=== design 1 ===
Figure 1. Met1 routing (design 1).
The bar under the picture is 20 um long. Supply wires on this layer in grey. Cells faint in the background.
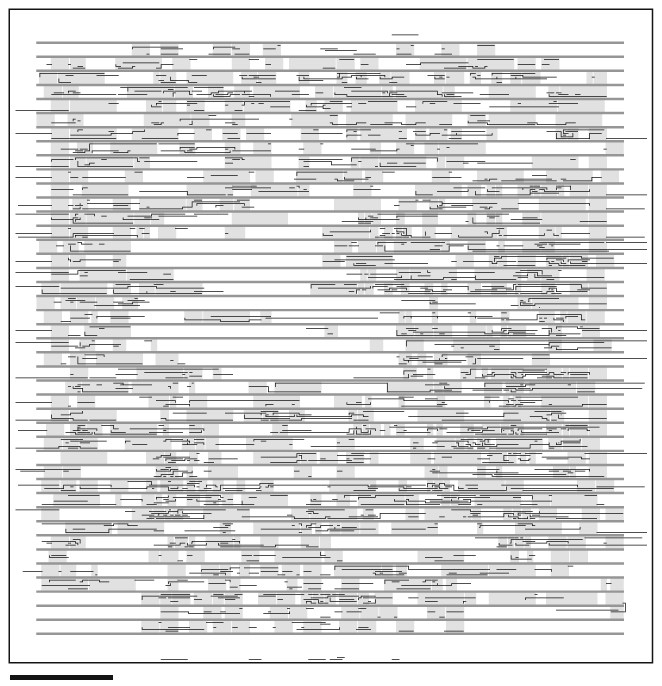

`src/rtl/sys_bridge_mp_pkg.sv`:
```
// Shared constants for the multi-slave system bridge:
// default windows, FSM encodings, store lane masks.
package sys_bridge_mp_pkg;

  localparam logic [31:0] DM_BASE  = 32'h0000_0000;
  localparam logic [31:0] DM_END   = 32'h0000_2FFF;
  localparam logic [31:0] TC1_BASE = 32'h0000_7F10;
  localparam logic [31:0] TC1_END  = 32'h0000_7F1B;
  localparam logic [31:0] TC2_BASE = 32'h0000_7F00;
  localparam logic [31:0] TC2_END  = 32'h0000_7F0B;
  localparam logic [31:0] IG_BASE  = 32'h0000_7F20;
  localparam logic [31:0] IG_END   = 32'h0000_7F23;

  localparam logic [1:0] ST_IDLE = 2'd0;
  localparam logic [1:0] ST_WAIT = 2'd1;
  localparam logic [1:0] ST_DONE = 2'd2;
  localparam logic [1:0] ST_ERR  = 2'd3;

  localparam logic [3:0] BE_HH = 4'b1100;
  localparam logic [3:0] BE_LH = 4'b0011;
  localparam logic [3:0] BE_B3 = 4'b1000;
  localparam logic [3:0] BE_B2 = 4'b0100;
  localparam logic [3:0] BE_B1 = 4'b0010;
  localparam logic [3:0] BE_B0 = 4'b0001;
  localparam logic [3:0] BE_W  = 4'b1111;

endpackage

```
`src/rtl/sys_bridge_mp_lane_steer.sv`:
```
// Store lane steering: moves the low-aligned rt value
// onto the byte lanes named by byteen. Ports: byteen, wdata -> sdata.
module bridge_lane_steer
  import sys_bridge_mp_pkg::*;
(
  input  logic [3:0]  byteen,
  input  logic [31:0] wdata,
  output logic [31:0] sdata
);

  always_comb begin
    sdata = wdata;
    case (byteen)
      BE_HH:   sdata = {wdata[15:0], 16'h0};
      BE_B3:   sdata = {wdata[7:0], 24'h0};
      BE_B2:   sdata = {8'h0, wdata[7:0], 16'h0};
      BE_B1:   sdata = {16'h0, wdata[7:0], 8'h0};
      BE_LH,
      BE_B0,
      BE_W:    sdata = wdata;
      default: sdata = wdata;
    endcase
  end

endmodule

```
`src/rtl/sys_bridge_mp.sv`:
```
// Registered M-stage bridge to N address-windowed slaves with stall,
// timeout/unmapped fault and registered load return.
// Ports: clk/reset, cpu_* request/response, s_* slave side.
module sys_bridge_mp
  import sys_bridge_mp_pkg::*;
#(
  parameter int N_SLAVES = 4,
  parameter logic [N_SLAVES*32-1:0] BASE  = {N_SLAVES{32'h0}},
  parameter logic [N_SLAVES*32-1:0] LIMIT = {N_SLAVES{32'h0}},
  parameter int TIMEOUT = 16,
  parameter int TW = 5
) (
  input  logic                  clk,
  input  logic                  reset,
  input  logic                  cpu_req,
  input  logic [31:0]           cpu_addr,
  input  logic [31:0]           cpu_wdata,
  input  logic [3:0]            cpu_byteen,
  input  logic                  cpu_kill,
  output logic                  cpu_stall,
  output logic                  cpu_rvalid,
  output logic [31:0]           cpu_rdata,
  output logic                  cpu_fault,
  output logic [N_SLAVES-1:0]   s_sel,
  output logic [31:0]           s_addr,
  output logic [31:0]           s_wdata,
  output logic [3:0]            s_byteen,
  input  logic [N_SLAVES*32-1:0] s_rdata,
  input  logic [N_SLAVES-1:0]   s_ready
);

  logic [1:0]          state;
  logic [TW-1:0]       cnt;
  logic [N_SLAVES-1:0] hit_oh;
  logic                hit_any;
  logic [31:0]         steer;
  logic [31:0]         rd_mux;
  logic                rdy;
  logic                issue;

  bridge_lane_steer u_steer (
    .byteen (cpu_byteen),
    .wdata  (cpu_wdata),
    .sdata  (steer)
  );

  // Scan high to low so the lowest matching window wins.
  always_comb begin
    hit_oh  = '0;
    hit_any = 1'b0;
    for (int i = N_SLAVES - 1; i >= 0; i--) begin
      if (cpu_addr >= BASE[i*32 +: 32] &&
          cpu_addr <= LIMIT[i*32 +: 32]) begin
        hit_oh    = '0;
        hit_oh[i] = 1'b1;
        hit_any   = 1'b1;
      end
    end
  end

  // s_sel is one-hot, so an and-or mux is enough.
  always_comb begin
    rd_mux = '0;
    for (int i = 0; i < N_SLAVES; i++) begin
      rd_mux = rd_mux | (s_rdata[i*32 +: 32] & {32{s_sel[i]}});
    end
  end

  assign rdy   = |(s_ready & s_sel);
  assign issue = cpu_req && !cpu_kill;

  assign cpu_stall  = (state == ST_IDLE && issue) ||
                      (state == ST_WAIT);
  assign cpu_rvalid = (state == ST_DONE) || (state == ST_ERR);
  assign cpu_fault  = (state == ST_ERR);

  always_ff @(posedge clk or negedge reset) begin
    if (!reset) begin
      state     <= ST_IDLE;
      cnt       <= '0;
      s_sel     <= '0;
      s_addr    <= '0;
      s_wdata   <= '0;
      s_byteen  <= '0;
      cpu_rdata <= '0;
    end else begin
      unique case (state)
        ST_IDLE: begin
          if (issue) begin
            if (hit_any) begin
              s_sel    <= hit_oh;
              s_addr   <= cpu_addr;
              s_wdata  <= steer;
              s_byteen <= cpu_byteen;
              cnt      <= '0;
              state    <= ST_WAIT;
            end else begin
              cpu_rdata <= '0;
              state     <= ST_ERR;
            end
          end
        end
        ST_WAIT: begin
          if (rdy) begin
            cpu_rdata <= rd_mux;
            s_sel     <= '0;
            s_byteen  <= '0;
            state     <= ST_DONE;
          end else if (cnt == TW'(TIMEOUT - 1)) begin
            cpu_rdata <= '0;
            s_sel     <= '0;
            s_byteen  <= '0;
            state     <= ST_ERR;
          end else begin
            cnt <= cnt + 1'b1;
          end
        end
        ST_DONE: state <= ST_IDLE;
        ST_ERR:  state <= ST_IDLE;
        default: state <= ST_IDLE;
      endcase
    end
  end

endmodule

```
`config.mk`:
```
export PLATFORM = sky130hd
export DESIGN_NAME = sys_bridge_mp
export DESIGN_NICKNAME = d
export VERILOG_FILES = /design/src/rtl/sys_bridge_mp_pkg.sv /design/src/rtl/sys_bridge_mp_lane_steer.sv /design/src/rtl/sys_bridge_mp.sv
export SDC_FILE = /design/constraint.sdc
export NUM_CORES = 1
export LEC_CHECK = 0
export CORE_AREA = 5 5 119 121
export CTS_BUF_LIST = sky130_fd_sc_hd__clkbuf_4
export DETAILED_ROUTE_END_ITERATION = 12
export DIE_AREA = 0 0 124 126
export GPL_TIMING_DRIVEN = 0
export PLACE_DENSITY_LB_ADDON = 0.12
export SYNTH_ARGS = -nofsm -noshare
export SYNTH_HDL_FRONTEND = slang
export SYNTH_SLANG_ARGS = --single-unit
```
`constraint.sdc`:
```
create_clock -name clk -period 3.8 [get_ports clk]
set_input_delay 0.38 -clock clk [delete_from_list [all_inputs] [get_ports clk]]
set_output_delay 0.38 -clock clk [all_outputs]
set_load 0.05 [all_outputs]
```
=== design 2 ===
File: src/rtl/exc_vector_if.sv
// Bus between the main control / memory side and the exception sequencer.
// The master drives the exception requests, pass-through controls and read data.
interface exc_vector_if;
  logic        exc_opcode;
  logic        exc_overflow;
  logic        exc_div0;
  logic [2:0]  cpu_iord_sel;
  logic        cpu_mem_wr;
  logic [31:0] mem_data;
  logic [2:0]  iord_sel;
  logic        mem_wr;
  logic        epc_write;
  logic        pc_write;
  logic [31:0] pc_data;
  logic [1:0]  exc_cause;
  logic        busy;
  logic        done;

  modport master (
    output exc_opcode, exc_overflow, exc_div0, cpu_iord_sel, cpu_mem_wr, mem_data,
    input  iord_sel, mem_wr, epc_write, pc_write, pc_data, exc_cause, busy, done
  );

  modport slave (
    input  exc_opcode, exc_overflow, exc_div0, cpu_iord_sel, cpu_mem_wr, mem_data,
    output iord_sel, mem_wr, epc_write, pc_write, pc_data, exc_cause, busy, done
  );
endinterface

File: src/rtl/exc_vector_ctrl.sv
// Exception sequencer: saves EPC, fetches the vector byte for the latched cause,
// loads PC with it, then returns the memory address path to the main control unit.
module exc_vector_ctrl #(
  parameter int unsigned MEM_WAIT = 1
) (
  input logic         clk,
  input logic         reset,
  exc_vector_if.slave bus
);

  typedef enum logic [2:0] {IDLE, SAVE, WAIT, LOAD, DONE} state_t;

  localparam logic [3:0] WAIT_INIT = 4'(MEM_WAIT);

  state_t      state_reg;
  logic [1:0]  cause_reg;
  logic [3:0]  wait_cnt_reg;
  logic        epc_write_reg;
  logic        pc_write_reg;
  logic        busy_reg;
  logic        done_reg;
  logic [31:0] pc_data_reg;
  logic [31:0] vector_data;

  assign vector_data = {24'b0, bus.mem_data[7:0]};

  always_ff @(posedge clk) begin
    if (reset) begin
      state_reg     <= IDLE;
      cause_reg     <= 2'b00;
      wait_cnt_reg  <= 4'd0;
      epc_write_reg <= 1'b0;
      pc_write_reg  <= 1'b0;
      busy_reg      <= 1'b0;
      done_reg      <= 1'b0;
      pc_data_reg   <= 32'd0;
    end else begin
      case (state_reg)
        IDLE: begin
          if (bus.exc_opcode || bus.exc_overflow || bus.exc_div0) begin
            // Cause code doubles as the vector select (01/10/11 -> 253/254/255)
            if (bus.exc_opcode)        cause_reg <= 2'b01;
            else if (bus.exc_overflow) cause_reg <= 2'b10;
            else                       cause_reg <= 2'b11;
            epc_write_reg <= 1'b1;
            busy_reg      <= 1'b1;
            state_reg     <= SAVE;
          end
        end
        SAVE: begin
          epc_write_reg <= 1'b0;
          wait_cnt_reg  <= WAIT_INIT;
          state_reg     <= WAIT;
        end
        WAIT: begin
          wait_cnt_reg <= wait_cnt_reg - 4'd1;
          if (wait_cnt_reg == 4'd1) begin
            pc_write_reg <= 1'b1;
            state_reg    <= LOAD;
          end
        end
        LOAD: begin
          pc_write_reg <= 1'b0;
          busy_reg     <= 1'b0;
          done_reg     <= 1'b1;
          pc_data_reg  <= vector_data;
          state_reg    <= DONE;
        end
        DONE: begin
          done_reg  <= 1'b0;
          state_reg <= IDLE;
        end
        default: state_reg <= IDLE;
      endcase
    end
  end

  // busy covers exactly SAVE..LOAD, the cycles in which the sequencer owns the path
  assign bus.iord_sel  = busy_reg ? {1'b0, cause_reg} : bus.cpu_iord_sel;
  assign bus.mem_wr    = busy_reg ? 1'b0 : bus.cpu_mem_wr;
  assign bus.epc_write = epc_write_reg;
  assign bus.pc_write  = pc_write_reg;
  // Memory data is only valid during LOAD, so the PC value passes through then
  assign bus.pc_data   = pc_write_reg ? vector_data : pc_data_reg;
  assign bus.exc_cause = cause_reg;
  assign bus.busy      = busy_reg;
  assign bus.done      = done_reg;

endmodule

File: src/flat_wrapper.sv
// flat-port wrapper written by rule: the top's interface ports become plain ports
module exc_vector_ctrl_flat 
#(
  parameter int unsigned MEM_WAIT = 1
)
  (clk, reset, bus_exc_opcode, bus_exc_overflow, bus_exc_div0, bus_cpu_iord_sel, bus_cpu_mem_wr, bus_mem_data, bus_iord_sel, bus_mem_wr, bus_epc_write, bus_pc_write, bus_pc_data, bus_exc_cause, bus_busy, bus_done);
  exc_vector_if bus_i ();
  input logic clk;
  input logic reset;
  input wire logic [$bits(bus_i.exc_opcode)-1:0] bus_exc_opcode;
  input wire logic [$bits(bus_i.exc_overflow)-1:0] bus_exc_overflow;
  input wire logic [$bits(bus_i.exc_div0)-1:0] bus_exc_div0;
  input wire logic [$bits(bus_i.cpu_iord_sel)-1:0] bus_cpu_iord_sel;
  input wire logic [$bits(bus_i.cpu_mem_wr)-1:0] bus_cpu_mem_wr;
  input wire logic [$bits(bus_i.mem_data)-1:0] bus_mem_data;
  output wire logic [$bits(bus_i.iord_sel)-1:0] bus_iord_sel;
  output wire logic [$bits(bus_i.mem_wr)-1:0] bus_mem_wr;
  output wire logic [$bits(bus_i.epc_write)-1:0] bus_epc_write;
  output wire logic [$bits(bus_i.pc_write)-1:0] bus_pc_write;
  output wire logic [$bits(bus_i.pc_data)-1:0] bus_pc_data;
  output wire logic [$bits(bus_i.exc_cause)-1:0] bus_exc_cause;
  output wire logic [$bits(bus_i.busy)-1:0] bus_busy;
  output wire logic [$bits(bus_i.done)-1:0] bus_done;
  assign bus_i.exc_opcode = bus_exc_opcode;
  assign bus_i.exc_overflow = bus_exc_overflow;
  assign bus_i.exc_div0 = bus_exc_div0;
  assign bus_i.cpu_iord_sel = bus_cpu_iord_sel;
  assign bus_i.cpu_mem_wr = bus_cpu_mem_wr;
  assign bus_i.mem_data = bus_mem_data;
  assign bus_iord_sel = bus_i.iord_sel;
  assign bus_mem_wr = bus_i.mem_wr;
  assign bus_epc_write = bus_i.epc_write;
  assign bus_pc_write = bus_i.pc_write;
  assign bus_pc_data = bus_i.pc_data;
  assign bus_exc_cause = bus_i.exc_cause;
  assign bus_busy = bus_i.busy;
  assign bus_done = bus_i.done;
  exc_vector_ctrl #(.MEM_WAIT(MEM_WAIT)) u_core (.clk(clk), .reset(reset), .bus(bus_i));
endmodule
File: config.mk
export PLATFORM = sky130hd
export DESIGN_NAME = exc_vector_ctrl_flat
export DESIGN_NICKNAME = d
export VERILOG_FILES = /design/src/rtl/exc_vector_if.sv /design/src/rtl/exc_vector_ctrl.sv /design/src/flat_wrapper.sv
export SDC_FILE = /design/constraint.sdc
export NUM_CORES = 1
export LEC_CHECK = 0
export CAP_MARGIN = 20
export CORE_MARGIN = 8
export CORE_UTILIZATION = 35
export DETAILED_ROUTE_END_ITERATION = 10
export MAX_ROUTING_LAYER = met4
export PLACE_DENSITY_LB_ADDON = 0.2
export SLEW_MARGIN = 20
export SYNTH_ARGS = -nofsm -noshare
export SYNTH_HDL_FRONTEND = slang
export SYNTH_SLANG_ARGS = --single-unit
File: constraint.sdc
create_clock -name clk -period 1.3 [get_ports clk]
set_clock_uncertainty 0.05 [all_clocks]
set_input_delay 0.13 -clock clk [delete_from_list [all_inputs] [get_ports clk]]
set_output_delay 0.13 -clock clk [all_outputs]
set_load 0.02 [all_outputs]
=== design 3 ===
===== src/rtl/uart_pkg.sv =====
// Shared UART transmit definitions: controller state encoding and the
// TX line-mux select codes used by both the controller and the line mux.
package uart_pkg;

  typedef enum logic [2:0] {
    ST_IDLE   = 3'd0,
    ST_START  = 3'd1,
    ST_DATA   = 3'd2,
    ST_PARITY = 3'd3,
    ST_STOP   = 3'd4
  } tx_state_e;

  localparam logic [1:0] MUX_SEL_START = 2'b00;
  localparam logic [1:0] MUX_SEL_STOP  = 2'b01;
  localparam logic [1:0] MUX_SEL_DATA  = 2'b10;
  localparam logic [1:0] MUX_SEL_PAR   = 2'b11;

  // Line select is a pure function of state, so mux_sel never sees an input.
  function automatic logic [1:0] mux_sel_of(input tx_state_e s);
    logic [1:0] sel;
    sel = MUX_SEL_STOP;
    case (s)
      ST_START:  sel = MUX_SEL_START;
      ST_DATA:   sel = MUX_SEL_DATA;
      ST_PARITY: sel = MUX_SEL_PAR;
      default:   sel = MUX_SEL_STOP;
    endcase
    return sel;
  endfunction

endpackage


===== src/rtl/uart_bit_cnt.sv =====
// Data-bit counter for the UART transmitter: synchronous clear, count enable,
// terminal-count flag when the last data bit (DATA_W-1) is on the line.
module uart_bit_cnt #(
  parameter int DATA_W = 8
) (
  input  logic                      clk_parity,
  input  logic                      rst_parity,
  input  logic                      clear,
  input  logic                      en,
  output logic                      tc,
  output logic [$clog2(DATA_W)-1:0] cnt
);

  localparam int CNT_W = $clog2(DATA_W);

  always_ff @(posedge clk_parity or negedge rst_parity) begin
    if (!rst_parity) begin
      cnt <= '0;
    end else if (clear) begin
      cnt <= '0;
    end else if (en) begin
      cnt <= cnt + CNT_W'(1);
    end
  end

  assign tc = (cnt == CNT_W'(DATA_W - 1));

endmodule


===== src/rtl/uart_tx_ctrl.sv =====
// UART transmit controller: sequences start, data, optional parity and stop
// bits one per clock. Define UART_TX_CTRL_STOP2_EN for two stop bits.
//
// Handshake: data_valid is a request with no ready; it is taken (ser_load
// pulses) only in IDLE or the final stop cycle, otherwise it is dropped.
module uart_tx_ctrl
  import uart_pkg::*;
#(
  parameter int DATA_W = 8
) (
  input  logic       clk_parity,
  input  logic       rst_parity,
  input  logic       data_valid,
  input  logic       par_en,
  input  logic       par_typ,
  output logic       ser_load,
  output logic       ser_en,
  output logic       par_calc_en,
  output logic [1:0] mux_sel,
  output logic       busy,
  output logic       frame_done,
  output logic       par_typ_hold,
  output tx_state_e  state_dbg
);

`ifdef UART_TX_CTRL_STOP2_EN
  localparam int STOP_CYCLES = 2;
`else
  localparam int STOP_CYCLES = 1;
`endif

  tx_state_e state;
  tx_state_e state_nxt;
  logic      par_en_q;
  logic      par_typ_q;
  logic      stop_cnt;
  logic      stop_last;
  logic      accept;
  logic      bit_tc;
  logic [$clog2(DATA_W)-1:0] bit_cnt;

  assign stop_last = (state == ST_STOP) && (stop_cnt == 1'(STOP_CYCLES - 1));
  // Gated by reset so the load pulse is also forced low while reset is held.
  assign accept    = rst_parity && data_valid && ((state == ST_IDLE) || stop_last);

  uart_bit_cnt #(
    .DATA_W (DATA_W)
  ) u_bit_cnt (
    .clk_parity (clk_parity),
    .rst_parity (rst_parity),
    .clear      (state != ST_DATA),
    .en         (state == ST_DATA),
    .tc         (bit_tc),
    .cnt        (bit_cnt)
  );

  always_ff @(posedge clk_parity or negedge rst_parity) begin
    if (!rst_parity) begin
      state     <= ST_IDLE;
      par_en_q  <= 1'b0;
      par_typ_q <= 1'b0;
      stop_cnt  <= 1'b0;
    end else begin
      state <= state_nxt;
      if (accept) begin
        par_en_q  <= par_en;
        par_typ_q <= par_typ;
      end
      if ((state == ST_STOP) && !stop_last) begin
        stop_cnt <= stop_cnt + 1'b1;
      end else begin
        stop_cnt <= 1'b0;
      end
    end
  end

  always_comb begin
    state_nxt = state;
    case (state)
      ST_IDLE:   if (accept) state_nxt = ST_START;
      ST_START:  state_nxt = ST_DATA;
      ST_DATA:   if (bit_tc) state_nxt = par_en_q ? ST_PARITY : ST_STOP;
      ST_PARITY: state_nxt = ST_STOP;
      ST_STOP: begin
        if (stop_last) state_nxt = accept ? ST_START : ST_IDLE;
      end
      default:   state_nxt = ST_IDLE;
    endcase
  end

  always_comb begin
    ser_load     = accept;
    par_calc_en  = accept && par_en;
    ser_en       = (state == ST_DATA);
    mux_sel      = mux_sel_of(state);
    busy         = (state != ST_IDLE);
    frame_done   = stop_last;
    par_typ_hold = par_typ_q;
    state_dbg    = state;
  end

endmodule

===== config.mk =====
export PLATFORM = sky130hd
export DESIGN_NAME = uart_tx_ctrl
export DESIGN_NICKNAME = d
export VERILOG_FILES = /design/src/rtl/uart_pkg.sv /design/src/rtl/uart_bit_cnt.sv /design/src/rtl/uart_tx_ctrl.sv
export SDC_FILE = /design/constraint.sdc
export NUM_CORES = 1
export LEC_CHECK = 0
export CAP_MARGIN = 20
export CORE_AREA = 5 5 42 44
export CTS_CLUSTER_DIAMETER = 200
export DETAILED_ROUTE_END_ITERATION = 8
export DIE_AREA = 0 0 47 49
export PLACE_DENSITY = 0.65
export REMOVE_ABC_BUFFERS = 1
export SKIP_LAST_GASP = 1
export SYNTH_ARGS = -nofsm -noshare
export SYNTH_HDL_FRONTEND = slang
export SYNTH_SLANG_ARGS = --single-unit

===== constraint.sdc =====
create_clock -name clk_parity -period 3 [get_ports clk_parity]
set_clock_uncertainty 0.2 [all_clocks]
set_input_delay 0.6 -clock clk_parity [delete_from_list [all_inputs] [get_ports clk_parity]]
set_output_delay 0.6 -clock clk_parity [all_outputs]
set_load 0.01 [all_outputs]

=== design 4 ===
<file path="config.mk">
export PLATFORM = sky130hd
export DESIGN_NAME = mem_access_ctrl
export DESIGN_NICKNAME = d
export VERILOG_FILES = /design/src/rtl/mem_access_ctrl.sv
export SDC_FILE = /design/constraint.sdc
export NUM_CORES = 1
export LEC_CHECK = 0
export ABC_AREA = 0
export CORE_MARGIN = 1.5
export CORE_UTILIZATION = 44
export DETAILED_ROUTE_END_ITERATION = 16
export MAX_ROUTING_LAYER = met4
export PLACE_DENSITY = 0.92
export SETUP_SLACK_MARGIN = 0.05
export SYNTH_ARGS = -nofsm -noshare
export SYNTH_HDL_FRONTEND = slang
export SYNTH_SLANG_ARGS = --single-unit
</file>
<file path="constraint.sdc">
create_clock -name clk -period 2.7 [get_ports clk]
set_input_delay 0.27 -clock clk [delete_from_list [all_inputs] [get_ports clk]]
set_output_delay 0.27 -clock clk [all_outputs]
set_load 0.005 [all_outputs]
</file>
<file path="src/rtl/mem_access_ctrl.sv">
// Round-robin two-port access controller for the 8-row memory array.
// Build with MEM_ACCESS_CRC_EN defined to add the resp_crc output (CRC-8 of resp_rdata).
module mem_access_ctrl #(
  parameter int DATA_W  = 8,
  parameter int ADDR_W  = 3,
  parameter int MEM_LAT = 1
) (
  input  logic              clk,
  input  logic              rst,
  input  logic              req_a,
  input  logic              we_a,
  input  logic [ADDR_W-1:0] addr_a,
  input  logic [DATA_W-1:0] wdata_a,
  output logic              gnt_a,
  input  logic              req_b,
  input  logic              we_b,
  input  logic [ADDR_W-1:0] addr_b,
  input  logic [DATA_W-1:0] wdata_b,
  output logic              gnt_b,
  output logic              resp_valid,
  output logic              resp_id,
  output logic [DATA_W-1:0] resp_rdata,
  output logic              mem_en,
  output logic              mem_we,
  output logic [ADDR_W-1:0] mem_addr,
  output logic [DATA_W-1:0] mem_wdata,
  input  logic [DATA_W-1:0] mem_rdata,
  output logic              busy
`ifdef MEM_ACCESS_CRC_EN
  ,
  output logic [7:0]        resp_crc
`endif
);

  typedef enum logic [1:0] {
    IDLE,
    ISSUE,
    WAIT,
    RESP
  } state_t;

  localparam int CW = 2;

  state_t            state, state_d;
  logic              last_grant, last_d;
  logic [CW-1:0]     cnt, cnt_d;
  logic              pick_b;
  logic              gnt_a_d, gnt_b_d;
  logic              mem_en_d, mem_we_d;
  logic [ADDR_W-1:0] mem_addr_d;
  logic [DATA_W-1:0] mem_wdata_d;
  logic              resp_valid_d, resp_id_d;
  logic [DATA_W-1:0] resp_rdata_d;
  logic              busy_d;
`ifdef MEM_ACCESS_CRC_EN
  logic [7:0]        crc_d;

  function automatic logic [7:0] crc8(input logic [DATA_W-1:0] d);
    logic [7:0] c;
    logic       fb;
    c = 8'h00;
    for (int i = DATA_W - 1; i >= 0; i--) begin
      fb = c[7] ^ d[i];
      c  = {c[6:0], 1'b0} ^ (fb ? 8'h07 : 8'h00);
    end
    return c;
  endfunction
`endif

  // last_grant doubles as the id of the access in flight
  always_comb begin
    state_d      = state;
    last_d       = last_grant;
    cnt_d        = cnt;
    pick_b       = req_b & (~req_a | ~last_grant);
    gnt_a_d      = 1'b0;
    gnt_b_d      = 1'b0;
    mem_en_d     = 1'b0;
    mem_we_d     = mem_we;
    mem_addr_d   = mem_addr;
    mem_wdata_d  = mem_wdata;
    resp_valid_d = 1'b0;
    resp_id_d    = resp_id;
    resp_rdata_d = '0;
`ifdef MEM_ACCESS_CRC_EN
    crc_d        = 8'h00;
`endif
    unique case (state)
      IDLE: begin
        if (req_a | req_b) begin
          state_d     = ISSUE;
          last_d      = pick_b;
          gnt_a_d     = ~pick_b;
          gnt_b_d     = pick_b;
          mem_en_d    = 1'b1;
          mem_we_d    = pick_b ? we_b : we_a;
          mem_addr_d  = pick_b ? addr_b : addr_a;
          mem_wdata_d = pick_b ? wdata_b : wdata_a;
        end
      end
      ISSUE: begin
        if (mem_we) begin
          state_d      = RESP;
          resp_valid_d = 1'b1;
          resp_id_d    = last_grant;
        end else begin
          state_d = WAIT;
          cnt_d   = CW'(MEM_LAT);
        end
      end
      WAIT: begin
        if (cnt == CW'(1)) begin
          state_d      = RESP;
          resp_valid_d = 1'b1;
          resp_id_d    = last_grant;
          resp_rdata_d = mem_rdata;
`ifdef MEM_ACCESS_CRC_EN
          crc_d        = crc8(mem_rdata);
`endif
        end else begin
          cnt_d = cnt - CW'(1);
        end
      end
      RESP: state_d = IDLE;
      default: state_d = IDLE;
    endcase
    busy_d = (state_d != IDLE);
  end

  always_ff @(posedge clk or posedge rst) begin
    if (rst) begin
      state      <= IDLE;
      last_grant <= 1'b1;
      cnt        <= '0;
      gnt_a      <= 1'b0;
      gnt_b      <= 1'b0;
      mem_en     <= 1'b0;
      mem_we     <= 1'b0;
      mem_addr   <= '0;
      mem_wdata  <= '0;
      resp_valid <= 1'b0;
      resp_id    <= 1'b0;
      resp_rdata <= '0;
      busy       <= 1'b0;
`ifdef MEM_ACCESS_CRC_EN
      resp_crc   <= 8'h00;
`endif
    end else begin
      state      <= state_d;
      last_grant <= last_d;
      cnt        <= cnt_d;
      gnt_a      <= gnt_a_d;
      gnt_b      <= gnt_b_d;
      mem_en     <= mem_en_d;
      mem_we     <= mem_we_d;
      mem_addr   <= mem_addr_d;
      mem_wdata  <= mem_wdata_d;
      resp_valid <= resp_valid_d;
      resp_id    <= resp_id_d;
      resp_rdata <= resp_rdata_d;
      busy       <= busy_d;
`ifdef MEM_ACCESS_CRC_EN
      resp_crc   <= crc_d;
`endif
    end
  end

endmodule

</file>

==> notes/layouts.md <==
Pictures saved along the way, in no particular order.

Register map, names as in the netlist.
The bar under the picture is 20 um long. Other sequential cells in the stronger grey, the rest of the logic in the fainter grey.
panel A
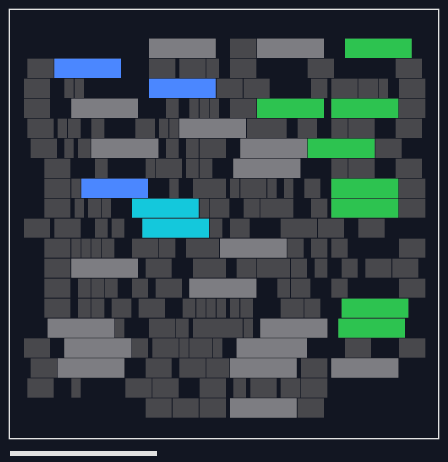
panel B
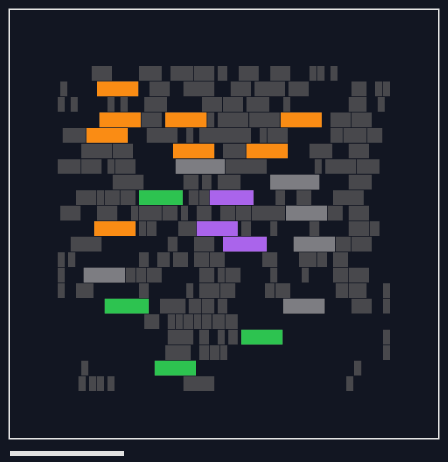
panel C
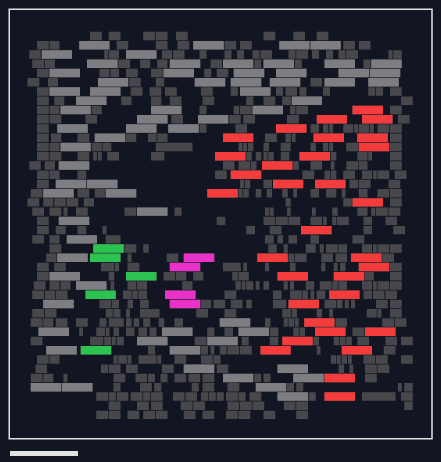
panel C -> design 1
panel A -> design 4
panel B -> design 2
Of these, most cells: panel C
Of these, most sequential cells: panel C

Figure 2. PDN straps and rails (design 3).
Pins as bars on the die edge. Tap cells in grey.
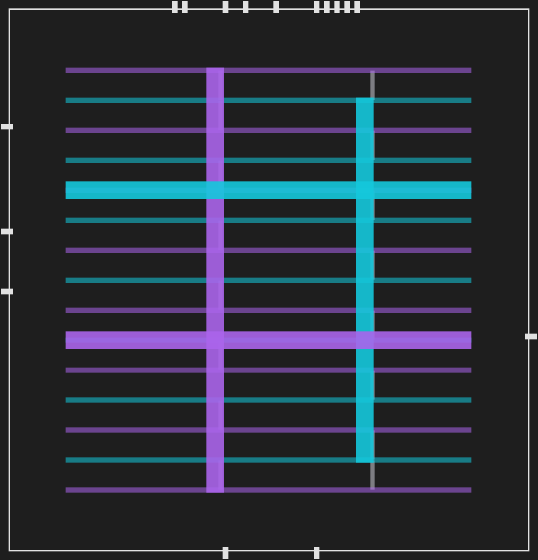
[cyan] VDD
[purple] VSS
tap cells: 16
met1 rails: 15
met4 straps: 2
met5 straps: 2
signal pins: 16
Die X-Extent: 47 um
chip height: 49 um
Peak VDD IR: 0.449 mV

==> flow_summary.ini, design 3 <==
; implementation run metrics
[status]
outcome = complete, no violations

[detailed_routing]
vias = 404
wl_met1_um = 438
first_pass_iters = 1
drtAntennaViolNets = 0
wl_met3_um = 31
wl_per_cell_um = 12.4
dr.max_layer_used = met4

[clock_tree]
clock_sink_count = 9
cts_root_buffer = clkbuf_4
ctsResizeCount = 0
clock_latency_ns = 0.26
cts_tree = done
ctsHoldBuffers = 0

[logic_synthesis]
synth_chip_area_sq_um = 474
yosys-top-cells-count = dfrtp_1, nor2_1, and2_1, inv_1
syn_area_sq_um = 474
syn-instance-count = 45
synth_area_leader_cell = dfrtp_1
synth.comb.largest_family = AND-OR/OR-AND gates
ys_seq_elements = 9
synth-simple-area-share_pct = 17.7
synth-edff-count = 0

[critical_path]
critPathLaunchType = input port
reg2reg_setup_slack_ns = 1.19
cp_max_fo = 4
required_ns = 2.20
crit_family = buffers and inverters
crit_start = rst_parity
critPathMaxStageDelay_ns = 0.54
r2r-start = state_dbg[0]
crit_arrival_ns = 2.15

[final_timing]
tns_ns = 0
period_minus_slack_ns = 2.95
period_used_pct = 98.3
hold_viol_final = 0

[placement]
gp_congestion = 0.682

[grt]
first_global_vias = 419
grt.met1_usage_pct = 13.9
grt_pass1_wl_mm = 1.93
gr-max-usage-layer = met2
grt_max_degree = 15

[pwr]
swShare_pct = 36.4
seqPwrFrac_pct = 34.8
powerComb_w = 0.000327

[layout]
nClkBuffers = 4
drive_above_1_share_pct = 17.9
inverters_excl_clock = 3
clk_share_pct = 3.76
nFillCells = 147
n_antenna_cell = 0
post-route-util_pct = 49.9

[die]
chip_area_sq_um = 2300
fp_util_pct = 33.8
ios = 16

[flow_run]
tool_warnings = 26

[hold_path]
whs_path_depth = 1
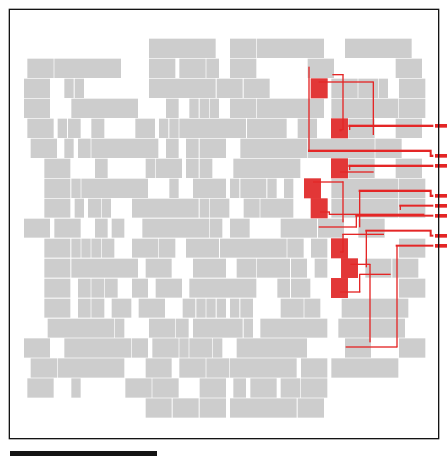
Figure 3: design 4, port wiring.
The bar under the picture is 20 um long.
[red] mem_rdata | bits: 8 | direction: input | edge: right | end cells: 8 | buffers: 8 | wire: 213 um
I/O Pins: 62
I/O Buffers: 61

==> flow_summary.ini, design 4 <==
; implementation run metrics
[status]
outcome = finished, violations left
violations = DRC

[flow_run]
maxCapViolations = 0
tool_warnings = 28

[pwr]
switchingPower_w = 0.000681
finalPower_w = 0.00200
swShare_pct = 34.1
p_per_area_nw_per_um2 = 990
ir_drop_mv = 0.497
seqPwrFrac_pct = 38.6
powerComb_w = 0.000952

[layout]
logic_gate_count = 83
nFillCells = 212
comb_share_pct = 25.0
seq_cells = 31
top_regs = mem_wdata: 8 flops, resp_rdata: 8 flops, mem_addr: 3 flops
post-route-util_pct = 71.3
seq_area_share_pct = 38.5
areaGrowthSynthToFinish_pct = 50.1
logic_area_sq_um = 504
lay_top_cells = clkdlybuf4s50_1, dfrtp_1, a21oi_1
largest_cell_class = flip-flops and latches
instances_no_fill = 220
nClkBuffers = 6

[detailed_routing]
first_iter_violations = 36
drc = 6
dr.max_layer_used = met4
drt_wl_total_mm = 3.31
drtAntennaViolNets = 0
wl_met1_mm = 1.22
vias = 1158
wl_met3_um = 260

[logic_synthesis]
aoi_share_pct = 15.9
topCellsByArea = dfrtp_1, a21oi_1, nand2_1
synthArstFlopShare_pct = 100
yosys-top-cells-count = dfrtp_1, a21oi_1, nand2_1
syn_avg_cell_area_sq_um = 10.7
syn-instance-count = 126
fp_nets = 166

[critical_path]
crit_end = cnt[0]
crit_family = adder cells
rr_worst_depth = 5
cp_max_fo = 15
crit_buf_inv = 1
critPathLaunchType = flop
timing.rr.end = cnt[0]

[placement]
hpwl_mm = 2.51
placed_area_sq_um = 1960
gp_congestion = 0.762

[clock_tree]
htree_levels = 2
ctsHoldBuffers = 0
clock_latency_ns = 0.33

[grt]
gr-total-overflow = 0
grt_pass1_wl_mm = 5.42
grtUsageMet3_pct = 7.14
first_global_vias = 1182

[final_timing]
hold_viol_final = 0
max_clock_freq_mhz = 625
period_used_pct = 59.3
rsz0062_at_grt = no
fin_worst_skew_ns = 0.00497

[hold_path]
min_path_type = input port to async pin
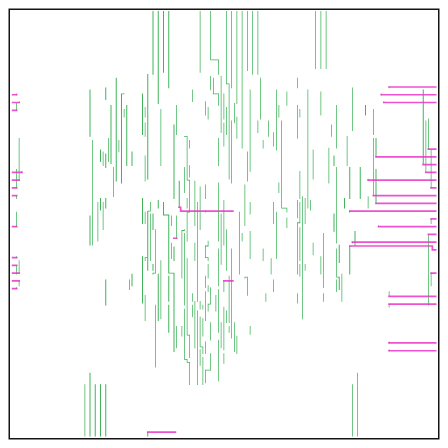
Figure 4: design 2, wiring by layer.
Two of the layers only.
[green] met2 | wire length: 1,410 um
[magenta] met3 | wire length: 196 um
Routed WL per cell: 13.2 um
Detailed Route WL: 3.02 mm
total track usage: 10.3%

==> flow_summary.ini, design 2 <==
; implementation run metrics
[layout]
drive_above_1_share_pct = 32.2

[logic_synthesis]
muxShareOfSynthArea_pct = 15.8
top_cell_area_share_pct = 34.5
synth-edff-count = 0
adder_share_pct = 2.05
syn_avg_cell_area_sq_um = 8.97
yosys-top-cells-count = buf_4, dfxtp_1, a21oi_1, nor2_1, mux2_2

[final_timing]
setup_slack_ns = -0.154
setup_viol = 10
slew_violations = 0

[status]
violations = setup timing
outcome = finished, violations left

[critical_path]
crit_chain = clkbuf_16 -> mux2_4 -> buf_6
critPathKind = flop to primary output
timing.rr.end = u_core.wait_cnt_reg[1]
crit_end = bus_pc_data[0]

[pwr]
seq_power_w = 0.000871

[placement]
pre_cts_slack_ns = -0.252

[die]
ios = 83

[detailed_routing]
wl_met3_um = 196
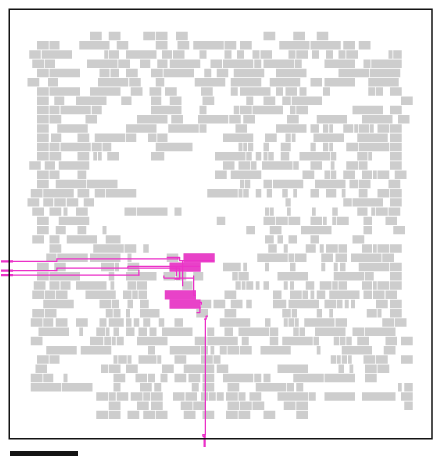
Figure 5: design 1, port wiring.
The bar under the picture is 20 um long.
[magenta] s_byteen | bits: 4 | direction: output | edge: 3 left, 1 bottom | end cells: 4 | buffers: 4 | wire: 247 um
I/O Buffers: 208
I/O Pins: 311

## Picture notes: Figure 1
wire length on this layer: 5,700 um
longest straight run: 46.5 um
share of all routed wire: 43%
vias: 3,697
met1 Use GR: 22.7%
Detailed Route WL: 13.3 mm

==> flow_summary.ini, design 1 <==
; implementation run metrics
[status]
outcome = complete, no violations

[final_timing]
max_clock_freq_mhz = 408
hold_ws_ns = 0.463
hold_viol_final = 0
fin_worst_skew_ns = 0.0113
period_used_pct = 64.5
rsz0062_at_grt = no
setup_slack_ns = 1.35

[layout]
areaGrowthSynthToFinish_pct = 57.0
ff_latch_area_sq_um = 2700
inverters_excl_clock = 13
clk_share_pct = 2.34
post-route-util_pct = 53.2
lay_top_count = clkdlybuf4s50_1
seq_area_share_pct = 39.1
instances_no_fill = 781

[logic_synthesis]
aoi_share_pct = 17.0
synth-simple-area-share_pct = 13.4
xor_area_share_pct = 0
synthArstFlopShare_pct = 100
synth_chip_area_sq_um = 4400
top_cell_area_share_pct = 61.4
adder_share_pct = 0.569
ys_seq_share_pct = 61.4
syn_avg_cell_area_sq_um = 11.7
muxShareOfSynthArea_pct = 2.56

[placement]
placed_area_sq_um = 6740
hpwl_mm = 10.3

[critical_path]
crit_arrival_ns = 2.07
required_ns = 3.42
crit_buf_inv = 4
rr_worst_depth = 9
crit_start = state[0]
critical_path.most_common_cell = inv_1
reg2reg_setup_slack_ns = 1.69

[detailed_routing]
routed_via_density = 4.73
wl_per_cell_um = 17.1
drc = 0
wl_met3_mm = 1.24
dr_wl_met2_mm = 6.24

[grt]
grtUsageTotal_pct = 17.2

[clock_tree]
cts_buffer_depth = 2
path_clk_slew_ns = 0.18
clock_latency_ns = 0.46

[pwr]
ir_drop_mv = 0.236
swShare_pct = 30.3
finalPower_w = 0.00234
seq_power_w = 0.00120
p_per_area_nw_per_um2 = 338
power-top-group = registers

=== design 5 ===
Figure 6. Port wiring (design 5).
The bar under the picture is 100 um long.
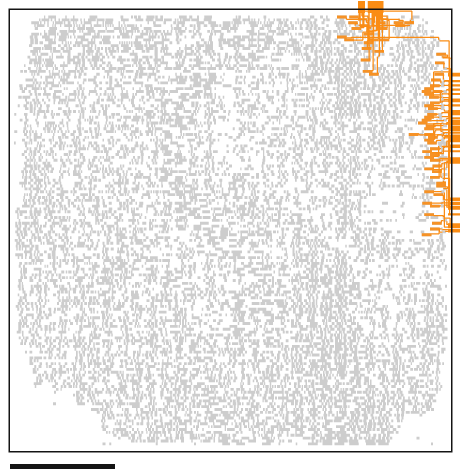

### config.mk
export PLATFORM = sky130hd
export DESIGN_NAME = alu_core_32_flat
export DESIGN_NICKNAME = d
export VERILOG_FILES = /design/src/rtl/alu_core_32_pkg.sv /design/src/rtl/alu_core_32_if.sv /design/src/rtl/adder_32.sv /design/src/rtl/multiplier_32.sv /design/src/rtl/shift_rot_32.sv /design/src/rtl/alu_core_32.sv /design/src/flat_wrapper.sv
export SDC_FILE = /design/constraint.sdc
export NUM_CORES = 2
export LEC_CHECK = 0
export CELL_PAD_IN_SITES_DETAIL_PLACEMENT = 1
export CELL_PAD_IN_SITES_GLOBAL_PLACEMENT = 2
export CORE_MARGIN = 3
export CORE_UTILIZATION = 30
export DETAILED_ROUTE_END_ITERATION = 16
export PLACE_DENSITY = 0.7
export SYNTH_ARGS = -nofsm -noshare
export SYNTH_HDL_FRONTEND = slang
export SYNTH_SLANG_ARGS = --single-unit
### constraint.sdc
create_clock -name in_clk -period 0.8 [get_ports in_clk]
set_input_delay 0.16 -clock in_clk [delete_from_list [all_inputs] [get_ports in_clk]]
set_output_delay 0.16 -clock in_clk [all_outputs]
set_load 0.005 [all_outputs]
### src/rtl/alu_core_32_pkg.sv
// Shared opcode encoding and result width for the Mini-SRC ALU datapath.
package alu_pkg;

    localparam int RESULT_W = 64;

    typedef enum logic [3:0] {
        OP_ADD = 4'b0000,
        OP_SUB = 4'b0001,
        OP_ROR = 4'b0010,
        OP_ROL = 4'b0011,
        OP_SHR = 4'b0100,
        OP_SHL = 4'b0101,
        OP_AND = 4'b0110,
        OP_OR  = 4'b0111,
        OP_MUL = 4'b1000,
        OP_DIV = 4'b1001,
        OP_NEG = 4'b1010,
        OP_NOT = 4'b1011
    } alu_op_e;

endpackage

### src/rtl/alu_core_32_if.sv
// Operand/opcode/result bundle between the datapath control and the ALU.
// There is no handshake: operands are sampled on every rising clock edge and
// the result is valid one cycle later, every cycle.
interface alu_core_32_if;
    import alu_pkg::*;

    logic [31:0]         in_a;
    logic [31:0]         in_b;
    logic [3:0]          in_opcode;
    logic [RESULT_W-1:0] out_result;

    modport master (output in_a, output in_b, output in_opcode, input out_result);
    modport slave  (input in_a, input in_b, input in_opcode, output out_result);
endinterface

### src/rtl/adder_32.sv
// 32-bit adder with carry-in/carry-out, shared by ADD, SUB, NEG and NOT.
module adder_32 (
    input  logic [31:0] in_x,
    input  logic [31:0] in_y,
    input  logic        in_carry,
    output logic [31:0] out_sum,
    output logic        out_carry
);
    assign {out_carry, out_sum} = {1'b0, in_x} + {1'b0, in_y} + {32'd0, in_carry};
endmodule

### src/rtl/multiplier_32.sv
// Signed 32x32 -> 64 multiplier using radix-4 Booth recoding of in_y.
module multiplier_32 (
    input  logic [31:0] in_x,
    input  logic [31:0] in_y,
    output logic [63:0] out_product
);
    logic [63:0] x_ext;
    logic [32:0] y_pad;
    logic [63:0] pp;
    logic [63:0] acc;

    always_comb begin
        x_ext = {{32{in_x[31]}}, in_x};
        y_pad = {in_y, 1'b0};
        acc   = '0;
        pp    = '0;
        // Each overlapping triplet selects 0, +-x or +-2x weighted by 4^i.
        for (int i = 0; i < 16; i++) begin
            case (y_pad[2*i+2 -: 3])
                3'b001, 3'b010: pp = x_ext;
                3'b011:         pp = x_ext << 1;
                3'b100:         pp = ~(x_ext << 1) + 64'd1;
                3'b101, 3'b110: pp = ~x_ext + 64'd1;
                default:        pp = '0;
            endcase
            acc = acc + (pp << (2 * i));
        end
        out_product = acc;
    end
endmodule

### src/rtl/shift_rot_32.sv
// Five-stage logarithmic barrel shifter/rotator; amount range 0-31.
module shift_rot_32 (
    input  logic [31:0] in_x,
    input  logic [4:0]  in_y,
    input  logic        in_left,
    input  logic        in_rot,
    output logic [31:0] out
);
    logic [31:0] stage;

    always_comb begin
        stage = in_x;
        for (int k = 0; k < 5; k++) begin
            if (in_y[k]) begin
                if (in_left) begin
                    stage = in_rot ? ((stage << (1 << k)) | (stage >> (32 - (1 << k))))
                                   : (stage << (1 << k));
                end else begin
                    stage = in_rot ? ((stage >> (1 << k)) | (stage << (32 - (1 << k))))
                                   : (stage >> (1 << k));
                end
            end
        end
        out = stage;
    end
endmodule

### src/rtl/alu_core_32.sv
// Registered 32-bit ALU: adder, barrel shifter and signed multiplier behind a
// 4-bit opcode, producing a 64-bit HI/LO result one clock later.
module alu_core_32
    import alu_pkg::*;
(
    input  logic          in_clk,
    input  logic          in_reset_n,
    alu_core_32_if.slave  bus
);
    logic [31:0]         add_x;
    logic [31:0]         add_y;
    logic                add_cin;
    logic [31:0]         add_sum;
    logic                unused_add_cout;
    logic [31:0]         shift_out;
    logic [63:0]         mul_out;
    logic [RESULT_W-1:0] result_d;
    logic [RESULT_W-1:0] result_q;

    // NEG/NOT reuse the adder as 0 + ~B + cin.
    always_comb begin
        add_x   = (bus.in_opcode == OP_NEG || bus.in_opcode == OP_NOT) ? 32'd0 : bus.in_a;
        add_y   = (bus.in_opcode == OP_SUB || bus.in_opcode == OP_NEG ||
                   bus.in_opcode == OP_NOT) ? ~bus.in_b : bus.in_b;
        add_cin = (bus.in_opcode == OP_SUB || bus.in_opcode == OP_NEG);
    end

    adder_32 u_adder (
        .in_x      (add_x),
        .in_y      (add_y),
        .in_carry  (add_cin),
        .out_sum   (add_sum),
        .out_carry (unused_add_cout)
    );

    shift_rot_32 u_shift (
        .in_x    (bus.in_a),
        .in_y    (bus.in_b[4:0]),
        .in_left (bus.in_opcode[0]),
        .in_rot  (bus.in_opcode[1]),
        .out     (shift_out)
    );

    multiplier_32 u_mul (
        .in_x        (bus.in_a),
        .in_y        (bus.in_b),
        .out_product (mul_out)
    );

    always_comb begin
        result_d = '0;
        case (bus.in_opcode)
            OP_ADD, OP_SUB, OP_NEG, OP_NOT: result_d = {32'd0, add_sum};
            OP_ROR, OP_ROL, OP_SHR, OP_SHL: result_d = {32'd0, shift_out};
            OP_AND:                         result_d = {32'd0, bus.in_a & bus.in_b};
            OP_OR:                          result_d = {32'd0, bus.in_a | bus.in_b};
            OP_MUL:                         result_d = mul_out;
            default:                        result_d = '0;
        endcase
    end

    always_ff @(posedge in_clk or negedge in_reset_n) begin
        if (!in_reset_n) begin
            result_q <= '0;
        end else begin
            result_q <= result_d;
        end
    end

    assign bus.out_result = result_q;
endmodule

### src/flat_wrapper.sv
// flat-port wrapper written by rule: the top's interface ports become plain ports
module alu_core_32_flat import alu_pkg::*;
  (in_clk, in_reset_n, bus_in_a, bus_in_b, bus_in_opcode, bus_out_result);
  alu_core_32_if bus_i ();
  input  logic in_clk;
  input  logic in_reset_n;
  input wire logic [$bits(bus_i.in_a)-1:0] bus_in_a;
  input wire logic [$bits(bus_i.in_b)-1:0] bus_in_b;
  input wire logic [$bits(bus_i.in_opcode)-1:0] bus_in_opcode;
  output wire logic [$bits(bus_i.out_result)-1:0] bus_out_result;
  assign bus_i.in_a = bus_in_a;
  assign bus_i.in_b = bus_in_b;
  assign bus_i.in_opcode = bus_in_opcode;
  assign bus_out_result = bus_i.out_result;
  alu_core_32 u_core (.in_clk(in_clk), .in_reset_n(in_reset_n), .bus(bus_i));
endmodule
=== design 6 ===
--- src/rtl/load_edge_register_pkg.sv ---
`default_nettype none
// ============================================================================
// Package     : load_edge_pkg
// Description : Shared width default and data word type for load_edge_register.
// Revision    : 1.0 - initial release
// ============================================================================
package load_edge_pkg;

  localparam int LOAD_EDGE_WIDTH_DEFAULT = 4;

  typedef logic [LOAD_EDGE_WIDTH_DEFAULT-1:0] load_edge_word_t;

endpackage : load_edge_pkg
`default_nettype wire

--- src/rtl/load_edge_register_rise_detect.sv ---
`default_nettype none
// ============================================================================
// Module      : rise_detect
// Description : Registers a strobe and flags its 0->1 transition combinationally.
// Revision    : 1.0 - initial release
// ============================================================================
module rise_detect
  import load_edge_pkg::*;
(
  input  logic clk,
  input  logic rst_n,
  input  logic in,
  output logic rise
);

  logic prev_d;
  logic prev_q;

  always_comb begin
    prev_d = in;
  end

  // Clearing prev on reset makes a strobe already high at release count as a rise.
  always_ff @(posedge clk) begin
    if (!rst_n) begin
      prev_q <= 1'b0;
    end else begin
      prev_q <= prev_d;
    end
  end

  assign rise = in & ~prev_q;

endmodule : rise_detect
`default_nettype wire

--- src/rtl/load_edge_register.sv ---
`default_nettype none
// ============================================================================
// Module      : load_edge_register
// Description : Captures data on each rising edge of load and holds it on out;
//               loaded pulses for one cycle alongside each update.
//               Optional macro LOAD_EDGE_SYNC_EN adds 2-flop input synchronizers.
// Revision    : 1.0 - initial release
// ============================================================================
module load_edge_register
  import load_edge_pkg::*;
#(
  parameter int WIDTH = LOAD_EDGE_WIDTH_DEFAULT
) (
  input  logic             clk,
  input  logic             rst_n,
  input  logic [WIDTH-1:0] data,
  input  logic             load,
  output logic [WIDTH-1:0] out,
  output logic             loaded
);

  logic             load_core;
  logic [WIDTH-1:0] data_core;
  logic             rise;

  logic [WIDTH-1:0] out_d;
  logic [WIDTH-1:0] out_q;
  logic             loaded_d;
  logic             loaded_q;

`ifdef LOAD_EDGE_SYNC_EN
  logic             load_s1_d, load_s1_q;
  logic             load_s2_d, load_s2_q;
  logic [WIDTH-1:0] data_s1_d, data_s1_q;
  logic [WIDTH-1:0] data_s2_d, data_s2_q;

  always_comb begin
    load_s1_d = load;
    load_s2_d = load_s1_q;
    data_s1_d = data;
    data_s2_d = data_s1_q;
  end

  // data travels the same two stages as load so the captured word lines up with its strobe.
  always_ff @(posedge clk) begin
    if (!rst_n) begin
      load_s1_q <= 1'b0;
      load_s2_q <= 1'b0;
      data_s1_q <= '0;
      data_s2_q <= '0;
    end else begin
      load_s1_q <= load_s1_d;
      load_s2_q <= load_s2_d;
      data_s1_q <= data_s1_d;
      data_s2_q <= data_s2_d;
    end
  end

  assign load_core = load_s2_q;
  assign data_core = data_s2_q;
`else
  assign load_core = load;
  assign data_core = data;
`endif

  rise_detect u_rise_detect (
    .clk   (clk),
    .rst_n (rst_n),
    .in    (load_core),
    .rise  (rise)
  );

  always_comb begin
    out_d    = out_q;
    loaded_d = 1'b0;
    if (rise) begin
      out_d    = data_core;
      loaded_d = 1'b1;
    end
  end

  always_ff @(posedge clk) begin
    if (!rst_n) begin
      out_q    <= '0;
      loaded_q <= 1'b0;
    end else begin
      out_q    <= out_d;
      loaded_q <= loaded_d;
    end
  end

  assign out    = out_q;
  assign loaded = loaded_q;

endmodule : load_edge_register
`default_nettype wire

--- config.mk ---
export PLATFORM = sky130hd
export DESIGN_NAME = load_edge_register
export DESIGN_NICKNAME = d
export VERILOG_FILES = /design/src/rtl/load_edge_register_pkg.sv /design/src/rtl/load_edge_register_rise_detect.sv /design/src/rtl/load_edge_register.sv
export SDC_FILE = /design/constraint.sdc
export NUM_CORES = 1
export LEC_CHECK = 0
export CELL_PAD_IN_SITES_DETAIL_PLACEMENT = 2
export CELL_PAD_IN_SITES_GLOBAL_PLACEMENT = 2
export CORE_AREA = 2 2 39 41
export DETAILED_ROUTE_END_ITERATION = 8
export DIE_AREA = 0 0 41 43
export PLACE_DENSITY = 0.6
export SYNTH_ARGS = -nofsm -noshare
export SYNTH_HDL_FRONTEND = slang
export SYNTH_SLANG_ARGS = --single-unit
export TNS_END_PERCENT = 10
--- constraint.sdc ---
create_clock -name clk -period 2.1 [get_ports clk]
set_clock_uncertainty 0.1 [all_clocks]
set_input_delay 0.21 -clock clk [delete_from_list [all_inputs] [get_ports clk]]
set_output_delay 0.21 -clock clk [all_outputs]
set_load 0.05 [all_outputs]
Figure 7. Met1 routing (design 5).
The bar under the picture is 100 um long. Supply wires on this layer in grey. Cells faint in the background.
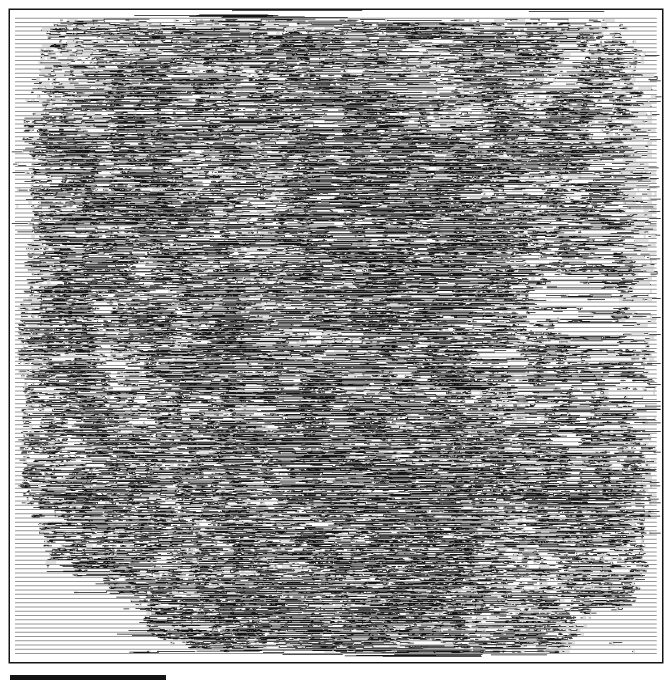
nets with wire on the layer: 8,626
longest straight run: 143 um
Detailed Route WL: 390 mm
vias: 66,500
met1 Use GR: 54.9%

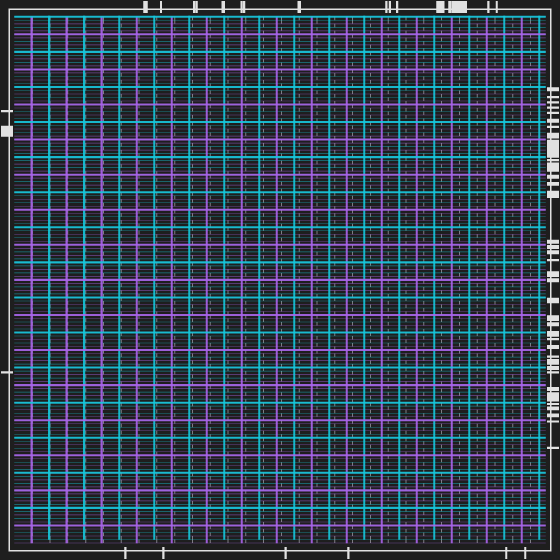
Figure 8: design 5, PDN straps and rails.
Pins as bars on the die edge. Tap cells in grey.
[cyan] VDD
[purple] VSS
signal pins: 134
rows: 150
tap cells: 2,204
met1 rails: 151
met5 straps: 30
core area: 168,000 sq um
Die X-Extent: 419 um
Peak VDD IR: 6.85 mV
chip height: 419 um

## Picture notes: Figure 6
[orange] bus_out_result | bits: 64 | direction: output | edge: 44 right, 20 top | end cells: 64 | buffers: 64 | wire: 2,060 um
I/O Buffers: 133
I/O Pins: 134

==> flow_summary.ini, design 5 <==
; implementation run metrics
[logic_synthesis]
top_cell_area_share_pct = 25.0
yosys_warnings = 0
aoi_share_pct = 32.6
synthArstFlopShare_pct = 100
muxShareOfSynthArea_pct = 6.11
xor_area_share_pct = 5.54
ys_seq_share_pct = 3.13
fp_nets = 7878
synth_chip_area_sq_um = 51100
topCellsByArea = fa_1, a21oi_1, o21ai_0

[clock_tree]
ctsResizeCount = 459
cts_root_buffer = clkbuf_16
path_clk_slew_ns = 0.06
cts-buffers-inserted = 9
cts_buffer_depth = 2
clock_sink_count = 64

[placement]
gp_congestion = 1.08
place_inst = 10400
hpwl_mm = 318

[layout]
largest_cell_class = logic gates
post-route-util_pct = 42.6
fin_area_sq_um = 71700
comb_share_pct = 65.1
buffer_area_share_pct = 24.7
ff_latch_area_sq_um = 1600
logic_area_sq_um = 46600
non_clock_buffer_count = 2074
drive_above_1_share_pct = 31.5

[final_timing]
period_used_pct = 1100
setup_slack_ns = -7.97
hold_ws_ns = 0.354
max_clock_freq_mhz = 114
slew_violations = 0
tns_ns = -446.82
setup_viol = 128
period_minus_slack_ns = 8.77

[detailed_routing]
first_iter_violations = 8630
routed_via_density = 6.32
wl_met1_mm = 152
drc = 0

[critical_path]
cp_max_fo = 4
worstSetupPathDepth = 33
critPathLaunchType = input port
critPathCaptureType = flop
critPathMaxStageDelay_ns = 0.60

[die]
chip_area_sq_um = 175000
nWellTaps = 2204

[grt]
grtUsageMet2_pct = 63.9
gr-total-overflow = 0

[pwr]
swShare_pct = 53.7
switchingPower_w = 0.252
p_per_area_nw_per_um2 = 6560
leakagePower_nw = 32.8
clockPowerShare_pct = 0.8
powerClk_w = 0.00367
powerComb_w = 0.462

[status]
outcome = finished, violations left
violations = setup timing
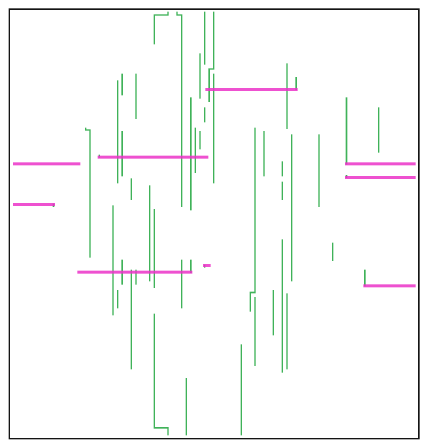
Figure 9: design 6, wiring by layer.
Two of the layers only.
[green] met2 | wire length: 290 um
[magenta] met3 | wire length: 60.2 um
vias: 202
total track usage: 8.74%
Routed WL per cell: 10.7 um
Detailed Route WL: 546 um

==> flow_summary.ini, design 6 <==
; implementation run metrics
[critical_path]
critical-path-slowest-cell = clkdlybuf4s50_1
timing.rr.end = out[0]
reg2reg_setup_slack_ns = 0.98

[pwr]
leakagePower_nw = 0.145
switchingPower_w = 0.0000781

[detailed_routing]
drtAntennaViolNets = 0

[grt]
first_global_vias = 225

[logic_synthesis]
syn-instance-count = 23
synth_area_leader_cell = dfxtp_1

[status]
outcome = complete, no violations

[final_timing]
max_clock_freq_mhz = 595

[clock_tree]
cts-buffers-inserted = 3
htree_levels = 1

[layout]
areaGrowthSynthToFinish_pct = 58.8
seq_area_share_pct = 33.2

[die]
chip_area_sq_um = 1760
nWellTaps = 16

=== design 7 ===
Figure 10. Met1 routing (design 7).
The bar under the picture is 20 um long. Supply wires on this layer in grey. Cells faint in the background.
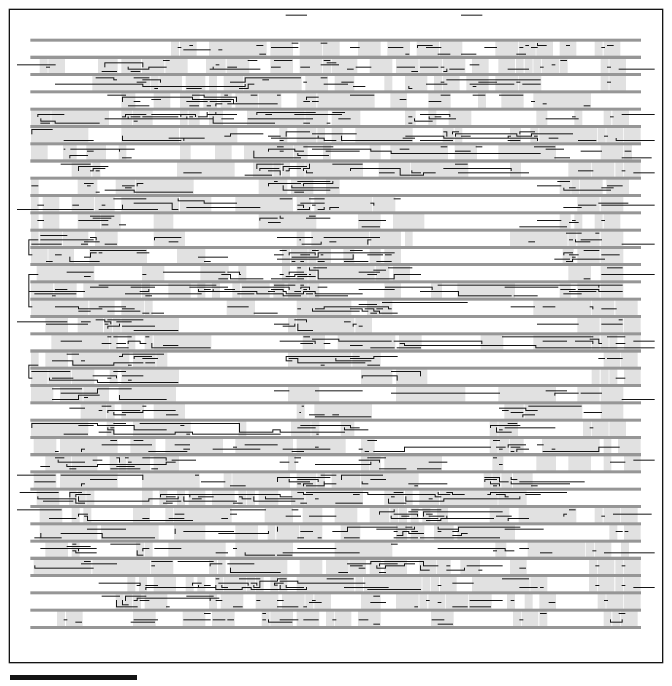

<file path="config.mk">
export PLATFORM = sky130hd
export DESIGN_NAME = io_seq_ctrl
export DESIGN_NICKNAME = d
export VERILOG_FILES = /design/src/rtl/pkg_io.sv /design/src/rtl/io_seq_ctrl.sv
export SDC_FILE = /design/constraint.sdc
export NUM_CORES = 1
export LEC_CHECK = 0
export CORE_MARGIN = 3
export CORE_UTILIZATION = 38
export CTS_CLUSTER_SIZE = 10
export DETAILED_ROUTE_END_ITERATION = 12
export GPL_TIMING_DRIVEN = 0
export HOLD_SLACK_MARGIN = 0.05
export PLACE_DENSITY = 0.81
export SKIP_CTS_REPAIR_TIMING = 1
export SLEW_MARGIN = 0
export SYNTH_ARGS = -nofsm -noshare
export SYNTH_HDL_FRONTEND = slang
export SYNTH_SLANG_ARGS = --single-unit
</file>
<file path="constraint.sdc">
create_clock -name clk -period 1.9 [get_ports clk]
set_input_delay 0.19 -clock clk [delete_from_list [all_inputs] [get_ports clk]]
set_output_delay 0.19 -clock clk [all_outputs]
set_load 0.05 [all_outputs]
</file>
<file path="src/rtl/pkg_io.sv">
// Shared I/O sequencer types: character/register widths and the decoded I/O opcode.
package pkg_io;

  localparam int unsigned BYTE_W    = 8;
  localparam int unsigned REG_ADDRW = 5;

  typedef enum logic [1:0] {
    IO_NOP      = 2'd0,
    IO_PUTC_IMM = 2'd1,
    IO_PUTC_REG = 2'd2,
    IO_GETC     = 2'd3
  } op_t;

endpackage

</file>
<file path="src/rtl/io_seq_ctrl.sv">
// Sequencer for ULM putc/getc: fetches the source register, drives the UART
// handshakes, writes received bytes back and stalls the core until retirement.
module io_seq_ctrl #(
  parameter int unsigned BYTE_W    = pkg_io::BYTE_W,
  parameter int unsigned REG_ADDRW = pkg_io::REG_ADDRW,
  parameter int unsigned REG_DATAW = 64,
  parameter int unsigned CNT_W     = 16
) (
  input  logic                 clk,
  input  logic                 rst_n,
  input  logic                 start,
  input  pkg_io::op_t          op,
  input  logic [BYTE_W-1:0]    char_imm,
  input  logic [REG_ADDRW-1:0] char_reg,
  output logic [REG_ADDRW-1:0] reg_rd_addr,
  input  logic [REG_DATAW-1:0] reg_rd_data,
  output logic                 reg_we,
  output logic [REG_ADDRW-1:0] reg_wr_addr,
  output logic [REG_DATAW-1:0] reg_wr_data,
  output logic [BYTE_W-1:0]    tx_data,
  output logic                 tx_valid,
  input  logic                 tx_ready,
  input  logic [BYTE_W-1:0]    rx_data,
  input  logic                 rx_valid,
  output logic                 rx_ready,
  output logic                 busy,
  output logic                 done,
  output logic [CNT_W-1:0]     tx_count,
  output logic [CNT_W-1:0]     rx_count
);

  typedef enum logic [2:0] {
    IDLE    = 3'd0,
    RD_REG  = 3'd1,
    RD_WAIT = 3'd2,
    TX      = 3'd3,
    RX      = 3'd4,
    WB      = 3'd5,
    DONE    = 3'd6
  } state_t;

  state_t               state_q, state_d;
  logic [REG_ADDRW-1:0] dest_q, dest_d;
  logic [REG_ADDRW-1:0] reg_rd_addr_d;
  logic                 reg_we_d;
  logic [REG_ADDRW-1:0] reg_wr_addr_d;
  logic [REG_DATAW-1:0] reg_wr_data_d;
  logic [BYTE_W-1:0]    tx_data_d;
  logic                 tx_valid_d;
  logic                 rx_ready_d;
  logic                 busy_d;
  logic                 done_d;
  logic [CNT_W-1:0]     tx_count_d;
  logic [CNT_W-1:0]     rx_count_d;

  // Only the low byte of a source register is transmitted.
  logic unused_rd_upper;
  assign unused_rd_upper = ^reg_rd_data[REG_DATAW-1:BYTE_W];

  // State and all outputs are registered; reset aborts any op in flight.
  always_ff @(posedge clk or negedge rst_n) begin
    if (!rst_n) begin
      state_q     <= IDLE;
      dest_q      <= '0;
      reg_rd_addr <= '0;
      reg_we      <= 1'b0;
      reg_wr_addr <= '0;
      reg_wr_data <= '0;
      tx_data     <= '0;
      tx_valid    <= 1'b0;
      rx_ready    <= 1'b0;
      busy        <= 1'b0;
      done        <= 1'b0;
      tx_count    <= '0;
      rx_count    <= '0;
    end else begin
      state_q     <= state_d;
      dest_q      <= dest_d;
      reg_rd_addr <= reg_rd_addr_d;
      reg_we      <= reg_we_d;
      reg_wr_addr <= reg_wr_addr_d;
      reg_wr_data <= reg_wr_data_d;
      tx_data     <= tx_data_d;
      tx_valid    <= tx_valid_d;
      rx_ready    <= rx_ready_d;
      busy        <= busy_d;
      done        <= done_d;
      tx_count    <= tx_count_d;
      rx_count    <= rx_count_d;
    end
  end

  // Next state plus next values of the registered outputs.
  always_comb begin
    state_d       = state_q;
    dest_d        = dest_q;
    reg_rd_addr_d = reg_rd_addr;
    reg_we_d      = 1'b0;
    reg_wr_addr_d = reg_wr_addr;
    reg_wr_data_d = reg_wr_data;
    tx_data_d     = tx_data;
    tx_count_d    = tx_count;
    rx_count_d    = rx_count;

    case (state_q)
      IDLE: begin
        if (start) begin
          case (op)
            pkg_io::IO_PUTC_IMM: begin
              tx_data_d = char_imm;
              state_d   = TX;
            end
            pkg_io::IO_PUTC_REG: begin
              reg_rd_addr_d = char_reg;
              state_d       = RD_REG;
            end
            pkg_io::IO_GETC: begin
              dest_d  = char_reg;
              state_d = RX;
            end
            default: state_d = DONE;
          endcase
        end
      end
      RD_REG:  state_d = RD_WAIT;
      RD_WAIT: begin
        tx_data_d = reg_rd_data[BYTE_W-1:0];
        state_d   = TX;
      end
      TX: begin
        if (tx_valid && tx_ready) begin
          tx_count_d = tx_count + CNT_W'(1);
          state_d    = DONE;
        end
      end
      RX: begin
        // Write-back is staged here so WB presents it as a single registered pulse.
        if (rx_valid && rx_ready) begin
          reg_we_d      = 1'b1;
          reg_wr_addr_d = dest_q;
          reg_wr_data_d = REG_DATAW'(rx_data);
          rx_count_d    = rx_count + CNT_W'(1);
          state_d       = WB;
        end
      end
      WB:      state_d = DONE;
      DONE:    state_d = IDLE;
      default: state_d = IDLE;
    endcase

    tx_valid_d = (state_d == TX);
    rx_ready_d = (state_d == RX);
    busy_d     = (state_d != IDLE);
    done_d     = (state_d == DONE);
  end

endmodule

</file>
=== design 8 ===
--- src/rtl/if_fetch_unit_pkg.sv ---
// Shared types and constants for the instruction-fetch front end.
package if_fetch_unit_pkg;
  localparam int XLEN = 32;
  localparam logic [XLEN-1:0] NOP_INST = 32'h0000_0013;

  typedef enum logic [1:0] {
    S_BOOT  = 2'd0,
    S_RUN   = 2'd1,
    S_FLUSH = 2'd2
  } if_state_e;

  typedef struct packed {
    logic [XLEN-1:0] inst;
    logic [XLEN-1:0] pc;
  } fetch_entry_t;
endpackage

--- src/rtl/fetch_fifo.sv ---
// Synchronous in-order queue with flush; head is the oldest entry.
module fetch_fifo #(
  parameter int WIDTH = 64,
  parameter int DEPTH = 4
) (
  input  logic                       clk,
  input  logic                       rst_n,
  input  logic                       push,
  input  logic [WIDTH-1:0]           push_data,
  input  logic                       pop,
  input  logic                       flush,
  output logic [WIDTH-1:0]           head,
  output logic [$clog2(DEPTH+1)-1:0] count
);
  localparam int AW = $clog2(DEPTH);

  logic [WIDTH-1:0] mem [DEPTH];
  logic [AW-1:0]    rd_ptr, wr_ptr;

  always_ff @(posedge clk or negedge rst_n) begin
    if (!rst_n) begin
      rd_ptr <= '0;
      wr_ptr <= '0;
      count  <= '0;
    end else if (flush) begin
      rd_ptr <= '0;
      wr_ptr <= '0;
      count  <= '0;
    end else begin
      if (push) wr_ptr <= wr_ptr + 1'b1;
      if (pop)  rd_ptr <= rd_ptr + 1'b1;
      if (push && !pop)      count <= count + 1'b1;
      else if (!push && pop) count <= count - 1'b1;
    end
  end

  // Storage needs no reset: count gates every read of it.
  always_ff @(posedge clk) begin
    if (push && !flush) mem[wr_ptr] <= push_data;
  end

  assign head = mem[rd_ptr];
endmodule

--- src/rtl/if_fetch_unit.sv ---
// Instruction-fetch front end: issues word fetches, queues responses, feeds decode.
// Optional IF_PERF_CNT_EN adds perf_fetch_cnt / perf_drop_cnt outputs.
module if_fetch_unit
  import if_fetch_unit_pkg::*;
#(
  parameter logic [XLEN-1:0] RESET_PC   = 32'h0000_0000,
  parameter int              FIFO_DEPTH = 4
) (
  input  logic            clk,
  input  logic            rst_n,
`ifdef IF_PERF_CNT_EN
  output logic [31:0]     perf_fetch_cnt,
  output logic [31:0]     perf_drop_cnt,
`endif
  output logic            imem_req_valid,
  input  logic            imem_req_ready,
  output logic [XLEN-1:0] imem_addr,
  input  logic            imem_rsp_valid,
  input  logic [XLEN-1:0] imem_rsp_data,
  output logic            if_valid,
  output logic [XLEN-1:0] if_inst,
  output logic [XLEN-1:0] if_pc,
  input  logic            id_ready,
  input  logic            redirect_valid,
  input  logic [XLEN-1:0] redirect_pc
);
  localparam int CW = $clog2(FIFO_DEPTH + 1);

  if_state_e       state;
  logic [XLEN-1:0] fetch_pc, rsp_pc, redirect_aligned;
  logic [CW-1:0]   outstanding, discard, count, out_nxt;
  logic [CW:0]     in_use;
  fetch_entry_t    head, push_entry;
  logic            accept, rsp_drop, rsp_keep, pop;

  assign redirect_aligned = redirect_pc & ~32'h3;
  // In-flight requests count against the queue so a response always has a slot.
  assign in_use         = {1'b0, count} + {1'b0, outstanding};
  assign imem_req_valid = (state == S_RUN) && (in_use < (CW+1)'(FIFO_DEPTH)) && !redirect_valid;
  assign imem_addr      = fetch_pc;
  assign accept         = imem_req_valid && imem_req_ready;
  assign rsp_drop       = imem_rsp_valid && (redirect_valid || discard != '0);
  assign rsp_keep       = imem_rsp_valid && !rsp_drop;
  assign pop            = if_valid && id_ready && !redirect_valid;
  assign out_nxt        = outstanding + CW'(accept) - CW'(imem_rsp_valid);
  assign push_entry     = '{inst: imem_rsp_data, pc: rsp_pc};

  assign if_valid = (count != '0);
  assign if_inst  = if_valid ? head.inst : NOP_INST;
  assign if_pc    = if_valid ? head.pc   : '0;

  fetch_fifo #(.WIDTH(2*XLEN), .DEPTH(FIFO_DEPTH)) u_fifo (
    .clk       (clk),
    .rst_n     (rst_n),
    .push      (rsp_keep),
    .push_data (push_entry),
    .pop       (pop),
    .flush     (redirect_valid),
    .head      (head),
    .count     (count)
  );

  // rsp_pc tracks the PC of the next kept response; stale ones never advance it.
  always_ff @(posedge clk or negedge rst_n) begin
    if (!rst_n) begin
      state       <= S_BOOT;
      fetch_pc    <= RESET_PC;
      rsp_pc      <= RESET_PC;
      outstanding <= '0;
      discard     <= '0;
    end else begin
      outstanding <= out_nxt;
      if (accept)   fetch_pc <= fetch_pc + 32'd4;
      if (rsp_keep) rsp_pc   <= rsp_pc + 32'd4;
      if (redirect_valid) begin
        fetch_pc <= redirect_aligned;
        rsp_pc   <= redirect_aligned;
        discard  <= out_nxt;
        state    <= (out_nxt != '0) ? S_FLUSH : S_RUN;
      end else begin
        case (state)
          S_BOOT:  state <= S_RUN;
          S_FLUSH: begin
            if (rsp_drop) discard <= discard - 1'b1;
            if (rsp_drop && discard == CW'(1)) state <= S_RUN;
          end
          default: state <= state;
        endcase
      end
    end
  end

`ifdef IF_PERF_CNT_EN
  always_ff @(posedge clk or negedge rst_n) begin
    if (!rst_n) begin
      perf_fetch_cnt <= '0;
      perf_drop_cnt  <= '0;
    end else begin
      if (pop) perf_fetch_cnt <= perf_fetch_cnt + 32'd1;
      perf_drop_cnt <= perf_drop_cnt + 32'(rsp_drop) + (redirect_valid ? 32'(count) : 32'd0);
    end
  end
`endif
endmodule

--- config.mk ---
export PLATFORM = sky130hd
export DESIGN_NAME = if_fetch_unit
export DESIGN_NICKNAME = d
export VERILOG_FILES = /design/src/rtl/if_fetch_unit_pkg.sv /design/src/rtl/fetch_fifo.sv /design/src/rtl/if_fetch_unit.sv
export SDC_FILE = /design/constraint.sdc
export NUM_CORES = 1
export LEC_CHECK = 0
export CAP_MARGIN = 20
export CORE_ASPECT_RATIO = 1.2
export CORE_MARGIN = 5
export CORE_UTILIZATION = 56
export CTS_CLUSTER_DIAMETER = 60
export DETAILED_ROUTE_END_ITERATION = 8
export GPL_TIMING_DRIVEN = 1
export PLACE_DENSITY = 0.8
export REMOVE_ABC_BUFFERS = 1
export SLEW_MARGIN = 20
export SYNTH_ARGS = -nofsm -noshare
export SYNTH_HDL_FRONTEND = slang
export SYNTH_SLANG_ARGS = --single-unit
export TNS_END_PERCENT = 5
--- constraint.sdc ---
create_clock -name clk -period 4.18 [get_ports clk]
set_input_delay 0.418 -clock clk [delete_from_list [all_inputs] [get_ports clk]]
set_output_delay 0.418 -clock clk [all_outputs]
set_load 0.01 [all_outputs]
Figure 11. Register map, names as in the netlist (design 8).
The bar under the picture is 50 um long. Other sequential cells in the stronger grey, the rest of the logic in the fainter grey.
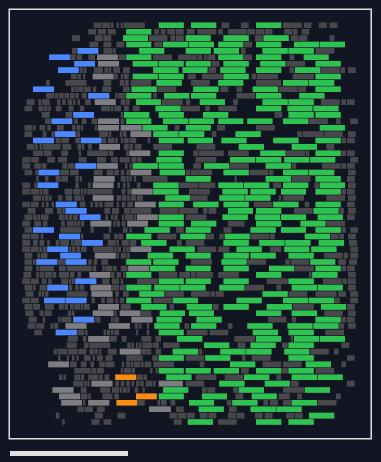
[orange] u_fifo.count | flops: 3
[blue] imem_addr | flops: 30
[green] u_fifo.mem | flops: 248
not coloured: 42
FF+latch area: 9330 sq um
sequential power: 0.00402 W
sequential cell area share: 55.3%
Layout Utilization: 68.8%

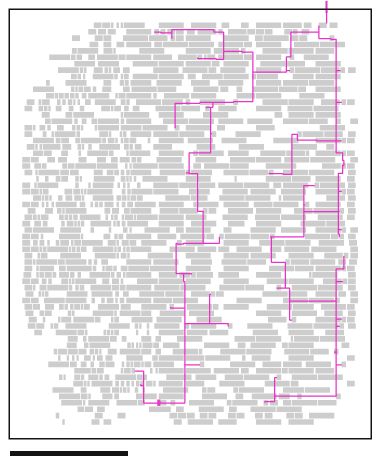
Figure 12: design 8, port wiring.
The bar under the picture is 50 um long.
[magenta] if_valid | bits: 1 | direction: output | edge: top | end cells: 1 | buffers: 2 | wire: 847 um
I/O Pins: 168
I/O Buffers: 161

==> flow_summary.ini, design 8 <==
; implementation run metrics
[die]
coreArea_sq_um = 24500

[logic_synthesis]
synth-simple-area-share_pct = 11.1
synth-edff-count = 248
xor_area_share_pct = 2.09
syn_avg_cell_area_sq_um = 15.5
muxShareOfSynthArea_pct = 11.2
ys_types = 63
yosys_warnings = 0
synthArstFlopShare_pct = 23.2

[layout]
non_clock_buffer_count = 175
lay_top_cells = edfxtp_1, clkdlybuf4s50_1, nand2_1
drive_above_1_share_pct = 14.7
buffer_area_share_pct = 10.5
seq_cells = 323
nClkBuffers = 41
largest_reg_flops = 248

[critical_path]
rr_worst_depth = 12
critPathKind = flop to primary output
crit_arrival_ns = 3.05
cp_max_fo = 34
worstSetupPathDepth = 4
crit_family = buffers and inverters
critical-path-slowest-cell = dfrtp_4

[final_timing]
worst_pin_slew_ns = 1.05
setup_viol = 0
hold_viol_final = 0
slew_headroom_pct = 29.6
period_minus_slack_ns = 3.47

[flow_run]
tool_warnings = 32

[detailed_routing]
wl_per_cell_um = 20.5
first_pass_iters = 6

[pwr]
ir_drop_mv = 0.354

[clock_tree]
cts_buffer_depth = 3

[status]
outcome = complete, no violations

[grt]
grt.met1_usage_pct = 27.7

[hold_path]
min_path_type = input port to async pin
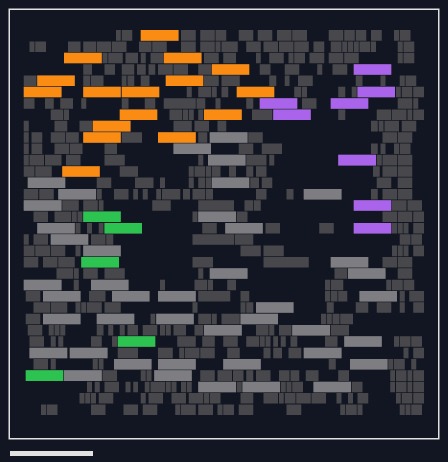
Figure 13: design 7, register map, names as in the netlist.
The bar under the picture is 20 um long. Other sequential cells in the stronger grey, the rest of the logic in the fainter grey.
[green] reg_wr_addr | flops: 5
[purple] tx_data | flops: 8 | where: top right
[orange] tx_count | flops: 16
not coloured: 42
FF+latch area: 1780 sq um
Layout Utilization: 57.0%
sequential power: 0.00197 W

Notes on Figure 10 above:
nets with wire on the layer: 453
share of all routed wire: 41%
main direction: horizontal
met1 Use GR: 17.7%
vias: 2,650
Detailed Route WL: 7.76 mm

==> flow_summary.ini, design 7 <==
; implementation run metrics
[status]
outcome = complete, no violations

[final_timing]
rsz0062_at_grt = no
hold_ws_ns = 0.382
slew_violations = 0
period_minus_slack_ns = 1.81

[logic_synthesis]
ys_seq_elements = 71
synth_chip_area_sq_um = 3550
yosys-top-cells-count = dfrtp_1, nand2_1, buf_4
synthArstFlopShare_pct = 100
syn_avg_cell_area_sq_um = 10.7
synth.comb.largest_family = simple AND/OR/NAND/NOR gates
ys_types = 38
adder_share_pct = 2.11
synth_area_leader_cell = dfrtp_1
aoi_share_pct = 2.43

[layout]
nClkBuffers = 10
nNetsFinal = 595
lay_top_count = clkdlybuf4s50_1
lay_top_cells = clkdlybuf4s50_1, dfrtp_1, nand2_1
seq_cells = 71
top_regs = rx_count: 16 flops, tx_count: 16 flops
fin_area_sq_um = 5070
n_antenna_cell = 0
logic_gate_count = 242

[critical_path]
crit_start = rx_count[11]
crit_arrival_ns = 1.62
timing.rr.end = reg_wr_data[1]
crit_family = buffers and inverters

[clock_tree]
path_clk_slew_ns = 0.08
cts_tree = done
cts_root_buffer = clkbuf_8
cts-buffers-inserted = 9

[pwr]
switchingPower_w = 0.00234
finalPower_w = 0.00561
ir_drop_mv = 0.615
pwr-share-comb_pct = 44.1

[detailed_routing]
first_pass_iters = 4
routed_via_density = 4.34
wl_met1_mm = 3.18

[die]
fp_util_pct = 39.9
row_count = 34

[grt]
grtUsageMet2_pct = 25.5
grtUsageTotal_pct = 14.8
grt_max_degree = 72

[placement]
place_inst = 593

=== design 9 ===
Figure 14. Register map, names as in the netlist (design 9).
The bar under the picture is 50 um long. Other sequential cells in the stronger grey, the rest of the logic in the fainter grey.
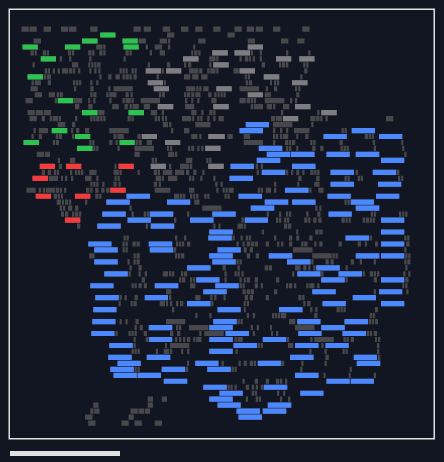

[src/rtl/dmc_pkg.sv]
// Shared types and constants for the MPC-side matrix-converter command path.
package dmc_pkg;

  localparam int unsigned VEC_W = 5;
  localparam int unsigned DIR_W = 3;
  localparam logic [VEC_W-1:0] ZERO_VEC = 5'd0;
  localparam int unsigned MAX_VEC_DEFAULT = 26;

  typedef struct packed {
    logic [VEC_W-1:0] vec;
    logic [DIR_W-1:0] dir;
  } cmd_t;

  typedef enum logic {
    StRun,
    StClamp
  } state_e;

endpackage

[src/rtl/cmd_fifo.sv]
// Synchronous command FIFO with flush; push when full and pop when empty are ignored.
module cmd_fifo
  import dmc_pkg::*;
#(
  parameter int unsigned DEPTH = 16,
  localparam int unsigned AW = $clog2(DEPTH),
  localparam int unsigned CW = AW + 1
) (
  input  logic          clk,
  input  logic          rst,
  input  logic          push,
  input  cmd_t          push_data,
  input  logic          pop,
  input  logic          flush,
  output cmd_t          head,
  output logic [CW-1:0] count
);

  localparam logic [CW-1:0] Full = CW'(DEPTH);

  cmd_t          mem [DEPTH];
  logic [AW-1:0] wr_ptr_q, rd_ptr_q;
  logic [CW-1:0] count_q;
  logic          do_push, do_pop;

  always_comb begin
    do_push = push && (count_q != Full);
    do_pop  = pop && (count_q != '0);
  end

  always_ff @(posedge clk) begin
    if (do_push && !flush) begin
      mem[wr_ptr_q] <= push_data;
    end
  end

  always_ff @(posedge clk) begin
    if (rst || flush) begin
      wr_ptr_q <= '0;
      rd_ptr_q <= '0;
      count_q  <= '0;
    end else begin
      if (do_push) wr_ptr_q <= wr_ptr_q + 1'b1;
      if (do_pop)  rd_ptr_q <= rd_ptr_q + 1'b1;
      case ({do_push, do_pop})
        2'b10:   count_q <= count_q + 1'b1;
        2'b01:   count_q <= count_q - 1'b1;
        default: count_q <= count_q;
      endcase
    end
  end

  assign head  = mem[rd_ptr_q];
  assign count = count_q;

endmodule

[src/rtl/mpc_vector_feeder.sv]
// Feeds buffered MPC switching commands to the switching block once per control period,
// falling back to a sticky clamp when the processor keeps missing periods.
module mpc_vector_feeder
  import dmc_pkg::*;
#(
  parameter int unsigned DEPTH      = 16,
  parameter int unsigned MAX_VEC    = MAX_VEC_DEFAULT,
  parameter int unsigned MISS_LIMIT = 3
) (
  input  logic                     clk,
  input  logic                     rst,
  input  logic                     wr_valid,
  output logic                     wr_ready,
  input  logic [VEC_W-1:0]         wr_vec,
  input  logic [DIR_W-1:0]         wr_dir,
  input  logic                     interrupt,
  output logic [VEC_W-1:0]         v,
  output logic [DIR_W-1:0]         dir,
  output logic                     clamp_signal,
  output logic [$clog2(DEPTH):0]   fill,
  output logic [15:0]              underflow_cnt,
  output logic                     err_illegal
);

  localparam int unsigned CW = $clog2(DEPTH) + 1;
  localparam logic [CW-1:0]    Full    = CW'(DEPTH);
  localparam logic [VEC_W-1:0] MaxV    = VEC_W'(MAX_VEC);
  localparam logic [7:0]       MissLim = 8'(MISS_LIMIT);

  state_e            state_q, state_d;
  logic [1:0]        sync_q;
  logic              edge_q, tick_q;
  logic [7:0]        miss_q, miss_inc;
  logic [15:0]       under_q;
  logic [VEC_W-1:0]  v_q;
  logic [DIR_W-1:0]  dir_q;
  logic              err_q;
  logic              wr_accept, illegal, push, pop, flush, fifo_empty;
  cmd_t              head;
  logic [CW-1:0]     count;

  // Two-flop synchroniser, then a registered rising-edge detect.
  always_ff @(posedge clk) begin
    if (rst) begin
      sync_q <= '0;
      edge_q <= 1'b0;
      tick_q <= 1'b0;
    end else begin
      sync_q <= {sync_q[0], interrupt};
      edge_q <= sync_q[1];
      tick_q <= sync_q[1] & ~edge_q;
    end
  end

  always_ff @(posedge clk) begin
    if (rst) state_q <= StRun;
    else     state_q <= state_d;
  end

  always_comb begin
    miss_inc   = miss_q + 8'd1;
    fifo_empty = (count == '0);
    state_d    = state_q;
    unique case (state_q)
      StRun:   if (tick_q && fifo_empty && (miss_inc == MissLim)) state_d = StClamp;
      StClamp: state_d = StClamp;
      default: state_d = StRun;
    endcase
  end

  always_comb begin
    wr_ready     = (state_q == StRun) && (count < Full);
    clamp_signal = (state_q == StClamp);
    pop          = (state_q == StRun) && tick_q && !fifo_empty;
    flush        = (state_d == StClamp);
    wr_accept    = wr_valid && wr_ready;
    illegal      = (wr_vec > MaxV);
    push         = wr_accept && !illegal;
  end

  always_ff @(posedge clk) begin
    if (rst) begin
      miss_q  <= '0;
      under_q <= '0;
      v_q     <= ZERO_VEC;
      dir_q   <= '0;
      err_q   <= 1'b0;
    end else begin
      err_q <= wr_accept && illegal;
      // In clamp the FIFO is held flushed, so every tick is an empty period.
      if (tick_q && (fifo_empty || state_q == StClamp) && (under_q != 16'hFFFF)) begin
        under_q <= under_q + 16'd1;
      end
      if (pop) begin
        miss_q <= '0;
      end else if (tick_q && fifo_empty && state_q == StRun) begin
        miss_q <= miss_inc;
      end
      if (state_d == StClamp) begin
        v_q   <= ZERO_VEC;
        dir_q <= '0;
      end else if (pop) begin
        v_q   <= head.vec;
        dir_q <= head.dir;
      end
    end
  end

  cmd_fifo #(
    .DEPTH(DEPTH)
  ) u_fifo (
    .clk      (clk),
    .rst      (rst),
    .push     (push),
    .push_data({wr_vec, wr_dir}),
    .pop      (pop),
    .flush    (flush),
    .head     (head),
    .count    (count)
  );

  assign v             = v_q;
  assign dir           = dir_q;
  assign fill          = count;
  assign underflow_cnt = under_q;
  assign err_illegal   = err_q;

endmodule

[config.mk]
export PLATFORM = sky130hd
export DESIGN_NAME = mpc_vector_feeder
export DESIGN_NICKNAME = d
export VERILOG_FILES = /design/src/rtl/dmc_pkg.sv /design/src/rtl/cmd_fifo.sv /design/src/rtl/mpc_vector_feeder.sv
export SDC_FILE = /design/constraint.sdc
export NUM_CORES = 1
export LEC_CHECK = 0
export ABC_AREA = 1
export CAP_MARGIN = 20
export CORE_AREA = 5 5 188 190
export DETAILED_ROUTE_END_ITERATION = 16
export DIE_AREA = 0 0 193 195
export PLACE_DENSITY_LB_ADDON = 0.1
export SLEW_MARGIN = 20
export SYNTH_ARGS = -nofsm -noshare
export SYNTH_HDL_FRONTEND = slang
export SYNTH_SLANG_ARGS = --single-unit
[constraint.sdc]
create_clock -name clk -period 2.9 [get_ports clk]
set_clock_uncertainty 0.15 [all_clocks]
set_input_delay 0.58 -clock clk [delete_from_list [all_inputs] [get_ports clk]]
set_output_delay 0.58 -clock clk [all_outputs]
set_load 0.01 [all_outputs]
=== design 10 ===
**config.mk**
```make
export PLATFORM = sky130hd
export DESIGN_NAME = serial_addsub_ctrl
export DESIGN_NICKNAME = d
export VERILOG_FILES = /design/src/rtl/serial_addsub_ctrl_pkg.sv /design/src/rtl/serial_addsub_ctrl_bit_cell.sv /design/src/rtl/serial_addsub_ctrl.sv
export SDC_FILE = /design/constraint.sdc
export NUM_CORES = 1
export LEC_CHECK = 0
export CAP_MARGIN = 5
export CORE_AREA = 10 10 89 91
export CTS_CLUSTER_DIAMETER = 100
export DETAILED_ROUTE_END_ITERATION = 16
export DIE_AREA = 0 0 99 101
export HOLD_SLACK_MARGIN = 0.05
export SLEW_MARGIN = 20
export SYNTH_ARGS = -nofsm -noshare
export SYNTH_HDL_FRONTEND = slang
export SYNTH_HIERARCHICAL = 1
export SYNTH_SLANG_ARGS = --single-unit
```
**constraint.sdc**
```tcl
create_clock -name clk -period 1.6 [get_ports clk]
set_clock_uncertainty 0.1 [all_clocks]
set_input_delay 0.24 -clock clk [delete_from_list [all_inputs] [get_ports clk]]
set_output_delay 0.24 -clock clk [all_outputs]
set_load 0.005 [all_outputs]
```
**src/rtl/serial_addsub_ctrl_pkg.sv**
```systemverilog
// Shared encodings for the bit-serial add/subtract sequencer.
package serial_addsub_ctrl_pkg;

  typedef logic [1:0] state_t;

  // 2'd3 is unreachable; every decoder treats it as IDLE.
  localparam state_t ST_IDLE = 2'd0;
  localparam state_t ST_RUN  = 2'd1;
  localparam state_t ST_DONE = 2'd2;

  localparam logic OP_ADD = 1'b0;
  localparam logic OP_SUB = 1'b1;

endpackage

```
**src/rtl/serial_addsub_ctrl_bit_cell.sv**
```systemverilog
// One-bit full adder / full subtractor cell, purely combinational.
module addsub_bit_cell
  import serial_addsub_ctrl_pkg::*;
(
  input  logic x,
  input  logic y,
  input  logic cin,
  input  logic op,
  output logic s,
  output logic cout
);

  always_comb begin
    s    = x ^ y ^ cin;
    cout = 1'b0;
    case (op)
      OP_ADD:  cout = (x & y) | (cin & (x ^ y));
      default: cout = (~x & y) | (cin & ~(x ^ y)); // borrow out
    endcase
  end

endmodule

```
**src/rtl/serial_addsub_ctrl.sv**
```systemverilog
// Bit-serial add/subtract sequencer, LSB first, one cell reused over WIDTH cycles.
// Optional signed-overflow output enabled by defining SERIAL_ADDSUB_OVF_EN.
module serial_addsub_ctrl
  import serial_addsub_ctrl_pkg::*;
#(
  parameter int WIDTH = 8
) (
  input  logic             clk,
  input  logic             rst,
  input  logic             start,
  input  logic             op,
  input  logic [WIDTH-1:0] a,
  input  logic [WIDTH-1:0] b,
  output logic             busy,
  output logic             done,
  output logic [WIDTH-1:0] result,
  output logic             cout
`ifdef SERIAL_ADDSUB_OVF_EN
  ,
  output logic             ovf
`endif
);

  localparam int CNT_W = $clog2(WIDTH);

  state_t           state_reg, state_next;
  logic [WIDTH-1:0] a_sh_reg, b_sh_reg, result_reg;
  logic [CNT_W-1:0] cnt_reg;
  logic             op_reg, carry_reg, cout_reg;
  logic             last_bit;
  logic             cell_s, cell_cout;

  assign last_bit = (cnt_reg == CNT_W'(WIDTH - 1));

  addsub_bit_cell u_cell (
    .x    (a_sh_reg[0]),
    .y    (b_sh_reg[0]),
    .cin  (carry_reg),
    .op   (op_reg),
    .s    (cell_s),
    .cout (cell_cout)
  );

  always_ff @(posedge clk) begin
    if (rst) state_reg <= ST_IDLE;
    else     state_reg <= state_next;
  end

  always_comb begin
    state_next = state_reg;
    case (state_reg)
      ST_RUN:  if (last_bit) state_next = ST_DONE;
      ST_DONE: state_next = ST_IDLE;
      default: state_next = start ? ST_RUN : ST_IDLE;
    endcase
  end

  always_comb begin
    busy = 1'b0;
    done = 1'b0;
    case (state_reg)
      ST_RUN:  busy = 1'b1;
      ST_DONE: begin
        busy = 1'b1;
        done = 1'b1;
      end
      default: ;
    endcase
  end

  // Result fills from the MSB end so that after WIDTH shifts bit 0 lands at LSB.
  always_ff @(posedge clk) begin
    if (rst) begin
      a_sh_reg   <= '0;
      b_sh_reg   <= '0;
      result_reg <= '0;
      cnt_reg    <= '0;
      op_reg     <= 1'b0;
      carry_reg  <= 1'b0;
      cout_reg   <= 1'b0;
    end else begin
      case (state_reg)
        ST_RUN: begin
          a_sh_reg   <= a_sh_reg >> 1;
          b_sh_reg   <= b_sh_reg >> 1;
          result_reg <= {cell_s, result_reg[WIDTH-1:1]};
          carry_reg  <= cell_cout;
          cnt_reg    <= cnt_reg + CNT_W'(1);
          if (last_bit) cout_reg <= cell_cout;
        end
        ST_DONE: ;
        default: begin
          if (start) begin
            a_sh_reg  <= a;
            b_sh_reg  <= b;
            op_reg    <= op;
            carry_reg <= 1'b0;
            cnt_reg   <= '0;
          end
        end
      endcase
    end
  end

`ifdef SERIAL_ADDSUB_OVF_EN
  logic ovf_reg;

  // On the last RUN edge carry_reg still holds the carry into the MSB.
  always_ff @(posedge clk) begin
    if (rst)                             ovf_reg <= 1'b0;
    else if (state_reg == ST_RUN && last_bit) ovf_reg <= carry_reg ^ cell_cout;
  end

  assign ovf = ovf_reg;
`endif

  assign result = result_reg;
  assign cout   = cout_reg;

endmodule

```
Figure 15. Port wiring (design 10).
The bar under the picture is 20 um long.
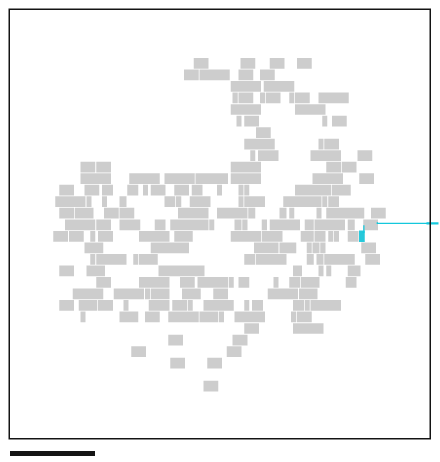
[cyan] busy | bits: 1 | direction: output | edge: right | end cells: 1 | buffers: 1 | wire: 14.0 um
I/O Pins: 31
I/O Buffers: 30

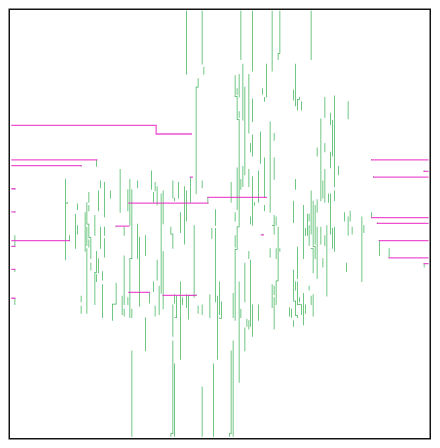
Figure 16: design 10, wiring by layer.
Two of the layers only.
[green] met2 | wire length: 1,480 um
[magenta] met3 | wire length: 220 um
Detailed Route WL: 3.29 mm
Routed WL per cell: 12.7 um
total track usage: 6.27%
vias: 1,114

==> flow_summary.ini, design 10 <==
; implementation run metrics
[status]
outcome = complete, no violations

[layout]
drive_above_1_share_pct = 19.8
nFillCells = 650
ff_latch_area_sq_um = 646
n_antenna_cell = 0
nNetsFinal = 208
seq_area_share_pct = 30.8
comb_share_pct = 37.2

[clock_tree]
ctsResizeCount = 6
cts-buffers-inserted = 5
htree_levels = 2
cts_tree = done

[pwr]
powerComb_w = 0.000313
seqPwrFrac_pct = 44.6
seq_power_w = 0.000870

[grt]
gr-max-usage-layer = met2
grt.met1_usage_pct = 7.25
grt_pass1_wl_mm = 5.15

[detailed_routing]
drc = 0
first_iter_violations = 35
routed_via_density = 4.30
dr_wl_met2_mm = 1.48
drtAntennaViolNets = 0

[logic_synthesis]
syn_area_sq_um = 1480
topCellsByArea = dfxtp_1, mux2i_1, a211oi_2
ff_type = dfxtp_1
synth.most_common_cell = dfxtp_1

[hold_path]
min_from = cout
min_path_type = flop to flop

[final_timing]
hold_ws_ns = 0.363
hold_viol_final = 0
slew_violations = 0

[die]
row_count = 29

[critical_path]
critPathCaptureType = flop
worstSetupPathDepth = 7
critical-path-slowest-cell = dfxtp_4

[flow_run]
tool_warnings = 30

[placement]
pre_cts_slack_ns = -0.0426
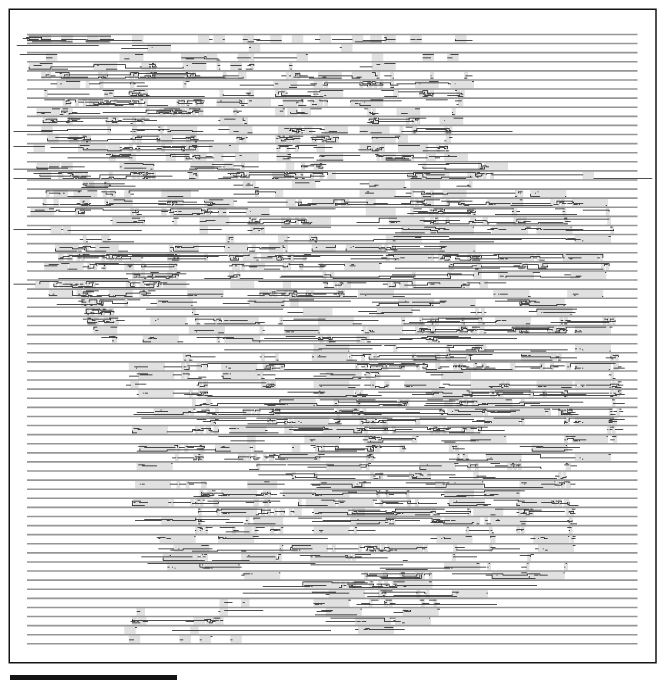
Figure 17: design 9, met1 routing.
The bar under the picture is 50 um long. Supply wires on this layer in grey. Cells faint in the background.
longest straight run: 51.5 um
share of all routed wire: 46%
wire length on this layer: 10,600 um
vias: 6,010
met1 Use GR: 16.4%
Detailed Route WL: 23.0 mm

## Picture notes: Figure 14
[red] miss_q | flops: 8 | where: left middle
[blue] u_fifo.mem | flops: 128
[green] underflow_cnt | flops: 16 | where: top left
not coloured: 27
sequential power: 0.00280 W
Layout Utilization: 29.9%
sequential cell area share: 48.9%
FF+latch area: 4870 sq um

==> flow_summary.ini, design 9 <==
; implementation run metrics
[status]
outcome = complete, no violations

[final_timing]
worst_pin_slew_ns = 0.696
slew_headroom_pct = 53.6
setup_slack_ns = 0.321
slew_violations = 0
rsz0062_at_grt = no

[pwr]
finalPower_w = 0.00531
powerClk_w = 0.00215
power-top-group = registers

[critical_path]
rr_worst_depth = 13
crit_end = u_fifo.count[4]
crit_buf_inv = 4

[die]
ios = 44

[logic_synthesis]
topCellsByArea = edfxtp_1, dfxtp_1, nand2_1
yosys-top-cells-count = nand2_1, inv_1, edfxtp_1
synth_chip_area_sq_um = 8240
ys_types = 33
fp_nets = 961

[placement]
pre_cts_slack_ns = -0.348

[layout]
fin_area_sq_um = 9940

=== design 11 ===
--- src/rtl/ca_code_gen_if.sv ---
// ca_code_gen_if: groups the chip-rate control and code outputs of
// ca_code_gen so the NCO side and the correlator side can share one bundle.
//   chip_en  : one-cycle advance strobe from the NCO
//   load     : one-cycle strobe, latch prn and restart at chip 0
//   prn      : satellite number 1..32, only looked at while load=1
//   code_out : current C/A chip
//   chip_idx : index of the current chip, 0..1022
//   epoch    : one-cycle pulse after the index wraps 1022->0
//   valid    : high while a legal PRN is being generated
// master = stimulus/NCO side, slave = code generator.
interface ca_code_gen_if #(
  parameter int PRN_W = 6
);
  logic             chip_en;
  logic             load;
  logic [PRN_W-1:0] prn;
  logic             code_out;
  logic [9:0]       chip_idx;
  logic             epoch;
  logic             valid;

  modport master (
    output chip_en, load, prn,
    input  code_out, chip_idx, epoch, valid
  );

  modport slave (
    input  chip_en, load, prn,
    output code_out, chip_idx, epoch, valid
  );
endinterface

--- src/rtl/ca_code_gen.sv ---
// ca_code_gen: GPS L1 C/A Gold code generator (1023 chips, PRN 1..32).
// Advances one chip per chip_en strobe while running; load restarts the
// code for a new PRN.
// Ports:
//   clk : system clock, rising edge
//   rst : asynchronous, active-low reset
//   bus : ca_code_gen_if.slave (chip_en, load, prn in; code_out,
//         chip_idx, epoch, valid out)
module ca_code_gen #(
  parameter int PRN_W = 6
) (
  input  logic         clk,
  input  logic         rst,
  ca_code_gen_if.slave bus
);
  // Code length is fixed by the GPS standard.
  localparam int         CODE_LEN = 1023;
  localparam logic [9:0] LAST_IDX = 10'(CODE_LEN - 1);

  typedef enum logic {IDLE, RUN} state_t;

  state_t           state_q, state_d;
  logic [10:1]      g1_q, g1_d;
  logic [10:1]      g2_q, g2_d;
  logic [9:0]       idx_q, idx_d;
  logic             epoch_q, epoch_d;
  logic [PRN_W-1:0] prn_q, prn_d;

  logic [3:0] s1, s2;
  logic       prn_legal;
  logic       g1_fb, g2_fb;
  logic       at_last;

  // G2 phase-select taps per PRN. The default (1,1) makes the G2 terms
  // cancel, so code_out stays a clean G1 bit (never X) while idle.
  always_comb begin
    s1 = 4'd1;
    s2 = 4'd1;
    case (32'(prn_q))
      1:  begin s1 = 4'd2; s2 = 4'd6;  end
      2:  begin s1 = 4'd3; s2 = 4'd7;  end
      3:  begin s1 = 4'd4; s2 = 4'd8;  end
      4:  begin s1 = 4'd5; s2 = 4'd9;  end
      5:  begin s1 = 4'd1; s2 = 4'd9;  end
      6:  begin s1 = 4'd2; s2 = 4'd10; end
      7:  begin s1 = 4'd1; s2 = 4'd8;  end
      8:  begin s1 = 4'd2; s2 = 4'd9;  end
      9:  begin s1 = 4'd3; s2 = 4'd10; end
      10: begin s1 = 4'd2; s2 = 4'd3;  end
      11: begin s1 = 4'd3; s2 = 4'd4;  end
      12: begin s1 = 4'd5; s2 = 4'd6;  end
      13: begin s1 = 4'd6; s2 = 4'd7;  end
      14: begin s1 = 4'd7; s2 = 4'd8;  end
      15: begin s1 = 4'd8; s2 = 4'd9;  end
      16: begin s1 = 4'd9; s2 = 4'd10; end
      17: begin s1 = 4'd1; s2 = 4'd4;  end
      18: begin s1 = 4'd2; s2 = 4'd5;  end
      19: begin s1 = 4'd3; s2 = 4'd6;  end
      20: begin s1 = 4'd4; s2 = 4'd7;  end
      21: begin s1 = 4'd5; s2 = 4'd8;  end
      22: begin s1 = 4'd6; s2 = 4'd9;  end
      23: begin s1 = 4'd1; s2 = 4'd3;  end
      24: begin s1 = 4'd4; s2 = 4'd6;  end
      25: begin s1 = 4'd5; s2 = 4'd7;  end
      26: begin s1 = 4'd6; s2 = 4'd8;  end
      27: begin s1 = 4'd7; s2 = 4'd9;  end
      28: begin s1 = 4'd8; s2 = 4'd10; end
      29: begin s1 = 4'd1; s2 = 4'd6;  end
      30: begin s1 = 4'd2; s2 = 4'd7;  end
      31: begin s1 = 4'd3; s2 = 4'd8;  end
      32: begin s1 = 4'd4; s2 = 4'd9;  end
      default: begin s1 = 4'd1; s2 = 4'd1; end
    endcase
  end

  assign prn_legal = (32'(bus.prn) >= 32'd1) && (32'(bus.prn) <= 32'd32);
  assign g1_fb     = g1_q[3] ^ g1_q[10];
  assign g2_fb     = g2_q[2] ^ g2_q[3] ^ g2_q[6] ^ g2_q[8] ^ g2_q[9] ^ g2_q[10];
  assign at_last   = (idx_q == LAST_IDX);

  // Next state. load has priority over chip_en, which also drops any epoch
  // that would have been raised on the same edge.
  always_comb begin
    state_d = state_q;
    g1_d    = g1_q;
    g2_d    = g2_q;
    idx_d   = idx_q;
    epoch_d = 1'b0;
    prn_d   = prn_q;
    if (bus.load) begin
      if (prn_legal) begin
        state_d = RUN;
        prn_d   = bus.prn;
        g1_d    = '1;
        g2_d    = '1;
        idx_d   = '0;
      end else begin
        state_d = IDLE;
      end
    end else if ((state_q == RUN) && bus.chip_en) begin
      if (at_last) begin
        // Reload all-ones at the wrap: matches the natural sequence but
        // re-synchronises the registers should they ever be upset.
        g1_d    = '1;
        g2_d    = '1;
        idx_d   = '0;
        epoch_d = 1'b1;
      end else begin
        // Stage 1 shifts toward stage 10; feedback enters stage 1.
        g1_d  = {g1_q[9:1], g1_fb};
        g2_d  = {g2_q[9:1], g2_fb};
        idx_d = idx_q + 10'd1;
      end
    end
  end

  always_ff @(posedge clk or negedge rst) begin
    if (!rst) begin
      state_q <= IDLE;
      g1_q    <= '1;
      g2_q    <= '1;
      idx_q   <= '0;
      epoch_q <= 1'b0;
      prn_q   <= '0;
    end else begin
      state_q <= state_d;
      g1_q    <= g1_d;
      g2_q    <= g2_d;
      idx_q   <= idx_d;
      epoch_q <= epoch_d;
      prn_q   <= prn_d;
    end
  end

  // Chip for the current index, straight from the registers.
  assign bus.code_out = g1_q[10] ^ g2_q[s1] ^ g2_q[s2];
  assign bus.chip_idx = idx_q;
  assign bus.epoch    = epoch_q;
  assign bus.valid    = (state_q == RUN);
endmodule

--- src/flat_wrapper.sv ---
// flat-port wrapper written by rule: the top's interface ports become plain ports
module ca_code_gen_flat 
#(
  parameter int PRN_W = 6
)
  (clk, rst, bus_chip_en, bus_load, bus_prn, bus_code_out, bus_chip_idx, bus_epoch, bus_valid);
  ca_code_gen_if #(.PRN_W(PRN_W)) bus_i ();
  input  logic clk;
  input  logic rst;
  input wire logic [$bits(bus_i.chip_en)-1:0] bus_chip_en;
  input wire logic [$bits(bus_i.load)-1:0] bus_load;
  input wire logic [$bits(bus_i.prn)-1:0] bus_prn;
  output wire logic [$bits(bus_i.code_out)-1:0] bus_code_out;
  output wire logic [$bits(bus_i.chip_idx)-1:0] bus_chip_idx;
  output wire logic [$bits(bus_i.epoch)-1:0] bus_epoch;
  output wire logic [$bits(bus_i.valid)-1:0] bus_valid;
  assign bus_i.chip_en = bus_chip_en;
  assign bus_i.load = bus_load;
  assign bus_i.prn = bus_prn;
  assign bus_code_out = bus_i.code_out;
  assign bus_chip_idx = bus_i.chip_idx;
  assign bus_epoch = bus_i.epoch;
  assign bus_valid = bus_i.valid;
  ca_code_gen #(.PRN_W(PRN_W)) u_core (.clk(clk), .rst(rst), .bus(bus_i));
endmodule
--- config.mk ---
export PLATFORM = sky130hd
export DESIGN_NAME = ca_code_gen_flat
export DESIGN_NICKNAME = d
export VERILOG_FILES = /design/src/rtl/ca_code_gen_if.sv /design/src/rtl/ca_code_gen.sv /design/src/flat_wrapper.sv
export SDC_FILE = /design/constraint.sdc
export NUM_CORES = 1
export LEC_CHECK = 0
export CAP_MARGIN = 20
export CORE_UTILIZATION = 30
export DETAILED_ROUTE_END_ITERATION = 12
export GPL_TIMING_DRIVEN = 0
export PLACE_DENSITY = 0.53
export SLEW_MARGIN = 5
export SYNTH_ARGS = -nofsm -noshare
export SYNTH_HDL_FRONTEND = slang
export SYNTH_SLANG_ARGS = --single-unit
--- constraint.sdc ---
create_clock -name clk -period 2.75 [get_ports clk]
set_input_delay 0.275 -clock clk [delete_from_list [all_inputs] [get_ports clk]]
set_output_delay 0.275 -clock clk [all_outputs]
set_load 0.01 [all_outputs]
=== design 12 ===
===== config.mk =====
export PLATFORM = sky130hd
export DESIGN_NAME = fact_engine
export DESIGN_NICKNAME = d
export VERILOG_FILES = /design/src/rtl/fact_engine.sv
export SDC_FILE = /design/constraint.sdc
export NUM_CORES = 1
export LEC_CHECK = 0
export CELL_PAD_IN_SITES_DETAIL_PLACEMENT = 1
export CELL_PAD_IN_SITES_GLOBAL_PLACEMENT = 1
export CORE_AREA = 3 3 146 148
export CTS_BUF_LIST = sky130_fd_sc_hd__clkbuf_8
export DETAILED_ROUTE_END_ITERATION = 16
export DIE_AREA = 0 0 149 151
export MAX_ROUTING_LAYER = met4
export PLACE_DENSITY = 0.95
export SETUP_SLACK_MARGIN = 0.02
export SYNTH_ARGS = -nofsm -noshare
export SYNTH_HDL_FRONTEND = slang
export SYNTH_SLANG_ARGS = --single-unit

===== constraint.sdc =====
create_clock -name clk -period 13.7 [get_ports clk]
set_clock_uncertainty 0.2 [all_clocks]
set_input_delay 3.425 -clock clk [delete_from_list [all_inputs] [get_ports clk]]
set_output_delay 3.425 -clock clk [all_outputs]
set_load 0.03 [all_outputs]

===== src/rtl/fact_engine.sv =====
// rtl/fact_engine.sv - iterative factorial / double-factorial engine
// Valid/ready operand in, valid/ready result out; one multiply per RUN cycle.
module fact_engine #(
  parameter int N = 16
) (
  input  logic         clk,
  input  logic         nrst,
  input  logic         in_valid,
  output logic         in_ready,
  input  logic [N-1:0] in0,
  input  logic         mode,
  output logic         out_valid,
  input  logic         out_ready,
  output logic [N-1:0] out0,
  output logic         ovf
);

  typedef enum logic [1:0] {IDLE, RUN, DONE} state_t;

  localparam logic [N-1:0] ONE = N'(1);

  state_t         state_q, state_d;
  logic [N-1:0]   acc_q, acc_d;
  logic [N-1:0]   cnt_q, cnt_d;
  logic           ovf_q, ovf_d;
  logic           dbl_q, dbl_d;
  logic           mul_seen_q, mul_seen_d;
  logic           live_q;
  logic [N-1:0]   step;
  logic [2*N-1:0] prod;
  logic           mul_en;
  logic           accept;

  assign step   = {{(N-2){1'b0}}, dbl_q, ~dbl_q};
  assign prod   = {{N{1'b0}}, acc_q} * {{N{1'b0}}, cnt_q};
  assign accept = in_valid && in_ready;
  // Odd n!! takes a final x1 step so that it costs ceil(n/2) multiplications.
  assign mul_en = (cnt_q > ONE) || (dbl_q && mul_seen_q && (cnt_q == ONE));

  always_ff @(posedge clk or negedge nrst) begin
    if (!nrst) begin
      state_q <= IDLE;
    end else begin
      state_q <= state_d;
    end
  end

  always_comb begin
    state_d = state_q;
    case (state_q)
      IDLE:    if (accept)    state_d = RUN;
      RUN:     if (!mul_en)   state_d = DONE;
      DONE:    if (out_ready) state_d = IDLE;
      default:                state_d = IDLE;
    endcase
  end

  // live_q keeps in_ready low until the first edge after reset release.
  always_comb begin
    in_ready  = (state_q == IDLE) && live_q;
    out_valid = (state_q == DONE);
    out0      = out_valid ? acc_q : '0;
    ovf       = out_valid ? ovf_q : 1'b0;
  end

  always_comb begin
    acc_d      = acc_q;
    cnt_d      = cnt_q;
    ovf_d      = ovf_q;
    dbl_d      = dbl_q;
    mul_seen_d = mul_seen_q;
    if (state_q == IDLE && accept) begin
      acc_d      = ONE;
      cnt_d      = in0;
      ovf_d      = 1'b0;
      dbl_d      = mode;
      mul_seen_d = 1'b0;
    end else if (state_q == RUN && mul_en) begin
      acc_d      = prod[N-1:0];
      ovf_d      = ovf_q | (|prod[2*N-1:N]);
      cnt_d      = (cnt_q > step) ? (cnt_q - step) : '0;
      mul_seen_d = 1'b1;
    end
  end

  always_ff @(posedge clk or negedge nrst) begin
    if (!nrst) begin
      acc_q      <= '0;
      cnt_q      <= '0;
      ovf_q      <= 1'b0;
      dbl_q      <= 1'b0;
      mul_seen_q <= 1'b0;
      live_q     <= 1'b0;
    end else begin
      acc_q      <= acc_d;
      cnt_q      <= cnt_d;
      ovf_q      <= ovf_d;
      dbl_q      <= dbl_d;
      mul_seen_q <= mul_seen_d;
      live_q     <= 1'b1;
    end
  end

endmodule

=== design 13 ===
--- src/rtl/tx.sv ---
// Per-square relay transmitter: seeds the square's own piece in all 16 directions, then
// scans rx and re-emits continuing sliding pieces toward the opposite neighbour.
module tx (
    input  logic         clk_i,
    input  logic         rst_ni,
    input  logic         start_i,
    input  logic         step_i,
    input  logic         hold_i,
    input  logic [9:0]   square_piece_i,
    input  logic         square_mine_i,
    input  logic         rx_tx_valid_i,
    input  logic [9:0]   rx_tx_piece_i,
    output logic [3:0]   direction_idx_o,
    output logic [159:0] moves_out_o,
    output logic         busy_o,
    output logic         scan_done_o,
    output logic         relay_any_o
);

    typedef enum logic [1:0] {StIdle, StScan, StDone} state_e;

    state_e         state_q, state_d;
    logic [3:0]     dir_q, dir_d;
    logic [159:0]   moves_q, moves_d;
    logic [159:0]   shadow_q, shadow_d;
    logic [3:0]     opp_dir;
    logic [7:0]     slot_lsb;

    // Sliding directions pair up by flipping bit 1 (0<->2, 1<->3, 4<->6, 5<->7).
    assign opp_dir  = dir_q ^ 4'd2;
    assign slot_lsb = 8'(opp_dir) * 8'd10;

    always_comb begin
        state_d  = state_q;
        dir_d    = dir_q;
        moves_d  = moves_q;
        shadow_d = shadow_q;
        unique case (state_q)
            StIdle: begin
                if (start_i) begin
                    if (square_mine_i && (square_piece_i != 10'd0)) begin
                        moves_d = {16{square_piece_i}};
                    end else begin
                        moves_d = '0;
                    end
                end else if (step_i) begin
                    state_d  = StScan;
                    dir_d    = 4'd0;
                    shadow_d = '0;
                end
            end
            StScan: begin
                if (!hold_i) begin
                    // Knight directions (8-15) never relay.
                    if (!dir_q[3] && rx_tx_valid_i) begin
                        shadow_d[slot_lsb +: 10] = rx_tx_piece_i;
                    end
                    if (dir_q == 4'd15) begin
                        state_d = StDone;
                        dir_d   = 4'd0;
                        moves_d = shadow_q;
                    end else begin
                        dir_d = dir_q + 4'd1;
                    end
                end
            end
            StDone: begin
                state_d = StIdle;
            end
            default: begin
                state_d = StIdle;
            end
        endcase
    end

    always_ff @(posedge clk_i or negedge rst_ni) begin
        if (!rst_ni) begin
            state_q  <= StIdle;
            dir_q    <= 4'd0;
            moves_q  <= '0;
            shadow_q <= '0;
        end else begin
            state_q  <= state_d;
            dir_q    <= dir_d;
            moves_q  <= moves_d;
            shadow_q <= shadow_d;
        end
    end

    assign direction_idx_o = dir_q;
    assign moves_out_o     = moves_q;
    assign busy_o          = (state_q != StIdle);
    assign scan_done_o     = (state_q == StDone);
    assign relay_any_o     = |moves_q;

endmodule

--- config.mk ---
export PLATFORM = sky130hd
export DESIGN_NAME = tx
export DESIGN_NICKNAME = d
export VERILOG_FILES = /design/src/rtl/tx.sv
export SDC_FILE = /design/constraint.sdc
export NUM_CORES = 1
export LEC_CHECK = 0
export ABC_AREA = 1
export ABC_CLOCK_PERIOD_IN_PS = 9300
export CAP_MARGIN = 20
export CORE_ASPECT_RATIO = 1.4
export CORE_MARGIN = 8
export CORE_UTILIZATION = 61
export CTS_CLUSTER_SIZE = 24
export DETAILED_ROUTE_END_ITERATION = 12
export PLACE_DENSITY = 0.93
export SETUP_SLACK_MARGIN = 0.1
export SLEW_MARGIN = 20
export SYNTH_ARGS = -nofsm -noshare
export SYNTH_HDL_FRONTEND = slang
export SYNTH_SLANG_ARGS = --single-unit
export TNS_END_PERCENT = 100
--- constraint.sdc ---
create_clock -name clk_i -period 9.3 [get_ports clk_i]
set_clock_uncertainty 0.1 [all_clocks]
set_input_delay 1.395 -clock clk_i [delete_from_list [all_inputs] [get_ports clk_i]]
set_output_delay 1.395 -clock clk_i [all_outputs]
set_load 0.005 [all_outputs]

==> notes/layouts.md <==
Pictures saved along the way, in no particular order.

Port wiring.
(a)
The bar under the picture is 20 um long.
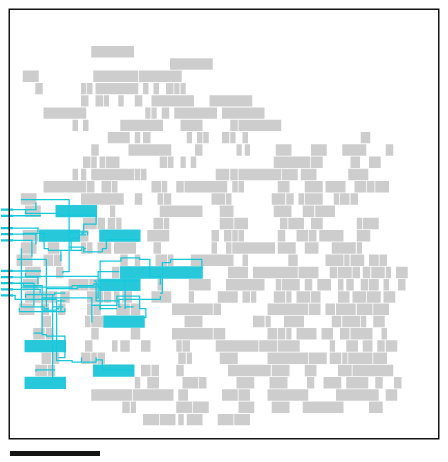
(b)
The bar under the picture is 50 um long.
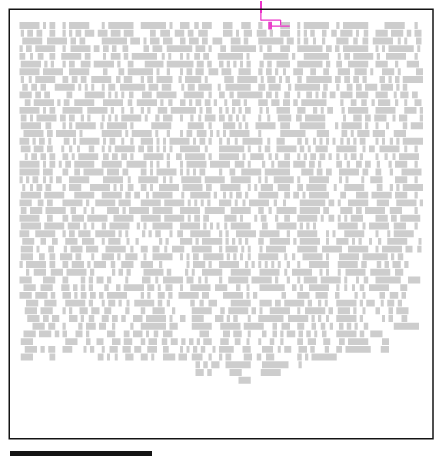
(c)
The bar under the picture is 50 um long.
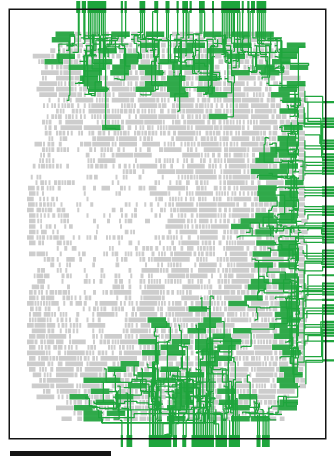
- design 11 = (a)
- design 12 = (b)
- design 13 = (c)

Figure 18. Met1 routing (design 11).
The bar under the picture is 20 um long. Supply wires on this layer in grey. Cells faint in the background.
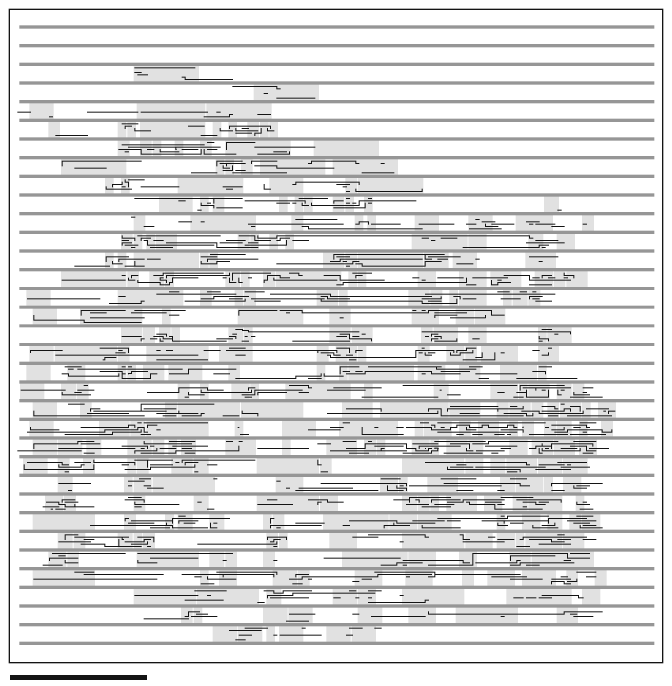
longest straight run: 36.8 um
wire length on this layer: 3,130 um
share of all routed wire: 48%
met1 Use GR: 20.1%
vias: 2,267
Detailed Route WL: 6.50 mm

==> flow_summary.ini, design 11 <==
; implementation run metrics
[final_timing]
setup_viol = 1
period_minus_slack_ns = 2.99
worst_pin_slew_ns = 0.570
setup_slack_ns = -0.242
fin_worst_skew_ns = 0.00738

[critical_path]
critPathKind = flop to primary output
crit_arrival_ns = 2.72
critical-path-slowest-cell = dfrtp_2
timing.rr.end = u_core.bus.chip_idx[4]
critPathMaxStageDelay_ns = 0.44
critPathLaunchType = flop
rr_worst_depth = 6

[logic_synthesis]
syn-instance-count = 292
topCellsByArea = dfstp_2, dfrtp_1, nor2_1
yosys_warnings = 0
syn_avg_cell_area_sq_um = 8.88
ys_types = 57
xor_area_share_pct = 3.72

[die]
row_count = 33
fp_util_pct = 31.2
nWellTaps = 105

[status]
violations = setup timing
outcome = finished, violations left

[clock_tree]
postCtsSetupBuffers = 10
clock_latency_ns = 0.28

[detailed_routing]
wl_met3_um = 183

[layout]
fin_area_sq_um = 3300
ff_latch_area_sq_um = 978
inverters_excl_clock = 8
non_clock_buffer_count = 55
seq_area_share_pct = 29.6
areaGrowthSynthToFinish_pct = 27.4
lay_top_cells = nor2_1, dfstp_2, clkdlybuf4s50_1

[hold_path]
whs_path_depth = 2

[grt]
grt_pass1_wl_mm = 10.8
gr-total-overflow = 0
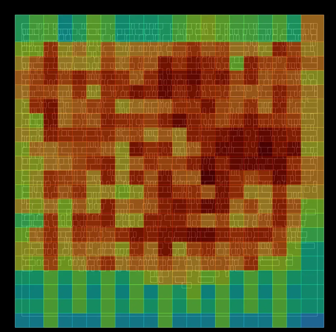
Figure 19: design 12, track usage over the die.
met1 Use GR: 39.5%
met2 Resource Use GR: 62.3%
Layout Utilization: 56.3%
M3 GR Usage: 4.97%

==> flow_summary.ini, design 12 <==
; implementation run metrics
[clock_tree]
cts-buffers-inserted = 5

[layout]
fin_area_sq_um = 11400
nNetsFinal = 1551

[critical_path]
crit_end = ovf_q
critPathCaptureType = flop
critPathKind = flop to flop

[grt]
first_global_vias = 10700
grtUsageTotal_pct = 36.3

[logic_synthesis]
synth-simple-area-share_pct = 20.8
synthArstFlopShare_pct = 100

[status]
outcome = complete, no violations

[die]
row_count = 52
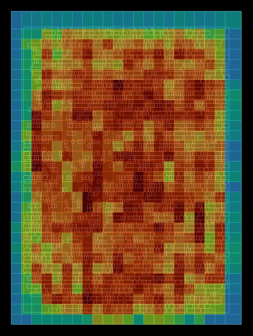
Figure 20: design 13, track usage over the die.
met1 Use GR: 42.9%
Layout Utilization: 73.5%
Top Usage Layer GRT: met2
Routed WL per cell: 23.6 um
M3 GR Usage: 8.65%

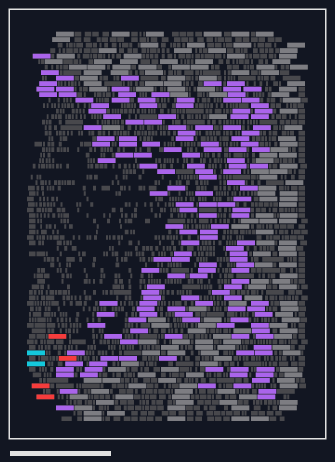
Figure 21: design 13, register map, names as in the netlist.
The bar under the picture is 50 um long. Other sequential cells in the stronger grey, the rest of the logic in the fainter grey.
[red] direction_idx_o | flops: 4 | where: bottom left
[cyan] state_q | flops: 2
[purple] shadow_q | flops: 160
not coloured: 160
sequential cell area share: 41.2%
FF+latch area: 8160 sq um

==> flow_summary.ini, design 13 <==
; implementation run metrics
[status]
outcome = complete, no violations

[detailed_routing]
first_iter_violations = 2388
drt_wl_total_mm = 62.1

[clock_tree]
htree_levels = 1

[logic_synthesis]
ff_type = dfrtp_1
syn-instance-count = 2134
syn_area_sq_um = 16700
fp_nets = 2170
synth_area_leader_cell = dfrtp_1
xor_area_share_pct = 0
synthArstFlopShare_pct = 100
ys_types = 40

[critical_path]
critPathCaptureType = flop
cp_max_fo = 214
critPathMaxStageDelay_ns = 0.92
timing.rr.end = moves_out_o[68]
crit_start = state_q[0]
crit_end = moves_out_o[68]
critPathLaunchType = flop

[layout]
nClkBuffers = 47
lay_top_count = nand2_1
seq_cells = 326
inverters_excl_clock = 264
comb_share_pct = 35.6
clk_share_pct = 5.47
buffer_area_share_pct = 10.4
logic_gate_count = 1414
fin_area_sq_um = 19800

[final_timing]
setup_slack_ns = 4.18
tns_ns = 0
hold_ws_ns = 0.378

[die]
fp_util_pct = 62.1
chip_area_sq_um = 33000
nWellTaps = 365
die_w_um = 156
coreArea_sq_um = 26900

[placement]
hpwl_mm = 42.1
io_buffers = 193

[grt]
grtUsageMet2_pct = 59.6
grt_pass1_wl_mm = 93.6
grt_max_degree = 215

[hold_path]
min_to = shadow_q[47]


==> gallery <==
Port wiring.
Plate I
The bar under the picture is 10 um long.
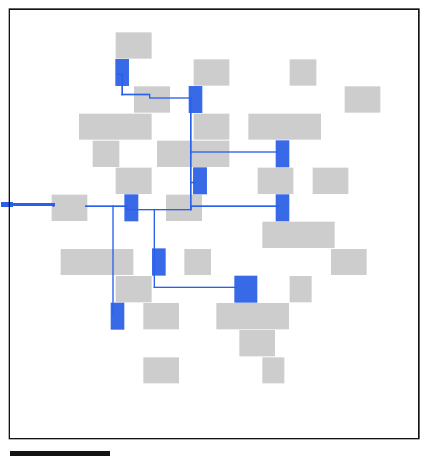
Plate II
The bar under the picture is 10 um long.
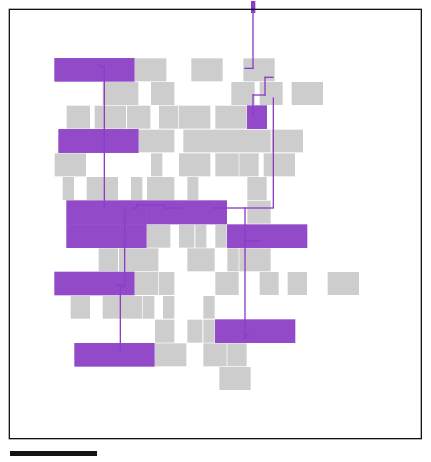
Plate III
The bar under the picture is 50 um long.
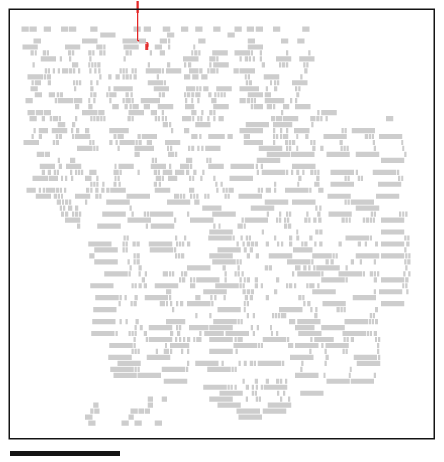
Plate IV
The bar under the picture is 20 um long.
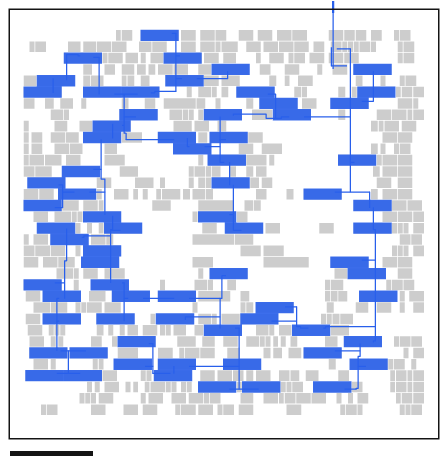
Plate V
The bar under the picture is 20 um long.
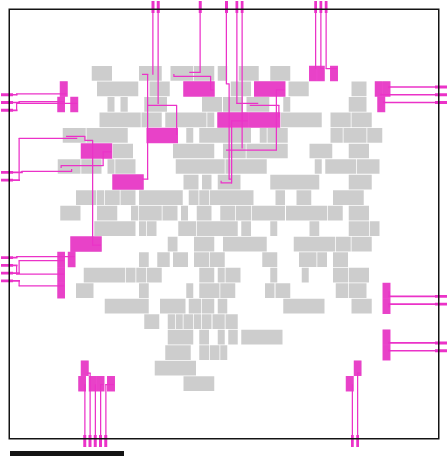
design 6: Plate I
design 3: Plate II
design 2: Plate V
design 9: Plate III
design 7: Plate IV
Of these, smallest die: Plate I
Of these, most cells: Plate III

Key to Plate II:
[purple] rst_parity | bits: 1 | direction: input | edge: top | end cells: 10 | buffers: 2 | wire: 91.7 um


==> gallery <==
Wiring by layer.
Two of the layers only.
image #1
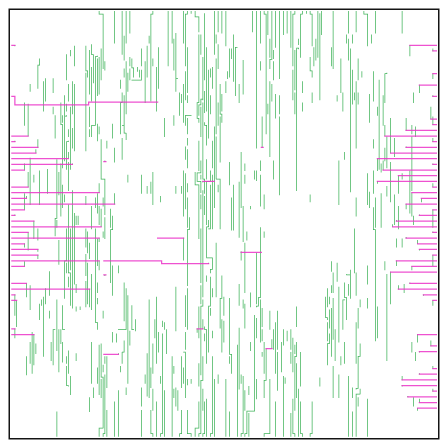
image #2
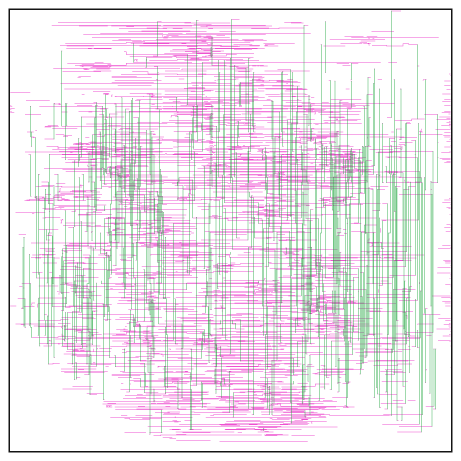
image #3
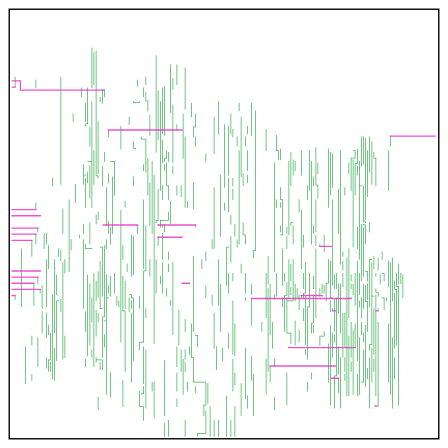
image #4
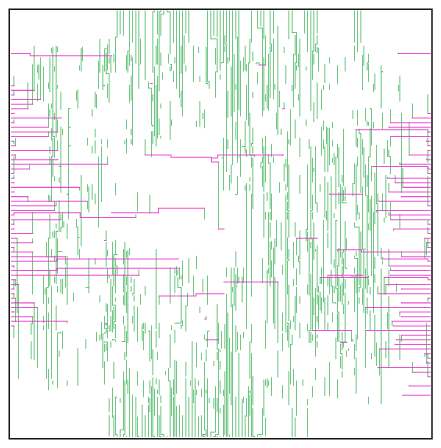
image #5
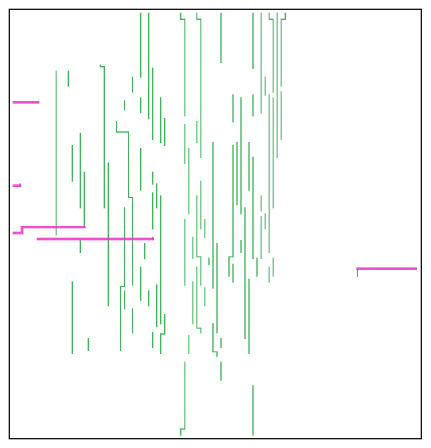
image #6
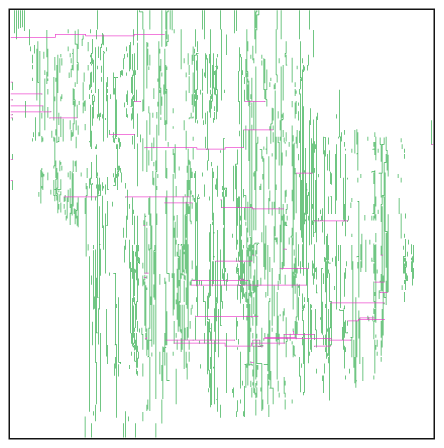
Of these, most wire: image #2
Of these, least wire: image #5
- image #6 = design 9
- image #4 = design 1
- image #2 = design 5
- image #1 = design 7
- image #5 = design 3
- image #3 = design 11

Key to image #4:
[magenta] met3 | wire length: 1,240 um
[green] met2 | wire length: 6,240 um

Power is estimated from default activity; no workload was simulated.
